==================== design 1
### Metal 4, design 1

Bar = 50 um. Supply wires on this layer in grey.
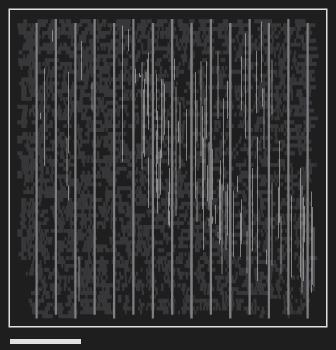

[src/rtl/muldiv_seq.sv]
// muldiv_seq -- iterative RV32M multiply/divide sequencer.
//
// Takes one M-extension op, stalls the pipeline via busy_o while a 32-step
// shift-add multiply or restoring divide runs on unsigned magnitudes, then
// applies sign correction and special-case overrides. The result is returned
// with a one-cycle done_o pulse. Latency is fixed at 34 cycles for every op.
//
// Ports:
//   clk_i     core clock, rising edge
//   rst_i     synchronous active-high reset
//   start_i   request, honoured only in IDLE or DONE
//   op_i      funct3 (MUL, MULH, MULHSU, MULHU, DIV, DIVU, REM, REMU)
//   a_i, b_i  rs1 / rs2 operands, sampled on the accept edge only
//   kill_i    pipeline flush, aborts the operation (beats start_i)
//   busy_o    high in CALC and FIX
//   done_o    high in DONE only
//   result_o  registered result, updated on the FIX->DONE edge
module muldiv_seq (
  input  logic        clk_i,
  input  logic        rst_i,
  input  logic        start_i,
  input  logic [2:0]  op_i,
  input  logic [31:0] a_i,
  input  logic [31:0] b_i,
  input  logic        kill_i,
  output logic        busy_o,
  output logic        done_o,
  output logic [31:0] result_o
);

  typedef enum logic [1:0] {S_IDLE, S_CALC, S_FIX, S_DONE} state_t;

  state_t      r_state, w_next;
  logic        w_accept;

  logic [2:0]  r_op;
  logic        r_neg_a, r_neg_b, r_bzero;
  logic [31:0] r_a;       // multiplicand / dividend magnitude (shifts left on divide)
  logic [31:0] r_b;       // multiplier (shifts right on multiply) / divisor magnitude
  logic [31:0] r_a_raw;   // original rs1, returned by REM on divide-by-zero
  logic [4:0]  r_cnt;
  logic [63:0] r_acc;     // multiply: product; divide: {remainder, quotient}
  logic [31:0] r_result;

  // ---------------- FSM ----------------
  always_ff @(posedge clk_i) begin
    if (rst_i) r_state <= S_IDLE;
    else       r_state <= w_next;
  end

  always_comb begin
    w_next   = r_state;
    w_accept = 1'b0;
    case (r_state)
      S_IDLE: if (start_i) begin w_next = S_CALC; w_accept = 1'b1; end
      S_CALC: if (r_cnt == 5'd31) w_next = S_FIX;
      S_FIX:  w_next = S_DONE;
      S_DONE: begin
        if (start_i) begin w_next = S_CALC; w_accept = 1'b1; end
        else         w_next = S_IDLE;
      end
      default: w_next = S_IDLE;
    endcase
    if (kill_i) begin
      w_next   = S_IDLE;
      w_accept = 1'b0;
    end
  end

  assign busy_o   = (r_state == S_CALC) || (r_state == S_FIX);
  assign done_o   = (r_state == S_DONE);
  assign result_o = r_result;

  // ---------------- operand conditioning ----------------
  logic        w_sa, w_sb;
  logic [31:0] w_a_mag, w_b_mag;

  assign w_sa    = (op_i == 3'b001) || (op_i == 3'b010) || (op_i == 3'b100) || (op_i == 3'b110);
  assign w_sb    = (op_i == 3'b001) || (op_i == 3'b100) || (op_i == 3'b110);
  assign w_a_mag = (w_sa && a_i[31]) ? (~a_i + 32'd1) : a_i;
  assign w_b_mag = (w_sb && b_i[31]) ? (~b_i + 32'd1) : b_i;

  // ---------------- iteration datapath ----------------
  logic [32:0] w_sum;   // multiply: upper half + multiplicand
  logic [32:0] w_shl;   // divide: remainder shifted left with next dividend bit
  logic [32:0] w_diff;  // divide: trial subtraction
  logic        w_ge;

  assign w_sum  = {1'b0, r_acc[63:32]} + (r_b[0] ? {1'b0, r_a} : 33'd0);
  assign w_shl  = {r_acc[63:32], r_a[31]};
  assign w_diff = w_shl - {1'b0, r_b};
  // Shifted remainder is below 2*divisor; with bit 32 set it certainly exceeds
  // any 32-bit divisor, otherwise the borrow bit of the 33-bit subtract decides.
  assign w_ge   = w_shl[32] | ~w_diff[32];

  // ---------------- sign correction / special cases ----------------
  logic        w_flip;
  logic [63:0] w_prod;
  logic [31:0] w_quo, w_rem, w_fix;

  assign w_flip = r_neg_a ^ r_neg_b;
  assign w_prod = w_flip  ? (~r_acc + 64'd1)        : r_acc;
  assign w_quo  = w_flip  ? (~r_acc[31:0] + 32'd1)  : r_acc[31:0];
  assign w_rem  = r_neg_a ? (~r_acc[63:32] + 32'd1) : r_acc[63:32];

  // Signed overflow (0x80000000 / -1) falls out of the magnitude path:
  // quotient 0x80000000 negated wraps to itself, remainder is 0.
  always_comb begin
    w_fix = 32'd0;
    case (r_op)
      3'b000:                 w_fix = w_prod[31:0];
      3'b001, 3'b010, 3'b011: w_fix = w_prod[63:32];
      3'b100, 3'b101:         w_fix = r_bzero ? 32'hFFFF_FFFF : w_quo;
      default:                w_fix = r_bzero ? r_a_raw : w_rem;
    endcase
  end

  always_ff @(posedge clk_i) begin
    if (rst_i) begin
      r_op     <= 3'd0;
      r_neg_a  <= 1'b0;
      r_neg_b  <= 1'b0;
      r_bzero  <= 1'b0;
      r_a      <= 32'd0;
      r_b      <= 32'd0;
      r_a_raw  <= 32'd0;
      r_cnt    <= 5'd0;
      r_acc    <= 64'd0;
      r_result <= 32'd0;
    end else begin
      if (w_accept) begin
        r_op    <= op_i;
        r_neg_a <= w_sa & a_i[31];
        r_neg_b <= w_sb & b_i[31];
        r_bzero <= (b_i == 32'd0);
        r_a     <= w_a_mag;
        r_b     <= w_b_mag;
        r_a_raw <= a_i;
        r_cnt   <= 5'd0;
        r_acc   <= 64'd0;
      end else if (r_state == S_CALC && !kill_i) begin
        r_cnt <= r_cnt + 5'd1;
        if (r_op[2]) begin
          r_acc <= {(w_ge ? w_diff[31:0] : w_shl[31:0]), r_acc[30:0], w_ge};
          r_a   <= {r_a[30:0], 1'b0};
        end else begin
          r_acc <= {w_sum, r_acc[31:1]};
          r_b   <= {1'b0, r_b[31:1]};
        end
      end
      if (r_state == S_FIX && !kill_i) r_result <= w_fix;
    end
  end

endmodule

[config.mk]
export PLATFORM = sky130hd
export DESIGN_NAME = muldiv_seq
export DESIGN_NICKNAME = d
export VERILOG_FILES = /design/src/rtl/muldiv_seq.sv
export SDC_FILE = /design/constraint.sdc
export NUM_CORES = 1
export LEC_CHECK = 0
export ABC_AREA = 1
export CORE_MARGIN = 5
export CORE_UTILIZATION = 43
export CTS_BUF_LIST = sky130_fd_sc_hd__clkbuf_2 sky130_fd_sc_hd__clkbuf_4 sky130_fd_sc_hd__clkbuf_8
export CTS_CLUSTER_SIZE = 40
export DETAILED_ROUTE_END_ITERATION = 8
export MAX_ROUTING_LAYER = met4
export PLACE_DENSITY = 0.58
export RECOVER_POWER = 50
export SYNTH_ARGS = -nofsm -noshare
export SYNTH_HDL_FRONTEND = slang
export SYNTH_SLANG_ARGS = --single-unit
[constraint.sdc]
create_clock -name clk_i -period 2.92 [get_ports clk_i]
set_input_delay 0.292 -clock clk_i [delete_from_list [all_inputs] [get_ports clk_i]]
set_output_delay 0.292 -clock clk_i [all_outputs]
set_load 0.01 [all_outputs]
==================== design 2
<file path="src/rtl/digilock_pkg.sv">
// Shared DigiLock definitions: keypad scanner states, row drive patterns and
// helpers for decoding the synchronised column pattern.
package digilock_pkg;

  localparam int unsigned LARG_TECLA = 4;

  localparam logic [3:0] LINHA0         = 4'b1110;
  localparam logic [3:0] LINHA1         = 4'b1101;
  localparam logic [3:0] LINHA2         = 4'b1011;
  localparam logic [3:0] LINHA3         = 4'b0111;
  localparam logic [3:0] COLUNAS_SOLTAS = 4'b1111;

  typedef enum logic [1:0] {
    VARRE,
    ESTABILIZA,
    EMITE,
    SOLTA
  } estado_t;

  function automatic logic [3:0] padrao_linha(input logic [1:0] idx);
    logic [3:0] padrao;
    case (idx)
      2'd0:    padrao = LINHA0;
      2'd1:    padrao = LINHA1;
      2'd2:    padrao = LINHA2;
      default: padrao = LINHA3;
    endcase
    return padrao;
  endfunction

  // True when exactly one column is pulled low; two or more is ghosting.
  function automatic logic um_zero(input logic [3:0] col);
    int unsigned n;
    n = 0;
    for (int unsigned i = 0; i < 4; i++) begin
      if (!col[i]) n++;
    end
    return (n == 1);
  endfunction

  function automatic logic [1:0] indice_coluna(input logic [3:0] col);
    logic [1:0] idx;
    case (col)
      4'b1110: idx = 2'd0;
      4'b1101: idx = 2'd1;
      4'b1011: idx = 2'd2;
      4'b0111: idx = 2'd3;
      default: idx = 2'd0;
    endcase
    return idx;
  endfunction

endpackage

</file>
<file path="src/rtl/sincronizador_colunas.sv">
// Two-flop synchroniser for the asynchronous keypad columns; resets to
// all-ones so an idle (pulled-up) keypad is seen during and after reset.
module sincronizador_colunas #(
  parameter int unsigned LARGURA = 4
) (
  input  logic               i_clk,
  input  logic               i_rst_n,
  input  logic [LARGURA-1:0] i_dado,
  output logic [LARGURA-1:0] o_dado
);

  logic [LARGURA-1:0] r_meta;
  logic [LARGURA-1:0] r_sinc;

  always_ff @(posedge i_clk or negedge i_rst_n) begin
    if (!i_rst_n) begin
      r_meta <= '1;
      r_sinc <= '1;
    end else begin
      r_meta <= i_dado;
      r_sinc <= r_meta;
    end
  end

  assign o_dado = r_sinc;

endmodule

</file>
<file path="src/rtl/varredor_teclado.sv">
// 4x4 keypad scanner/debouncer: drives one row low at a time, debounces press
// and release, and emits one key code strobe per clean press.
module varredor_teclado
  import digilock_pkg::*;
#(
  parameter int unsigned T_VARREDURA = 4,
  parameter int unsigned T_DEBOUNCE  = 16,
  parameter int unsigned LARG_CONT   = 8
) (
  input  logic                  clk,
  input  logic                  reset_n,
  input  logic [3:0]            colunas,
  output logic [3:0]            linhas,
  output logic [LARG_TECLA-1:0] tecla,
  output logic                  tecla_ativada
);

  localparam logic [LARG_CONT-1:0] C_VARR_FIM = LARG_CONT'(T_VARREDURA - 1);
  localparam logic [LARG_CONT-1:0] C_DEB_FIM  = LARG_CONT'(T_DEBOUNCE - 1);

  estado_t                 r_estado;
  logic [LARG_CONT-1:0]    r_cont;
  logic [1:0]              r_idx_linha;
  logic [1:0]              r_idx_coluna;
  logic [3:0]              r_padrao;
  logic [LARG_TECLA-1:0]   r_tecla;
  logic                    r_ativada;

  estado_t                 w_estado_prox;
  logic [LARG_CONT-1:0]    w_cont_prox;
  logic [1:0]              w_idx_linha_prox;
  logic                    w_capturar;
  logic                    w_emitir;
  logic [3:0]              w_col_s;

  sincronizador_colunas #(
    .LARGURA (4)
  ) u_sinc (
    .i_clk   (clk),
    .i_rst_n (reset_n),
    .i_dado  (colunas),
    .o_dado  (w_col_s)
  );

  always_comb begin
    w_estado_prox    = r_estado;
    w_cont_prox      = r_cont + 1'b1;
    w_idx_linha_prox = r_idx_linha;
    w_capturar       = 1'b0;
    w_emitir         = 1'b0;
    case (r_estado)
      VARRE: begin
        if (r_cont == C_VARR_FIM) begin
          w_cont_prox = '0;
          if (um_zero(w_col_s)) begin
            w_capturar    = 1'b1;
            w_estado_prox = ESTABILIZA;
          end else begin
            w_idx_linha_prox = r_idx_linha + 2'd1;
          end
        end
      end
      ESTABILIZA: begin
        if (w_col_s != r_padrao) begin
          w_cont_prox      = '0;
          w_idx_linha_prox = r_idx_linha + 2'd1;
          w_estado_prox    = VARRE;
        end else if (r_cont == C_DEB_FIM) begin
          w_cont_prox   = '0;
          w_emitir      = 1'b1;
          w_estado_prox = EMITE;
        end
      end
      EMITE: begin
        w_cont_prox   = '0;
        w_estado_prox = SOLTA;
      end
      SOLTA: begin
        if (w_col_s != COLUNAS_SOLTAS) begin
          w_cont_prox = '0;
        end else if (r_cont == C_DEB_FIM) begin
          w_cont_prox      = '0;
          w_idx_linha_prox = r_idx_linha + 2'd1;
          w_estado_prox    = VARRE;
        end
      end
      default: begin
        w_cont_prox   = '0;
        w_estado_prox = VARRE;
      end
    endcase
  end

  always_ff @(posedge clk or negedge reset_n) begin
    if (!reset_n) begin
      r_estado    <= VARRE;
      r_cont      <= '0;
      r_idx_linha <= 2'd0;
    end else begin
      r_estado    <= w_estado_prox;
      r_cont      <= w_cont_prox;
      r_idx_linha <= w_idx_linha_prox;
    end
  end

  always_ff @(posedge clk or negedge reset_n) begin
    if (!reset_n) begin
      r_idx_coluna <= 2'd0;
      r_padrao     <= COLUNAS_SOLTAS;
    end else if (w_capturar) begin
      r_idx_coluna <= indice_coluna(w_col_s);
      r_padrao     <= w_col_s;
    end
  end

  // Code and strobe are loaded on the transition into EMITE so that both are
  // presented during the single EMITE cycle.
  always_ff @(posedge clk or negedge reset_n) begin
    if (!reset_n) begin
      r_tecla   <= '0;
      r_ativada <= 1'b0;
    end else begin
      r_ativada <= w_emitir;
      if (w_emitir) r_tecla <= {r_idx_linha, r_idx_coluna};
    end
  end

  assign linhas        = padrao_linha(r_idx_linha);
  assign tecla         = r_tecla;
  assign tecla_ativada = r_ativada;

endmodule

</file>
<file path="config.mk">
export PLATFORM = sky130hd
export DESIGN_NAME = varredor_teclado
export DESIGN_NICKNAME = d
export VERILOG_FILES = /design/src/rtl/digilock_pkg.sv /design/src/rtl/sincronizador_colunas.sv /design/src/rtl/varredor_teclado.sv
export SDC_FILE = /design/constraint.sdc
export NUM_CORES = 1
export LEC_CHECK = 0
export CELL_PAD_IN_SITES_DETAIL_PLACEMENT = 2
export CELL_PAD_IN_SITES_GLOBAL_PLACEMENT = 2
export CORE_AREA = 5 5 71 73
export DETAILED_ROUTE_END_ITERATION = 8
export DIE_AREA = 0 0 76 78
export MAX_ROUTING_LAYER = met4
export PLACE_DENSITY_LB_ADDON = 0.1
export SLEW_MARGIN = 20
export SYNTH_ARGS = -nofsm -noshare
export SYNTH_HDL_FRONTEND = slang
export SYNTH_HIERARCHICAL = 1
export SYNTH_SLANG_ARGS = --single-unit
</file>
<file path="constraint.sdc">
create_clock -name clk -period 4.8 [get_ports clk]
set_input_delay 0.96 -clock clk [delete_from_list [all_inputs] [get_ports clk]]
set_output_delay 0.96 -clock clk [all_outputs]
set_load 0.02 [all_outputs]
</file>
### Signal wires on met2, design 2

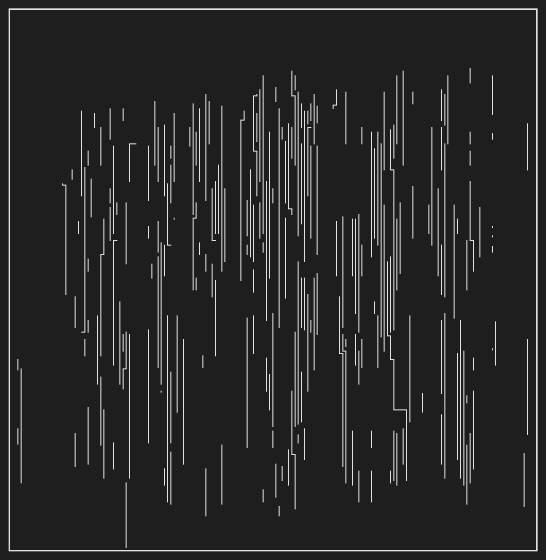
share of all routed wire: 54%
wire length on this layer: 1960 um
main direction: vertical
wirelength, routed: 3.63 mm
met2 track utilization from global routing: 0.245
DR vias: 1070

### Metal 1, design 2

Supply wires on this layer in grey.
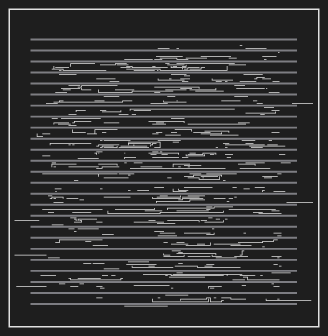
longest straight run: 25.8 um
share of all routed wire: 41%
main direction: horizontal
wire length on this layer: 1500 um
global-route track usage on met1: 0.148

==> flow_summary.html, design 2 <==
<h3>Run summary</h3>
<table>
<tr><th>Metric</th><th>Value</th></tr>
<tr><th colspan="2">Outcome</th></tr>
<tr><td>Run status</td><td>completed</td></tr>
<tr><th colspan="2">Floorplan</th></tr>
<tr><td>Height of the die</td><td>78 um</td></tr>
<tr><th colspan="2">STA</th></tr>
<tr><td>Setup-failing EPs final</td><td>0</td></tr>
<tr><th colspan="2">Worst setup path</th></tr>
<tr><td>Type of the worst setup path</td><td>reg2reg</td></tr>
<tr><td>Top delay family on crit path</td><td>adder cells</td></tr>
<tr><td>Max stage delay cell, worst path</td><td>dfstp_2</td></tr>
<tr><th colspan="2">Layout</th></tr>
<tr><td>Buffer count excluding the clock tree in the final layout</td><td>15</td></tr>
<tr><td>Seq Cell Count</td><td>31</td></tr>
<tr><th colspan="2">Worst hold path</th></tr>
<tr><td>Number of cells on the worst hold path</td><td>0</td></tr>
<tr><th colspan="2">Clock tree</th></tr>
<tr><td>Clock-pin slew on the worst setup and hold paths</td><td>0.07 ns</td></tr>
<tr><td>Sink count of the clock tree</td><td>31</td></tr>
<tr><td>Clk latency late pin</td><td>approximately 0.28 ns</td></tr>
<tr><th colspan="2">Logic synthesis</th></tr>
<tr><td>Most frequently used flop master after synthesis</td><td>dfrtp_1</td></tr>
<tr><td>Mux contribution to synthesized area</td><td>0.0859</td></tr>
<tr><td>Synth Warn #</td><td>6</td></tr>
</table>
design 2: metrics by stage:
step                instance area (um2)  total power, mW  worst slack, ns  instances
global route                       1980            0.986             1.60        211
finish                             1980            0.929             1.74        211
detailed placement                 1860            0.687             1.75        203
global placement                   1860            0.659             1.85        203
floorplan                          1680            0.574             1.96        139
CTS                                1980            0.948             1.71        211
design 2: per-layer routing:
layer,routed length (um),vias up,GRT usage,share of wire
met3,121,5,0.0347,0.033
met5,0,-,-,0
met4,43,0,0.0427,0.012
li1,-,505,-,-
met1,1500,539,0.148,0.41
met2,1960,21,0.245,0.54
design 2: state kept, by name, summed over array words and instances (netlist names), named ones only:
| signal | cells |
|---|---|
| r_padrao | 4 |
| r_estado | 1 |
| u_sinc/o_dado | 4 |
| u_sinc/r_meta | 4 |
| r_cont | 8 |
| tecla_ativada | 1 |
| r_idx_linha | 2 |
| r_idx_coluna | 2 |
| tecla | 4 |
design 2: power by group through the flow:
stage / registers, mW / logic, mW / clock network [mW]
floorplan: 0.344 / 0.231 / 0
global placement: 0.353 / 0.306 / 0
detailed placement: 0.359 / 0.328 / 0
CTS: 0.355 / 0.332 / 0.261
global route: 0.362 / 0.354 / 0.270
finish: 0.353 / 0.323 / 0.252
### Clock wiring as the flow saved it, design 1

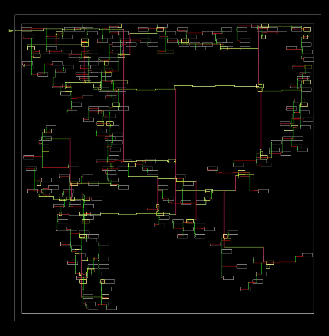
sink count of the clock tree: 205
clk latency late pin: 0.62 ns
# clk buffers: 62
Seq Cell Count: 205

About 'Metal 4' of design 1:
wire length on this layer: 3550 um
share of all routed wire: 4.0%
DR vias: 23700
wirelength, routed: 89.0 mm

==> flow_summary.html, design 1 <==
<h3>Run summary</h3>
<table>
<tr><th>Metric</th><th>Value</th></tr>
<tr><th colspan="2">Floorplan</th></tr>
<tr><td>Die area</td><td>approximately 0.049 mm2</td></tr>
<tr><th colspan="2">Place</th></tr>
<tr><td>Port Buffers</td><td>about 100</td></tr>
<tr><th colspan="2">GRT</th></tr>
<tr><td>Number of antenna violations at the first check in global routing</td><td>0</td></tr>
<tr><th colspan="2">Logic synthesis</th></tr>
<tr><td>Post-synthesis share of cell area spent on xor and xnor gates</td><td>0.0283</td></tr>
<tr><td>Top post-synthesis cells by count</td><td>nand2_1, inv_1, nor2_1</td></tr>
<tr><td>Mean instance size in the synthesized netlist</td><td>between 5 and 6 um2</td></tr>
<tr><th colspan="2">Pwr</th></tr>
<tr><td>Comb power frac</td><td>0.284</td></tr>
<tr><td>Reported net switching power</td><td>roughly 3.3 mW</td></tr>
<tr><td>Reported clock group power</td><td>3.34 mW</td></tr>
<tr><td>Areal power density over the cells</td><td>a little over 400 mW/mm2</td></tr>
<tr><th colspan="2">STA</th></tr>
<tr><td>RSZ-0062 raised after global routing</td><td>true</td></tr>
<tr><td>Final critical path time including I/O delays and setup</td><td>between 2 and 3 ns</td></tr>
<tr><td>Max-slew violation count</td><td>0</td></tr>
<tr><th colspan="2">Layout</th></tr>
<tr><td># nets final</td><td>approximately 3700</td></tr>
<tr><th colspan="2">Outcome</th></tr>
<tr><td>Run status</td><td>completed</td></tr>
<tr><th colspan="2">Routing</th></tr>
<tr><td>Met2 wire length</td><td>~36 mm</td></tr>
<tr><th colspan="2">Worst setup path</th></tr>
<tr><td>Worst stage delay on the critical path</td><td>approximately 0.75 ns</td></tr>
</table>
==> design 1: cells in the final DEF (no fill, tap or decap), types with 21 or more instances in the layout <==
master and instances:
dfxtp_1 200, nor2_1 408, clkbuf_8 49, nand4_1 58, o21ai_0 246, ha_1 76, nand3_1 292, dlygate4sd3_1 34
xor2_1 42, a31oi_1 26, nand2_1 986, buf_4 77, o211ai_1 21, inv_1 490, a21oi_1 218, clkdlybuf4s50_1 69
o22ai_1 35
==> design 1: stage by stage <==
| stage | setup slack [ns] | cell area [um2] | instances | TNS (ns) | hold slack (ns) |
|---|---|---|---|---|---|
| floorplan | 0.627 | 19200 | 3423 | 0 | 0.428 |
| global placement | 0.0567 | 21200 | 4085 | 0 | 0.452 |
| detailed placement | 0.0507 | 21200 | 4085 | 0 | 0.455 |
| CTS | 0.0437 | 22100 | 4156 | 0 | 0.00516 |
| global route | -0.0385 | 22100 | 4156 | -0.0534 | 0.0469 |
| finish | 0.0213 | 22100 | 4156 | 0 | 0.0402 |
==> design 1: state kept, by name, summed over array words and instances (netlist names) <==
signal	cells
r_acc	64
r_a	32
r_a_raw	32
r_b	32
result_o	32
r_cnt	5
r_op	3
r_state	2
r_bzero	1
r_neg_a	1
r_neg_b	1

==> screenshots <==
The metal 3 layer.
(a)
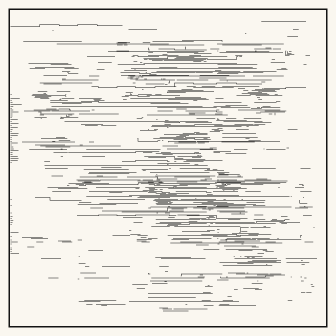
(b)
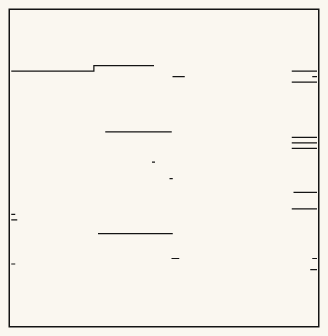
- design 1 = (a)
- design 2 = (b)

Key to (b):
longest straight run: 20.2 um
wire length on this layer: 122 um
main direction: horizontal
nets with wire on the layer: 16


==================== design 3
### The metal 3 layer, design 3

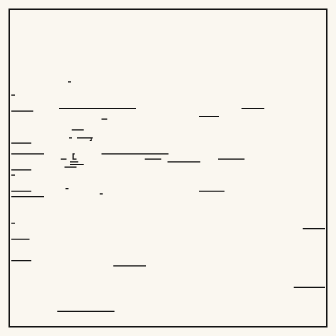

File: config.mk
export PLATFORM = sky130hd
export DESIGN_NAME = adc_sample_sequencer
export DESIGN_NICKNAME = d
export VERILOG_FILES = /design/src/rtl/adc_sample_sequencer.sv
export SDC_FILE = /design/constraint.sdc
export NUM_CORES = 1
export LEC_CHECK = 0
export CELL_PAD_IN_SITES_DETAIL_PLACEMENT = 0
export CELL_PAD_IN_SITES_GLOBAL_PLACEMENT = 1
export CORE_MARGIN = 4
export CORE_UTILIZATION = 48
export CTS_CLUSTER_SIZE = 10
export DETAILED_ROUTE_END_ITERATION = 8
export GPL_TIMING_DRIVEN = 1
export MAX_ROUTING_LAYER = met4
export PLACE_DENSITY = 0.88
export SKIP_CTS_REPAIR_TIMING = 1
export SLEW_MARGIN = 20
export SYNTH_ARGS = -nofsm -noshare
export SYNTH_HDL_FRONTEND = slang
export SYNTH_SLANG_ARGS = --single-unit
File: constraint.sdc
create_clock -name clk -period 7.1 [get_ports clk]
set_clock_uncertainty 0.15 [all_clocks]
set_input_delay 0.71 -clock clk [delete_from_list [all_inputs] [get_ports clk]]
set_output_delay 0.71 -clock clk [all_outputs]
set_load 0.02 [all_outputs]
File: src/rtl/adc_sample_sequencer.sv
`default_nettype none
// ============================================================================
//  Module      : adc_sample_sequencer
//  Description : Conversion sequencer and decimator for the multislope ADC
//                core. Raises the level-sensitive adc_start, waits for the
//                core's adc_done level, accumulates 2^AVG_LOG2 results and
//                presents the truncated mean on a valid/ready output port.
//  Ports       : clk, rst_n (async active-low)
//                enable       - run request (level)
//                adc_start    - start level to ADC core
//                adc_done     - ADC final-state level
//                adc_result   - 8-bit conversion result
//                avg_data     - mean of the last N captured results
//                avg_valid    - avg_data valid, held until avg_ready
//                avg_ready    - consumer accept
//                timeout_err  - sticky conversion-timeout flag
//                busy         - sequencer not idle
//  Revision    : 1.0 - initial release
// ============================================================================
module adc_sample_sequencer #(
    parameter int AVG_LOG2 = 2,
    parameter int TIMEOUT  = 1023
) (
    input  logic       clk,
    input  logic       rst_n,
    input  logic       enable,
    output logic       adc_start,
    input  logic       adc_done,
    input  logic [7:0] adc_result,
    output logic [7:0] avg_data,
    output logic       avg_valid,
    input  logic       avg_ready,
    output logic       timeout_err,
    output logic       busy
);

    localparam int                ACC_W      = 8 + AVG_LOG2;
    localparam int                CNT_W      = AVG_LOG2 + 1;
    localparam logic [CNT_W-1:0]  C_N        = CNT_W'(1 << AVG_LOG2);
    // Counter value seen on the TIMEOUT-th WAIT_DONE cycle (counter starts at 0).
    localparam logic [15:0]       C_TMO_LAST = 16'(TIMEOUT - 1);

    typedef enum logic [2:0] {
        S_IDLE      = 3'd0,
        S_START     = 3'd1,
        S_WAIT_DONE = 3'd2,
        S_RELEASE   = 3'd3,
        S_OUTPUT    = 3'd4
    } state_t;

    state_t             state_q;
    logic [ACC_W-1:0]   acc_q;
    logic [ACC_W-1:0]   acc_d;
    logic [CNT_W-1:0]   cnt_q;
    logic [15:0]        tmo_q;
    logic               adc_start_q;
    logic [7:0]         avg_data_q;
    logic               avg_valid_q;
    logic               timeout_err_q;
    logic               busy_q;

    // Accumulator is wide enough for N full-scale samples, so no overflow.
    assign acc_d = acc_q + ACC_W'(adc_result);

    always_ff @(posedge clk or negedge rst_n) begin
        if (!rst_n) begin
            state_q       <= S_IDLE;
            acc_q         <= '0;
            cnt_q         <= '0;
            tmo_q         <= '0;
            adc_start_q   <= 1'b0;
            avg_data_q    <= '0;
            avg_valid_q   <= 1'b0;
            timeout_err_q <= 1'b0;
            busy_q        <= 1'b0;
        end else begin
            case (state_q)
                S_IDLE: begin
                    adc_start_q <= 1'b0;
                    acc_q       <= '0;
                    cnt_q       <= '0;
                    if (!enable) begin
                        timeout_err_q <= 1'b0;
                    end
                    // A done level left over from a previous run must fall
                    // before the core can accept a new start.
                    if (enable && !adc_done) begin
                        state_q <= S_START;
                        busy_q  <= 1'b1;
                    end
                end

                S_START: begin
                    tmo_q <= '0;
                    if (!enable) begin
                        adc_start_q <= 1'b0;
                        acc_q       <= '0;
                        cnt_q       <= '0;
                        state_q     <= S_RELEASE;
                    end else begin
                        adc_start_q <= 1'b1;
                        state_q     <= S_WAIT_DONE;
                    end
                end

                S_WAIT_DONE: begin
                    if (!enable) begin
                        adc_start_q <= 1'b0;
                        acc_q       <= '0;
                        cnt_q       <= '0;
                        state_q     <= S_RELEASE;
                    end else if (adc_done) begin
                        acc_q       <= acc_d;
                        cnt_q       <= cnt_q + CNT_W'(1);
                        adc_start_q <= 1'b0;
                        state_q     <= S_RELEASE;
                    end else if (tmo_q == C_TMO_LAST) begin
                        // Partial batch is discarded so the next word is clean.
                        adc_start_q   <= 1'b0;
                        timeout_err_q <= 1'b1;
                        acc_q         <= '0;
                        cnt_q         <= '0;
                        state_q       <= S_RELEASE;
                    end else begin
                        tmo_q <= tmo_q + 16'd1;
                    end
                end

                S_RELEASE: begin
                    if (!adc_done) begin
                        if (cnt_q == C_N) begin
                            // Mean by truncation: drop the low AVG_LOG2 bits.
                            avg_data_q  <= acc_q[ACC_W-1 -: 8];
                            avg_valid_q <= 1'b1;
                            state_q     <= S_OUTPUT;
                        end else if (enable) begin
                            state_q <= S_START;
                        end else begin
                            state_q <= S_IDLE;
                            busy_q  <= 1'b0;
                        end
                    end
                end

                S_OUTPUT: begin
                    if (avg_ready) begin
                        avg_valid_q <= 1'b0;
                        acc_q       <= '0;
                        cnt_q       <= '0;
                        state_q     <= S_IDLE;
                        busy_q      <= 1'b0;
                    end
                end

                default: begin
                    adc_start_q <= 1'b0;
                    state_q     <= S_IDLE;
                    busy_q      <= 1'b0;
                end
            endcase
        end
    end

    assign adc_start   = adc_start_q;
    assign avg_data    = avg_data_q;
    assign avg_valid   = avg_valid_q;
    assign timeout_err = timeout_err_q;
    assign busy        = busy_q;

endmodule
`default_nettype wire
==================== design 4
**src/rtl/exposure_combiner.sv**
```systemverilog
// exposure_combiner: averages two shutter-triggered exposure windows per frame.
// Each window accumulates 2^LOG2_SAMPLES qualified pixel samples. When the
// second window completes, the averaged result is published and skip is raised
// back to the sequencer.
// Ports:
//   clk, reset (async, active-low)
//   shutter             one-cycle shutter pulse, two per frame
//   pix_valid/pix_data  sensor sample stream
//   skip                level, processing done; cleared by the next frame's shutter
//   result_valid        one-cycle pulse qualifying result/frame_err
//   result              averaged pixel value of the frame
//   frame_err           frame saw an exposure overrun
//   frame_count         completed frames, wraps mod 256
module exposure_combiner #(
   parameter int unsigned WIDTH        = 8,
   parameter int unsigned LOG2_SAMPLES = 1
) (
   input  logic             clk,
   input  logic             reset,
   input  logic             shutter,
   input  logic             pix_valid,
   input  logic [WIDTH-1:0] pix_data,
   output logic             skip,
   output logic             result_valid,
   output logic [WIDTH-1:0] result,
   output logic             frame_err,
   output logic [7:0]       frame_count
);

   localparam int unsigned SUM_W = WIDTH + LOG2_SAMPLES + 1;
   localparam int unsigned CNT_W = LOG2_SAMPLES + 1;
   localparam logic [CNT_W-1:0] LAST_CNT = CNT_W'((1 << LOG2_SAMPLES) - 1);

   typedef enum logic [2:0] {
      WAIT1 = 3'd0,
      EXP1  = 3'd1,
      WAIT2 = 3'd2,
      EXP2  = 3'd3,
      DONE  = 3'd4
   } state_e;

   state_e             state_q, state_d;
   logic [SUM_W-1:0]   sum_q, sum_d;
   logic [CNT_W-1:0]   cnt_q, cnt_d;
   logic               err_q, err_d;
   logic               skip_q, skip_d;
   logic               rv_q, rv_d;
   logic [WIDTH-1:0]   result_q, result_d;
   logic               ferr_q, ferr_d;
   logic [7:0]         fcnt_q, fcnt_d;
   logic [SUM_W-1:0]   sum_acc;

   // Running sum including the current sample.
   assign sum_acc = sum_q + SUM_W'(pix_data);

   // State and output registers.
   always_ff @(posedge clk or negedge reset) begin
      if (!reset) begin
         state_q  <= WAIT1;
         sum_q    <= '0;
         cnt_q    <= '0;
         err_q    <= 1'b0;
         skip_q   <= 1'b0;
         rv_q     <= 1'b0;
         result_q <= '0;
         ferr_q   <= 1'b0;
         fcnt_q   <= 8'd0;
      end else begin
         state_q  <= state_d;
         sum_q    <= sum_d;
         cnt_q    <= cnt_d;
         err_q    <= err_d;
         skip_q   <= skip_d;
         rv_q     <= rv_d;
         result_q <= result_d;
         ferr_q   <= ferr_d;
         fcnt_q   <= fcnt_d;
      end
   end

   // Next-state and output logic.
   always_comb begin
      state_d  = state_q;
      sum_d    = sum_q;
      cnt_d    = cnt_q;
      err_d    = err_q;
      skip_d   = skip_q;
      rv_d     = 1'b0;
      result_d = result_q;
      ferr_d   = ferr_q;
      fcnt_d   = fcnt_q;

      case (state_q)
         WAIT1: begin
            if (shutter) begin
               state_d = EXP1;
               sum_d   = '0;
               cnt_d   = '0;
               err_d   = 1'b0;
               skip_d  = 1'b0;
            end
         end
         EXP1: begin
            if (shutter) begin
               // Overrun: keep partial sum, this cycle's sample opens EXP2.
               state_d = EXP2;
               err_d   = 1'b1;
               cnt_d   = pix_valid ? CNT_W'(1) : '0;
               if (pix_valid) sum_d = sum_acc;
            end else if (pix_valid) begin
               sum_d = sum_acc;
               if (cnt_q == LAST_CNT) begin
                  state_d = WAIT2;
                  cnt_d   = '0;
               end else begin
                  cnt_d = cnt_q + CNT_W'(1);
               end
            end
         end
         WAIT2: begin
            if (shutter) begin
               state_d = EXP2;
               cnt_d   = '0;
            end
         end
         EXP2: begin
            if (shutter) err_d = 1'b1;
            if (pix_valid) begin
               sum_d = sum_acc;
               if (cnt_q == LAST_CNT) begin
                  // Publish on the accepting edge so result_valid is high in DONE.
                  state_d  = DONE;
                  cnt_d    = '0;
                  rv_d     = 1'b1;
                  result_d = WIDTH'(sum_acc >> (LOG2_SAMPLES + 1));
                  ferr_d   = err_q | shutter;
                  fcnt_d   = fcnt_q + 8'd1;
                  skip_d   = 1'b1;
               end else begin
                  cnt_d = cnt_q + CNT_W'(1);
               end
            end
         end
         DONE: begin
            state_d = WAIT1;
         end
         default: begin
            state_d = WAIT1;
         end
      endcase
   end

   assign skip         = skip_q;
   assign result_valid = rv_q;
   assign result       = result_q;
   assign frame_err    = ferr_q;
   assign frame_count  = fcnt_q;

endmodule

```
**config.mk**
```make
export PLATFORM = sky130hd
export DESIGN_NAME = exposure_combiner
export DESIGN_NICKNAME = d
export VERILOG_FILES = /design/src/rtl/exposure_combiner.sv
export SDC_FILE = /design/constraint.sdc
export NUM_CORES = 1
export LEC_CHECK = 0
export CAP_MARGIN = 30
export CORE_UTILIZATION = 40
export CTS_BUF_LIST = sky130_fd_sc_hd__clkbuf_8
export CTS_CLUSTER_DIAMETER = 200
export DETAILED_ROUTE_END_ITERATION = 10
export PLACE_DENSITY = 0.68
export RECOVER_POWER = 50
export SYNTH_ARGS = -nofsm -noshare
export SYNTH_HDL_FRONTEND = slang
export SYNTH_SLANG_ARGS = --single-unit
```
**constraint.sdc**
```tcl
create_clock -name clk -period 2.74 [get_ports clk]
set_input_delay 0.274 -clock clk [delete_from_list [all_inputs] [get_ports clk]]
set_output_delay 0.274 -clock clk [all_outputs]
set_load 0.03 [all_outputs]
```
==================== design 5
File: src/rtl/c3lib_sync_pkg.sv
// -----------------------------------------------------------------------------
// c3lib_sync_pkg
// Shared constants and types for the c3lib level-signal synchronizer family.
//   - Legal parameter ranges, checked at elaboration by the top level.
//   - filt_act_e: the per-channel, per-cycle filter decision.
// -----------------------------------------------------------------------------
package c3lib_sync_pkg;

  localparam int WIDTH_MIN       = 1;
  localparam int WIDTH_MAX       = 32;
  localparam int SYNC_STAGES_MIN = 2;
  localparam int SYNC_STAGES_MAX = 4;
  localparam int FILTER_CNT_MIN  = 1;
  localparam int FILTER_CNT_MAX  = 255;

  // What the glitch filter of one channel does on the coming clk edge.
  typedef enum logic [1:0] {
    ACT_CLEAR  = 2'd0,  // synchronized level matches output, or filter mode changing
    ACT_COUNT  = 2'd1,  // mismatch still young: keep counting
    ACT_ACCEPT = 2'd2,  // mismatch held long enough: take the new level
    ACT_BYPASS = 2'd3   // filter disabled: follow the synchronizer directly
  } filt_act_e;

endpackage : c3lib_sync_pkg

File: src/rtl/c3lib_sync_deglitch_chan.sv
// -----------------------------------------------------------------------------
// c3lib_sync_deglitch_chan
// One channel: synchronizer chain, stability counter (glitch filter) and
// registered rise/fall edge pulses.
// Ports:
//   clk          in  1  sampling clock
//   rst_n        in  1  asynchronous active-low reset
//   i_data       in  1  asynchronous level input
//   i_filt_en    in  1  1: filter active, 0: follow synchronizer
//   i_filt_hold  in  1  filter mode is changing this cycle: clear, do not update
//   o_data       out 1  synchronized, filtered level
//   o_rise       out 1  one-cycle pulse the cycle after o_data goes 0->1
//   o_fall       out 1  one-cycle pulse the cycle after o_data goes 1->0
// -----------------------------------------------------------------------------
module c3lib_sync_deglitch_chan
  import c3lib_sync_pkg::*;
#(
  parameter int   SYNC_STAGES = 2,
  parameter int   FILTER_CNT  = 4,
  parameter int   CNT_W       = $clog2(FILTER_CNT + 1),
  parameter logic RESET_VAL   = 1'b1
) (
  input  logic clk,
  input  logic rst_n,
  input  logic i_data,
  input  logic i_filt_en,
  input  logic i_filt_hold,
  output logic o_data,
  output logic o_rise,
  output logic o_fall
);

  localparam logic [CNT_W-1:0] CNT_LAST = CNT_W'(FILTER_CNT - 1);

  logic             w_sync_q;
  logic [CNT_W-1:0] r_cnt;
  logic [CNT_W-1:0] w_cnt_nxt;
  logic             r_dout;
  logic             w_dout_nxt;
  logic             r_dout_d;
  logic             r_rise;
  logic             r_fall;
  filt_act_e        w_act;

  // Synchronizer: the hardened cell is kept intact by the implementation flow;
  // the behavioral model is used everywhere else.
`ifdef C3LIB_SYNC_TECH_CELL
  (* dont_touch = "true" *)
  c3lib_sync_tech_cell #(
    .STAGES    (SYNC_STAGES),
    .RESET_VAL (RESET_VAL)
  ) u_sync (
    .clk   (clk),
    .rst_n (rst_n),
    .i_d   (i_data),
    .o_q   (w_sync_q)
  );
`else
  c3lib_sync_metastable_behav_gate #(
    .STAGES    (SYNC_STAGES),
    .RESET_VAL (RESET_VAL)
  ) u_sync (
    .clk   (clk),
    .rst_n (rst_n),
    .i_d   (i_data),
    .o_q   (w_sync_q)
  );
`endif

  // Filter decision. The counter only advances while below CNT_LAST and is
  // cleared on acceptance, so it saturates by construction and cannot wrap.
  always_comb begin
    // NOTE: defaults first so every path assigns every output; no latches.
    w_act      = ACT_CLEAR;
    w_cnt_nxt  = '0;
    w_dout_nxt = r_dout;

    if (i_filt_hold) begin
      w_act = ACT_CLEAR;
    end else if (!i_filt_en) begin
      w_act = ACT_BYPASS;
    end else if (w_sync_q == r_dout) begin
      w_act = ACT_CLEAR;
    end else if (r_cnt == CNT_LAST) begin
      w_act = ACT_ACCEPT;
    end else begin
      w_act = ACT_COUNT;
    end

    case (w_act)
      ACT_COUNT:  w_cnt_nxt  = r_cnt + CNT_W'(1);
      ACT_ACCEPT: w_dout_nxt = w_sync_q;
      ACT_BYPASS: w_dout_nxt = w_sync_q;
      default:    w_cnt_nxt  = '0;
    endcase
  end

  // Edge pulses compare data_out with its own delayed copy, so they appear the
  // cycle after the change. The delayed copy resets to RESET_VAL, so neither
  // reset assertion nor release produces a pulse.
  always_ff @(posedge clk or negedge rst_n) begin
    if (!rst_n) begin
      r_cnt    <= '0;
      r_dout   <= RESET_VAL;
      r_dout_d <= RESET_VAL;
      r_rise   <= 1'b0;
      r_fall   <= 1'b0;
    end else begin
      r_cnt    <= w_cnt_nxt;
      r_dout   <= w_dout_nxt;
      r_dout_d <= r_dout;
      r_rise   <= r_dout & ~r_dout_d;
      r_fall   <= ~r_dout & r_dout_d;
    end
  end

  assign o_data = r_dout;
  assign o_rise = r_rise;
  assign o_fall = r_fall;

endmodule : c3lib_sync_deglitch_chan

File: src/rtl/c3lib_sync_metastable_behav_gate.sv
// -----------------------------------------------------------------------------
// c3lib_sync_metastable_behav_gate
// Behavioral model of a single-bit multi-flop synchronizer. Every flop resets
// to RESET_VAL so the chain comes out of reset already holding the strap's
// expected level.
// Ports:
//   clk    in  1  sampling clock
//   rst_n  in  1  asynchronous active-low reset
//   i_d    in  1  asynchronous input
//   o_q    out 1  input delayed by STAGES clk edges
// -----------------------------------------------------------------------------
module c3lib_sync_metastable_behav_gate #(
  parameter int   STAGES    = 2,
  parameter logic RESET_VAL = 1'b1
) (
  input  logic clk,
  input  logic rst_n,
  input  logic i_d,
  output logic o_q
);

  logic [STAGES-1:0] r_sync;

  // NOTE: every synchronizer flop is reset (to RESET_VAL, not zero) so that a
  // pad strapped to its default level never shows a transient after reset.
  always_ff @(posedge clk or negedge rst_n) begin
    if (!rst_n) begin
      r_sync <= {STAGES{RESET_VAL}};
    end else begin
      // NOTE: non-blocking assignments make each flop sample the previous
      // stage's old value, giving a true shift register.
      r_sync <= {r_sync[STAGES-2:0], i_d};
    end
  end

  assign o_q = r_sync[STAGES-1];

endmodule : c3lib_sync_metastable_behav_gate

File: src/rtl/c3lib_sync_deglitch_gate.sv
// -----------------------------------------------------------------------------
// c3lib_sync_deglitch_gate
// Multi-channel synchronizer for asynchronous level signals (straps, sideband
// status, pad inputs) with per-bit reset value, programmable depth, digital
// glitch filter and one-cycle rise/fall pulses. Channels are independent; no
// coherency is implied across bits of data_out.
// Ports:
//   clk       in  1      sampling clock
//   rst_n     in  1      asynchronous active-low reset
//   data_in   in  WIDTH  asynchronous inputs
//   filt_en   in  1      1: glitch filter active, 0: bypass (quasi-static)
//   data_out  out WIDTH  synchronized, filtered level
//   rise_pls  out WIDTH  1-cycle pulse after a data_out bit goes 0->1
//   fall_pls  out WIDTH  1-cycle pulse after a data_out bit goes 1->0
// -----------------------------------------------------------------------------
module c3lib_sync_deglitch_gate
  import c3lib_sync_pkg::*;
#(
  parameter int               WIDTH       = 4,
  parameter int               SYNC_STAGES = 2,
  parameter logic [WIDTH-1:0] RESET_VAL   = {WIDTH{1'b1}},
  parameter int               FILTER_CNT  = 4,
  parameter int               CNT_W       = $clog2(FILTER_CNT + 1)
) (
  input  logic             clk,
  input  logic             rst_n,
  input  logic [WIDTH-1:0] data_in,
  input  logic             filt_en,
  output logic [WIDTH-1:0] data_out,
  output logic [WIDTH-1:0] rise_pls,
  output logic [WIDTH-1:0] fall_pls
);

  // Parameter range checks at elaboration.
  if (WIDTH < WIDTH_MIN || WIDTH > WIDTH_MAX) begin : g_err_width
    $error("c3lib_sync_deglitch_gate: WIDTH=%0d out of range", WIDTH);
  end
  if (SYNC_STAGES < SYNC_STAGES_MIN || SYNC_STAGES > SYNC_STAGES_MAX) begin : g_err_stages
    $error("c3lib_sync_deglitch_gate: SYNC_STAGES=%0d out of range", SYNC_STAGES);
  end
  if (FILTER_CNT < FILTER_CNT_MIN || FILTER_CNT > FILTER_CNT_MAX) begin : g_err_filter
    $error("c3lib_sync_deglitch_gate: FILTER_CNT=%0d out of range", FILTER_CNT);
  end
  if (CNT_W != $clog2(FILTER_CNT + 1)) begin : g_err_cntw
    $error("c3lib_sync_deglitch_gate: CNT_W must not be overridden");
  end

  // A change of filt_en holds every channel for that edge and clears its
  // counter, so switching modes mid-count neither updates data_out nor pulses;
  // a re-enabled filter then needs a full FILTER_CNT run of stable samples.
  logic r_filt_en_q;
  logic w_filt_hold;

  always_ff @(posedge clk or negedge rst_n) begin
    if (!rst_n) begin
      r_filt_en_q <= 1'b1;
    end else begin
      r_filt_en_q <= filt_en;
    end
  end

  assign w_filt_hold = filt_en ^ r_filt_en_q;

  for (genvar gi = 0; gi < WIDTH; gi++) begin : g_chan
    c3lib_sync_deglitch_chan #(
      .SYNC_STAGES (SYNC_STAGES),
      .FILTER_CNT  (FILTER_CNT),
      .CNT_W       (CNT_W),
      .RESET_VAL   (RESET_VAL[gi])
    ) u_chan (
      .clk         (clk),
      .rst_n       (rst_n),
      .i_data      (data_in[gi]),
      .i_filt_en   (filt_en),
      .i_filt_hold (w_filt_hold),
      .o_data      (data_out[gi]),
      .o_rise      (rise_pls[gi]),
      .o_fall      (fall_pls[gi])
    );
  end

endmodule : c3lib_sync_deglitch_gate

File: config.mk
export PLATFORM = sky130hd
export DESIGN_NAME = c3lib_sync_deglitch_gate
export DESIGN_NICKNAME = d
export VERILOG_FILES = /design/src/rtl/c3lib_sync_pkg.sv /design/src/rtl/c3lib_sync_deglitch_chan.sv /design/src/rtl/c3lib_sync_metastable_behav_gate.sv /design/src/rtl/c3lib_sync_deglitch_gate.sv
export SDC_FILE = /design/constraint.sdc
export NUM_CORES = 1
export LEC_CHECK = 0
export CAP_MARGIN = 20
export CORE_MARGIN = 1.5
export CORE_UTILIZATION = 53
export CTS_CLUSTER_SIZE = 16
export DETAILED_ROUTE_END_ITERATION = 8
export HOLD_SLACK_MARGIN = 0.03
export PLACE_DENSITY_LB_ADDON = 0.25
export SLEW_MARGIN = 20
export SYNTH_ARGS = -nofsm -noshare
export SYNTH_HDL_FRONTEND = slang
export SYNTH_SLANG_ARGS = --single-unit
File: constraint.sdc
create_clock -name clk -period 1.55 [get_ports clk]
set_input_delay 0.155 -clock clk [delete_from_list [all_inputs] [get_ports clk]]
set_output_delay 0.155 -clock clk [all_outputs]
set_load 0.02 [all_outputs]
==================== design 6
File: src/rtl/relay_frame_tx_if.sv
`default_nettype none
// ============================================================================
//  Module   : relay_frame_tx_if
//  Purpose  : Byte-wide valid/ready payload interface into relay_frame_tx.
//             The master (ARM-facing producer) drives the byte, its last flag
//             and valid; the slave (frame transmitter) returns ready.
//  Revision : 1.0 - initial release
// ============================================================================
interface relay_frame_tx_if;
    logic [7:0] data_in;
    logic       data_last;
    logic       data_valid;
    logic       data_ready;

    modport master (
        output data_in,
        output data_last,
        output data_valid,
        input  data_ready
    );

    modport slave (
        input  data_in,
        input  data_last,
        input  data_valid,
        output data_ready
    );
endinterface
`default_nettype wire

File: src/rtl/relay_frame_tx.sv
`default_nettype none
// ============================================================================
//  Module   : relay_frame_tx
//  Purpose  : Relay-link transmitter. Buffers payload bytes in a small FIFO,
//             wraps each frame in role-specific start/end markers and shifts
//             it MSB-first onto the relay line, one bit per bit tick.
//  Revision : 1.0 - initial release
// ============================================================================
module relay_frame_tx #(
    parameter int DEPTH      = 16,   // FIFO entries (power of 2, >= 2)
    parameter int TICK_DIV   = 16,   // clk cycles per relay bit
    parameter int TICK_PHASE = 8     // divider value at which a bit tick occurs
) (
    input  wire logic          clk,
    input  wire logic          reset,
    input  wire logic          role_i,      // 1 = fake reader, 0 = fake tag
    relay_frame_tx_if.slave    byte_if,
    output logic               relay_out_o,
    output logic               busy_o,
    output logic               underrun_o
);

    localparam int AW = $clog2(DEPTH);
    localparam int DW = (TICK_DIV > 1) ? $clog2(TICK_DIV) : 1;

    // Start markers are held left-aligned so both roles shift out of bit 7.
    localparam logic [7:0] C_READER_SOF = 8'hC0;  // 8 bits: 1100_0000
    localparam logic [7:0] C_TAG_SOF    = 8'hF0;  // 4 bits: 1111
    localparam logic [3:0] C_READER_SOF_LEN = 4'd7;
    localparam logic [3:0] C_TAG_SOF_LEN    = 4'd3;
    localparam logic [3:0] C_READER_EOF_LEN = 4'd15;
    localparam logic [3:0] C_TAG_EOF_LEN    = 4'd7;
    localparam logic [3:0] C_GAP_LEN        = 4'd7;
    localparam logic [3:0] C_BYTE_LEN       = 4'd7;

    typedef enum logic [2:0] {
        S_IDLE    = 3'd0,
        S_START   = 3'd1,
        S_PAYLOAD = 3'd2,
        S_END     = 3'd3,
        S_GAP     = 3'd4
    } state_t;

    // ------------------------------------------------------------------------
    // Registers
    // ------------------------------------------------------------------------
    state_t          state_q;
    logic [DW-1:0]   div_q;
    logic [DW-1:0]   div_d;
    logic [AW:0]     wr_q;
    logic [AW:0]     rd_q;
    logic [8:0]      mem_q [DEPTH];
    logic [7:0]      sh_q;
    logic [3:0]      cnt_q;
    logic            last_q;
    logic            role_q;
    logic            relay_out_q;
    logic            busy_q;
    logic            underrun_q;

    // ------------------------------------------------------------------------
    // Combinational helpers
    // ------------------------------------------------------------------------
    logic            w_tick;
    logic            w_empty;
    logic            w_full;
    logic            w_push;
    logic [8:0]      w_head;
    logic [7:0]      w_sof;

    // Pointers carry one extra wrap bit: equal => empty, only MSB differs => full.
    assign w_empty = (wr_q == rd_q);
    assign w_full  = (wr_q[AW] != rd_q[AW]) && (wr_q[AW-1:0] == rd_q[AW-1:0]);
    assign w_push  = byte_if.data_valid && !w_full;
    assign w_head  = mem_q[rd_q[AW-1:0]];
    assign w_tick  = (div_q == DW'(TICK_PHASE));
    assign w_sof   = role_i ? C_READER_SOF : C_TAG_SOF;

    assign byte_if.data_ready = !w_full;
    assign relay_out_o        = relay_out_q;
    assign busy_o             = busy_q;
    assign underrun_o         = underrun_q;

    // Free-running bit-tick divider, wraps at TICK_DIV-1.
    always_comb begin
        div_d = div_q + 1'b1;
        if (div_q == DW'(TICK_DIV - 1)) begin
            div_d = '0;
        end
    end

    // Divider register: restarts from zero on reset release.
    always_ff @(posedge clk or posedge reset) begin
        if (reset) begin
            div_q <= '0;
        end else begin
            div_q <= div_d;
        end
    end

    // FIFO storage: data byte plus its last flag.
    always_ff @(posedge clk) begin
        if (w_push) begin
            mem_q[wr_q[AW-1:0]] <= {byte_if.data_last, byte_if.data_in};
        end
    end

    // FIFO write pointer.
    always_ff @(posedge clk or posedge reset) begin
        if (reset) begin
            wr_q <= '0;
        end else if (w_push) begin
            wr_q <= wr_q + {{AW{1'b0}}, 1'b1};
        end
    end

    // Framing state machine; every state/bit change happens on a bit tick and
    // the new line bit is registered on that same edge.
    always_ff @(posedge clk or posedge reset) begin
        if (reset) begin
            state_q     <= S_IDLE;
            rd_q        <= '0;
            sh_q        <= '0;
            cnt_q       <= '0;
            last_q      <= 1'b0;
            role_q      <= 1'b0;
            relay_out_q <= 1'b0;
            busy_q      <= 1'b0;
            underrun_q  <= 1'b0;
        end else begin
            underrun_q <= 1'b0;
            if (w_tick) begin
                case (state_q)
                    S_IDLE: begin
                        relay_out_q <= 1'b0;
                        if (!w_empty) begin
                            role_q      <= role_i;
                            busy_q      <= 1'b1;
                            relay_out_q <= w_sof[7];
                            sh_q        <= {w_sof[6:0], 1'b0};
                            cnt_q       <= role_i ? C_READER_SOF_LEN : C_TAG_SOF_LEN;
                            state_q     <= S_START;
                        end
                    end

                    S_START: begin
                        if (cnt_q != 4'd0) begin
                            relay_out_q <= sh_q[7];
                            sh_q        <= {sh_q[6:0], 1'b0};
                            cnt_q       <= cnt_q - 4'd1;
                        end else begin
                            // A frame only starts with data queued, so the pop is safe.
                            relay_out_q <= w_head[7];
                            sh_q        <= {w_head[6:0], 1'b0};
                            last_q      <= w_head[8];
                            rd_q        <= rd_q + {{AW{1'b0}}, 1'b1};
                            cnt_q       <= C_BYTE_LEN;
                            state_q     <= S_PAYLOAD;
                        end
                    end

                    S_PAYLOAD: begin
                        if (cnt_q != 4'd0) begin
                            relay_out_q <= sh_q[7];
                            sh_q        <= {sh_q[6:0], 1'b0};
                            cnt_q       <= cnt_q - 4'd1;
                        end else if (!last_q && !w_empty) begin
                            // Back-to-back byte, no idle bit in between.
                            relay_out_q <= w_head[7];
                            sh_q        <= {w_head[6:0], 1'b0};
                            last_q      <= w_head[8];
                            rd_q        <= rd_q + {{AW{1'b0}}, 1'b1};
                            cnt_q       <= C_BYTE_LEN;
                        end else begin
                            // Either a clean end or the producer ran dry mid-frame.
                            underrun_q  <= !last_q;
                            relay_out_q <= 1'b0;
                            cnt_q       <= role_q ? C_READER_EOF_LEN : C_TAG_EOF_LEN;
                            state_q     <= S_END;
                        end
                    end

                    S_END: begin
                        relay_out_q <= 1'b0;
                        if (cnt_q != 4'd0) begin
                            cnt_q <= cnt_q - 4'd1;
                        end else begin
                            cnt_q   <= C_GAP_LEN;
                            state_q <= S_GAP;
                        end
                    end

                    S_GAP: begin
                        relay_out_q <= 1'b0;
                        if (cnt_q != 4'd0) begin
                            cnt_q <= cnt_q - 4'd1;
                        end else begin
                            busy_q  <= 1'b0;
                            state_q <= S_IDLE;
                        end
                    end

                    default: begin
                        relay_out_q <= 1'b0;
                        busy_q      <= 1'b0;
                        state_q     <= S_IDLE;
                    end
                endcase
            end
        end
    end

endmodule
`default_nettype wire

File: src/flat_wrapper.sv
// flat-port wrapper written by rule: the top's interface ports become plain ports
module relay_frame_tx_flat 
#(
    parameter int DEPTH      = 16,                                     
    parameter int TICK_DIV   = 16,                              
    parameter int TICK_PHASE = 8                                                
)
  (clk, reset, role_i, relay_out_o, busy_o, underrun_o, byte_if_data_in, byte_if_data_last, byte_if_data_valid, byte_if_data_ready);
  relay_frame_tx_if byte_if_i ();
  input  wire logic clk;
  input  wire logic reset;
  input  wire logic role_i;
  output logic relay_out_o;
  output logic busy_o;
  output logic underrun_o;
  input wire logic [$bits(byte_if_i.data_in)-1:0] byte_if_data_in;
  input wire logic [$bits(byte_if_i.data_last)-1:0] byte_if_data_last;
  input wire logic [$bits(byte_if_i.data_valid)-1:0] byte_if_data_valid;
  output wire logic [$bits(byte_if_i.data_ready)-1:0] byte_if_data_ready;
  assign byte_if_i.data_in = byte_if_data_in;
  assign byte_if_i.data_last = byte_if_data_last;
  assign byte_if_i.data_valid = byte_if_data_valid;
  assign byte_if_data_ready = byte_if_i.data_ready;
  relay_frame_tx #(.DEPTH(DEPTH), .TICK_DIV(TICK_DIV), .TICK_PHASE(TICK_PHASE)) u_core (.clk(clk), .reset(reset), .role_i(role_i), .byte_if(byte_if_i), .relay_out_o(relay_out_o), .busy_o(busy_o), .underrun_o(underrun_o));
endmodule
File: config.mk
export PLATFORM = sky130hd
export DESIGN_NAME = relay_frame_tx_flat
export DESIGN_NICKNAME = d
export VERILOG_FILES = /design/src/rtl/relay_frame_tx_if.sv /design/src/rtl/relay_frame_tx.sv /design/src/flat_wrapper.sv
export SDC_FILE = /design/constraint.sdc
export NUM_CORES = 1
export LEC_CHECK = 0
export CORE_MARGIN = 2
export CORE_UTILIZATION = 50
export DETAILED_ROUTE_END_ITERATION = 8
export GPL_ROUTABILITY_DRIVEN = 1
export GPL_TIMING_DRIVEN = 1
export PLACE_DENSITY = 0.69
export SYNTH_ARGS = -nofsm -noshare
export SYNTH_HDL_FRONTEND = slang
export SYNTH_SLANG_ARGS = --single-unit
File: constraint.sdc
create_clock -name clk -period 2.3 [get_ports clk]
set_input_delay 0.46 -clock clk [delete_from_list [all_inputs] [get_ports clk]]
set_output_delay 0.46 -clock clk [all_outputs]
set_load 0.05 [all_outputs]
### The metal 3 layer, design 5

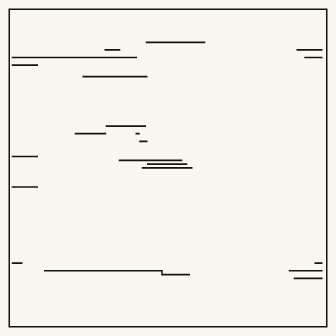
longest straight run: 22.1 um
nets with wire on the layer: 16
wirelength, routed: 2.42 mm
DR vias: 844
met3 demand-to-capacity share in global routing: 0.0783

### Signal metal coverage by tile, design 5

Bar = 20 um. The die is cut into 11 by 11 equal tiles; dark purple is low, yellow is high, scaled to the fullest tile. Values are wire area over tile area, all layers added.
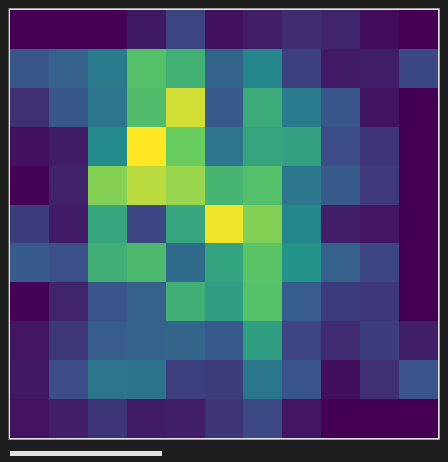
fullest tile: 0.42
emptiest ninth of the die: lower right
mean over tiles: 0.12
nearly empty tiles: 12%
tiles over half the peak: 22%
densest ninth of the die: centre
Global Route Usage Sum: 0.170
routed length per instance: 15.4 um

==> flow_summary.html, design 5 <==
<h3>Run summary</h3>
<table>
<tr><th>Metric</th><th>Value</th></tr>
<tr><th colspan="2">Outcome</th></tr>
<tr><td>Run status</td><td>completed</td></tr>
<tr><th colspan="2">STA</th></tr>
<tr><td>Setup-failing EPs final</td><td>0</td></tr>
<tr><td>Final hold vios</td><td>0</td></tr>
<tr><td>Skew final</td><td>0.00949 ns</td></tr>
<tr><td>F_max</td><td>0.694 GHz</td></tr>
<tr><th colspan="2">Routing</th></tr>
<tr><td>Average via count per standard cell</td><td>around 5.4</td></tr>
<tr><td>Number of nets still failing antenna checks after routing</td><td>0</td></tr>
<tr><th colspan="2">Clock tree</th></tr>
<tr><td>Post-CTS setup buffers</td><td>0</td></tr>
<tr><td>CTS tree</td><td>built</td></tr>
<tr><th colspan="2">Logic synthesis</th></tr>
<tr><td>Synthesized-area fraction occupied by and/or/nand/nor cells</td><td>0.156</td></tr>
<tr><td>Dominant comb cell</td><td>simple AND/OR/NAND/NOR gates</td></tr>
<tr><td>Synth Warn #</td><td>0</td></tr>
<tr><td>Asr flop ratio synth</td><td>1.00</td></tr>
<tr><td>Gate Count Post-Synth</td><td>~110</td></tr>
<tr><th colspan="2">Worst setup path</th></tr>
<tr><td>Critical register-to-register path startpoint</td><td>g_chan[3].u_chan.r_cnt[0]</td></tr>
<tr><td>Bufs and invs on worst path</td><td>1</td></tr>
<tr><td>Worst stage delay on the critical path</td><td>about 0.60 ns</td></tr>
<tr><th colspan="2">Layout</th></tr>
<tr><td>Register with the most flip-flops</td><td>g_chan.u_chan.r_cnt</td></tr>
<tr><th colspan="2">Floorplan</th></tr>
<tr><td>Top-level port count</td><td>19</td></tr>
<tr><th colspan="2">GRT</th></tr>
<tr><td>Largest net degree at the start of global routing</td><td>38</td></tr>
</table>
design 5: power by group through the flow:
| stage | registers (mW) | logic, mW | clock network [mW] |
|---|---|---|---|
| global route | 1.13 | 0.329 | 0.634 |
| finish | 1.12 | 0.303 | 0.566 |
| floorplan | 1.12 | 0.218 | 0 |
| detailed placement | 1.14 | 0.295 | 0 |
| global placement | 1.13 | 0.285 | 0 |
| CTS | 1.12 | 0.292 | 0.586 |
design 5: worst max-delay path by stage:
stage | from | end | depth (start not counted)
6_report | g_chan[2].u_chan.o_fall | fall_pls[2] | 1
5_1_grt | g_chan[2].u_chan.r_cnt[0] | g_chan[2].u_chan.o_data | 4
4_1_cts | r_filt_en_q | g_chan[2].u_chan.r_cnt[2] | 4
3_5_place_dp | filt_en | g_chan[2].u_chan.r_cnt[2] | 5
3_3_place_gp | filt_en | g_chan[1].u_chan.r_cnt[1] | 5
2_1_floorplan | r_filt_en_q | g_chan[0].u_chan.r_cnt[0] | 5
design 5: layout make-up:
class	instances	area (um2)
Fill cell	211	973
Sequential cell	37	947
Multi-Input combinational cell	51	477
Timing Repair Buffer	20	190
Clock buffer	7	65.1
Tap cell	31	38.8
Inverter	10	37.5
Clock inverter	1	5.00
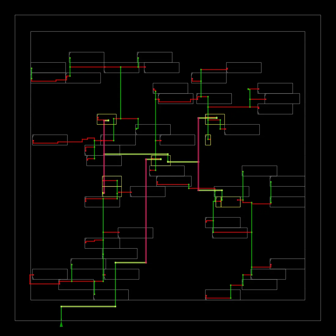
*Clock wiring as the flow saved it, design 3*
clk latency late pin: 0.29 ns
number of CTS-inserted buffers: 5
reported clock group power: 0.161 mW

## Picture notes: 'The metal 3 layer' of design 3
wire length on this layer: 174 um
main direction: horizontal
longest straight run: 19.3 um
share of all routed wire: 3.4%
DR vias: 2051
met3 demand-to-capacity share in global routing: 0.0291

==> flow_summary.html, design 3 <==
<h3>Run summary</h3>
<table>
<tr><th>Metric</th><th>Value</th></tr>
<tr><th colspan="2">STA</th></tr>
<tr><td>Final critical path time including I/O delays and setup</td><td>around 2.8 ns</td></tr>
<tr><td>Setup-failing EPs final</td><td>0</td></tr>
<tr><th colspan="2">Floorplan</th></tr>
<tr><td>Die width</td><td>slightly above 80 um</td></tr>
<tr><td>Number of standard-cell rows in the floorplan</td><td>26</td></tr>
<tr><th colspan="2">Routing</th></tr>
<tr><td>First-pass detailed-route iteration total</td><td>4</td></tr>
<tr><th colspan="2">Logic synthesis</th></tr>
<tr><td>Top post-synthesis cells by count</td><td>dfrtp_1, nand2_1, nor2_1</td></tr>
<tr><td>Main area contributors</td><td>dfrtp_1, ha_1, mux2_2</td></tr>
<tr><td>Mean instance size in the synthesized netlist</td><td>9.74 um2</td></tr>
<tr><td>Area share of the leading cell type in the synthesized netlist</td><td>0.436</td></tr>
<tr><th colspan="2">Worst setup path</th></tr>
<tr><td>Worst-path fanout max</td><td>3</td></tr>
<tr><td>Critical Path Source Type</td><td>primary input</td></tr>
<tr><th colspan="2">Layout</th></tr>
<tr><td>Share of cells above drive strength 1</td><td>0.0922</td></tr>
<tr><td># fillers</td><td>486</td></tr>
<tr><th colspan="2">Worst hold path</th></tr>
<tr><td>Worst hold endpoint</td><td>cnt_q[2]</td></tr>
<tr><th colspan="2">Outcome</th></tr>
<tr><td>Run status</td><td>completed</td></tr>
<tr><th colspan="2">Clock tree</th></tr>
<tr><td>Sink count of the clock tree</td><td>about 44</td></tr>
</table>
-- design 3: cells in the final DEF, fill, tap and decap left out, drive strengths merged, types with 4 or more instances in the layout --
cell type / instances
nand4: 5
o21ai: 22
inv: 10
clkdlybuf4s50: 23
clkbuf: 8
dfrtp: 44
nor4: 7
nand3: 12
xnor2: 6
ha: 12
a21oi: 13
nand2: 23
a31oi: 4
nor2: 18
mux2: 8
or3: 9
nor3: 7
-- design 3: routing by layer --
layer	vias up	part of all wire
met5	-	0
met4	0	0.017
met3	12	0.034
met1	987	0.48
met2	47	0.47
li1	1005	-
-- design 3: flip-flops by register name, summed over array words and instances (netlist names) --
signal	cells
tmo_q	16
acc_q	10
avg_data	8
cnt_q	3
state_q	3
adc_start	1
avg_valid	1
busy	1
timeout_err	1
-- design 3: power by group through the flow --
stage / Clock, mW / Sequential [mW] / Combinational [mW]
2_1_floorplan: 0 / 0.317 / 0.193
3_3_place_gp: 0 / 0.330 / 0.248
3_5_place_dp: 0 / 0.331 / 0.253
4_1_cts: 0.166 / 0.326 / 0.254
5_1_grt: 0.174 / 0.333 / 0.286
6_report: 0.161 / 0.327 / 0.251
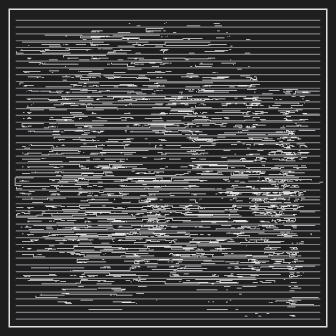
*Metal 1, design 6*
Supply wires on this layer in grey.
share of all routed wire: 42%
longest straight run: 50.6 um
main direction: horizontal
wire length on this layer: 6800 um
wirelength, routed: 16.1 mm
DR vias: 4218
global-route track usage on met1: 0.282

### Metal 4, design 6

Bar = 50 um. Supply wires on this layer in grey.
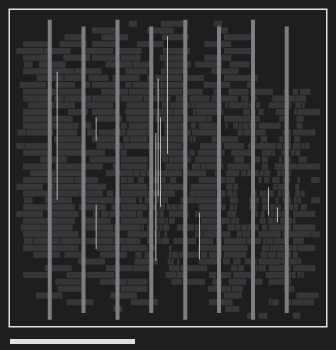
longest straight run: 51.0 um
nets with wire on the layer: 8

==> flow_summary.html, design 6 <==
<h3>Run summary</h3>
<table>
<tr><th>Metric</th><th>Value</th></tr>
<tr><th colspan="2">Outcome</th></tr>
<tr><td>Run status</td><td>completed</td></tr>
<tr><th colspan="2">Routing</th></tr>
<tr><td>Top Metal Used</td><td>met4</td></tr>
<tr><th colspan="2">Layout</th></tr>
<tr><td>Count of inserted antenna diode cells</td><td>0</td></tr>
<tr><th colspan="2">Clock tree</th></tr>
<tr><td>Post-CTS Resized</td><td>1</td></tr>
<tr><td>Clock-pin slew on the worst setup and hold paths</td><td>0.07 ns</td></tr>
<tr><th colspan="2">GRT</th></tr>
<tr><td>Layer carrying the most global-route usage</td><td>met2</td></tr>
<tr><td>Global Route Usage Sum</td><td>0.212</td></tr>
<tr><th colspan="2">Pwr</th></tr>
<tr><td>Seq power</td><td>around 4 mW</td></tr>
<tr><td>Part of the total power dissipated in sequential elements</td><td>0.496</td></tr>
<tr><th colspan="2">Place</th></tr>
<tr><td>Cell Area, Placed</td><td>0.00823 mm2</td></tr>
<tr><td>Routability congestion estimate</td><td>around 0.86</td></tr>
<tr><th colspan="2">STA</th></tr>
<tr><td>Hold Slack</td><td>0.441 ns</td></tr>
<tr><td>Worst max-slew margin expressed relative to the limit</td><td>0.532</td></tr>
<tr><td>Transition time at the pin with the least slew margin</td><td>approximately 0.7 ns</td></tr>
<tr><th colspan="2">Logic synthesis</th></tr>
<tr><td>Post-synthesis cell count from yosys</td><td>between 400 and 500</td></tr>
<tr><th colspan="2">Worst setup path</th></tr>
<tr><td>CP Launch Point</td><td>u_core.rd_q[0]</td></tr>
</table>
[design 6: final timing paths]
path,slack (ns),depth (start not counted),to
setup / recovery,0.01,5,u_core.sh_q[1]
hold / removal,0.44,3,u_core.div_q[0]
setup reg to reg,0.01,5,u_core.sh_q[1]
hold reg to reg,0.50,1,u_core.div_q[0]
max in group asynchronous,1.52,3,u_core.rd_q[1]
min in group clk,0.50,1,u_core.div_q[0]
[design 6: stage by stage]
stage | setup slack [ns] | TNS, ns | power, mW
4_1_cts | 0.0181 | 0 | 8.10
2_1_floorplan | -0.160 | -4.29 | 4.71
3_5_place_dp | -0.0206 | -0.0206 | 5.26
6_report | 0.0129 | 0 | 8.08
5_1_grt | -0.0415 | -0.346 | 8.39
3_3_place_gp | 0.0299 | 0 | 5.22
[design 6: worst max-delay path, delay by kind of cell (launching register included)]
| family | cells | cell delay [ns] |
|---|---|---|
| buffers and inverters | 1 | 0.17 |
| AND/OR/NAND/NOR | 1 | 0.17 |
| multiplexers | 3 | 1.38 |
| flip-flops | 1 | 0.44 |
[design 6: logic make-up after synthesis]
group	synth area share
buf+inv	0.0257
fa+ha+maj	0.0150
simple gates	0.0507
compound gates	0.0545
flops	0.686
mux	0.148
xor+xnor	0.0198
### Clock wiring as the flow saved it, design 4

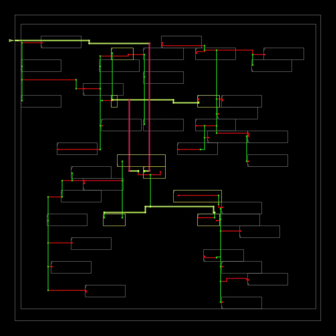
Seq Cell Count: 35
# clk buffers: 5
clk latency late pin: 0.29 ns
sink count of the clock tree: 35
skew final: 0.00764 ns

### Signal metal coverage by tile, design 4

Bar = 20 um. The die is cut into 14 by 14 equal tiles; dark purple is low, yellow is high, scaled to the fullest tile. Values are wire area over tile area, all layers added.
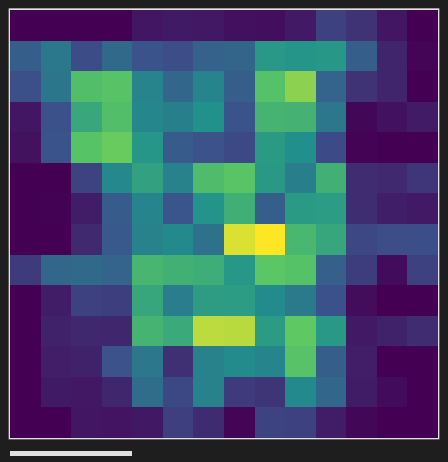
mean over tiles: 0.12
tiles over half the peak: 24%
fullest tile: 0.41
emptiest ninth of the die: lower left
DR vias: 1436
Global Route Usage Sum: 0.172
wirelength, routed: 3.73 mm
routed length per instance: 14.2 um

==> flow_summary.html, design 4 <==
<h3>Run summary</h3>
<table>
<tr><th>Metric</th><th>Value</th></tr>
<tr><th colspan="2">Logic synthesis</th></tr>
<tr><td>Asr flop ratio synth</td><td>1.00</td></tr>
<tr><td>Post-synthesis cell count from yosys</td><td>approximately 180</td></tr>
<tr><td>Floorplan Nets</td><td>between 150 and 200</td></tr>
<tr><td>Synth Cell Area</td><td>0.00186 mm2</td></tr>
<tr><th colspan="2">Layout</th></tr>
<tr><td>Most common logic cells in the final layout</td><td>dfrtp_1, clkdlybuf4s50_1, nand2_1</td></tr>
<tr><td># fillers</td><td>between 400 and 500</td></tr>
<tr><td>Most numerous logic cell after layout</td><td>dfrtp_1</td></tr>
<tr><th colspan="2">Outcome</th></tr>
<tr><td>Run status</td><td>completed</td></tr>
<tr><th colspan="2">Clock tree</th></tr>
<tr><td>Clock tree root buffer cell</td><td>clkbuf_8</td></tr>
<tr><td>CTS tree</td><td>built</td></tr>
<tr><th colspan="2">Worst setup path</th></tr>
<tr><td>Data required, critical path</td><td>approximately 2.9 ns</td></tr>
<tr><td>Critical Path Source Type</td><td>primary input</td></tr>
<tr><td>Top delay family on crit path</td><td>buffers and inverters</td></tr>
<tr><th colspan="2">Routing</th></tr>
<tr><td>Number of nets still failing antenna checks after routing</td><td>0</td></tr>
<tr><th colspan="2">Pwr</th></tr>
<tr><td>Seq power</td><td>0.901 mW</td></tr>
<tr><td>Peak supply drop</td><td>around 0.4 mV</td></tr>
<tr><th colspan="2">GRT</th></tr>
<tr><td>Gr ovfl total</td><td>0</td></tr>
</table>
-- design 4: sequential cells by signal (all words and copies together) (netlist names) --
signal and flops:
sum_q 10, frame_count 8, result 8, state_q 3
cnt_q 2, err_q 1, frame_err 1, result_valid 1
skip 1
-- design 4: worst min path at each step --
stage,to,slack (ns),depth (start not counted)
after floorplan,cnt_q[0],-0.02,0
after global placement,frame_count[7],0.46,1
after detailed placement,cnt_q[1],0.47,1
after CTS,state_q[0],0.41,2
after global routing,state_q[0],0.51,2
final,sum_q[0],0.47,2
-- design 4: metal layers --
layer  global-route usage  up-vias  share of wire
met4               0.0689        0          0.012
met2                0.263       26           0.45
met3               0.0519        4          0.034
met5                    0        -              0
li1                     -      721              -
met1                0.228      685           0.51
-- design 4: cell type report --
type | count | area, um2 | share of cell area
Multi-Input combinational cell | 130 | 923 | 0.395
Sequential cell | 35 | 876 | 0.375
Timing Repair Buffer | 33 | 323 | 0.138
Clock buffer | 5 | 68.8 | 0.0294
Tap cell | 52 | 65.1 | 0.0278
Clock inverter | 3 | 63.8 | 0.0273
Inverter | 5 | 18.8 | 0.00803

==> notes/layouts.md <==
Pictures saved along the way, in no particular order.

Signal wires on met2.
image #1
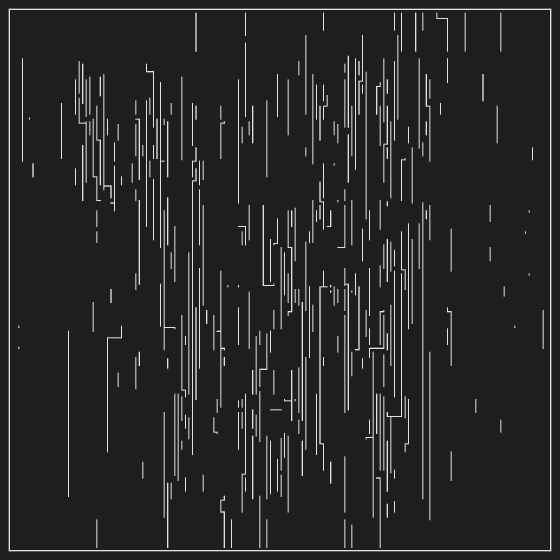
image #2
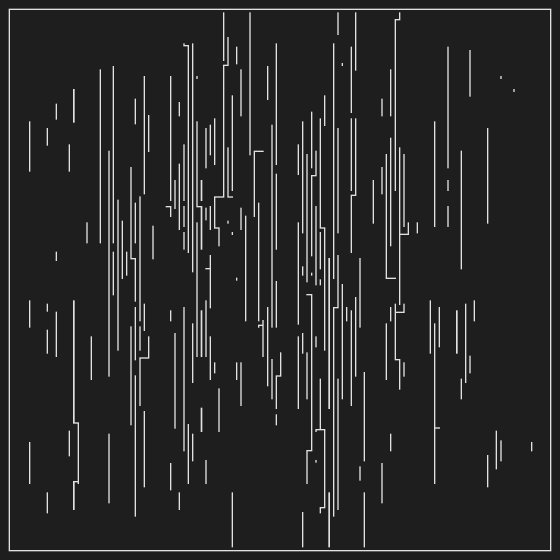
image #3
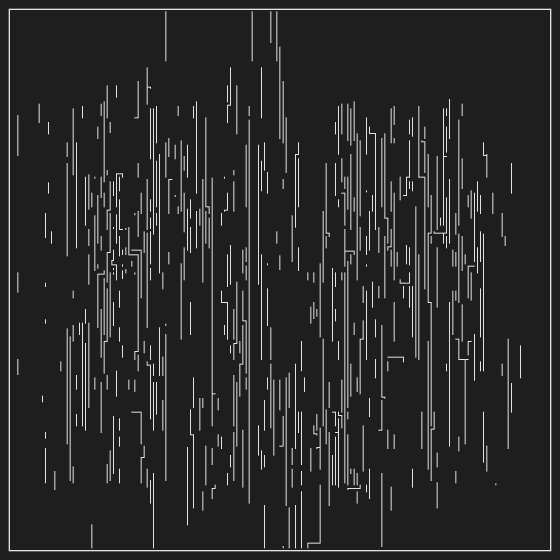
image #4
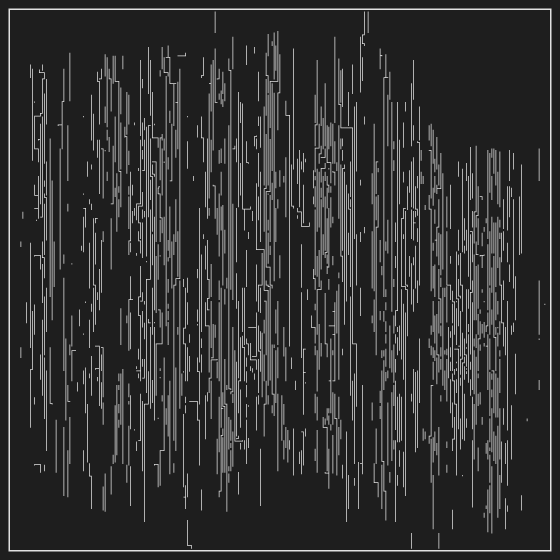
image #2: design 5
image #3: design 3
image #4: design 6
image #1: design 4



==> screenshots <==
Metal 1.
Supply wires on this layer in grey.
panel A
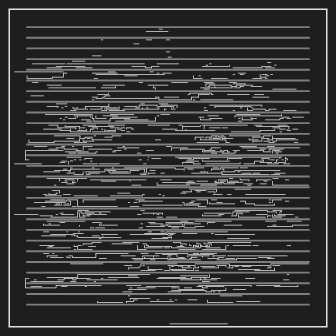
panel B
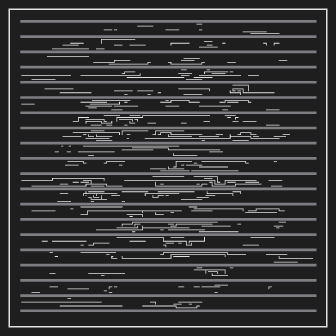
panel C
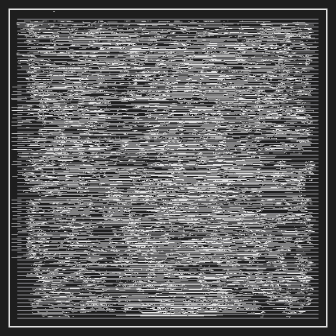
panel D
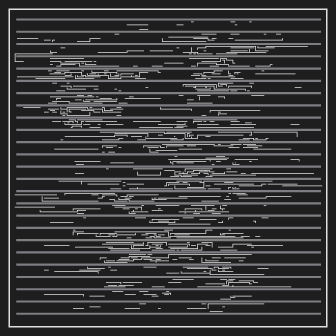
For design 3, see panel A.
For design 1, see panel C.
For design 5, see panel B.
For design 4, see panel D.

No activity file was given, so power comes from the tool's default toggle rates.
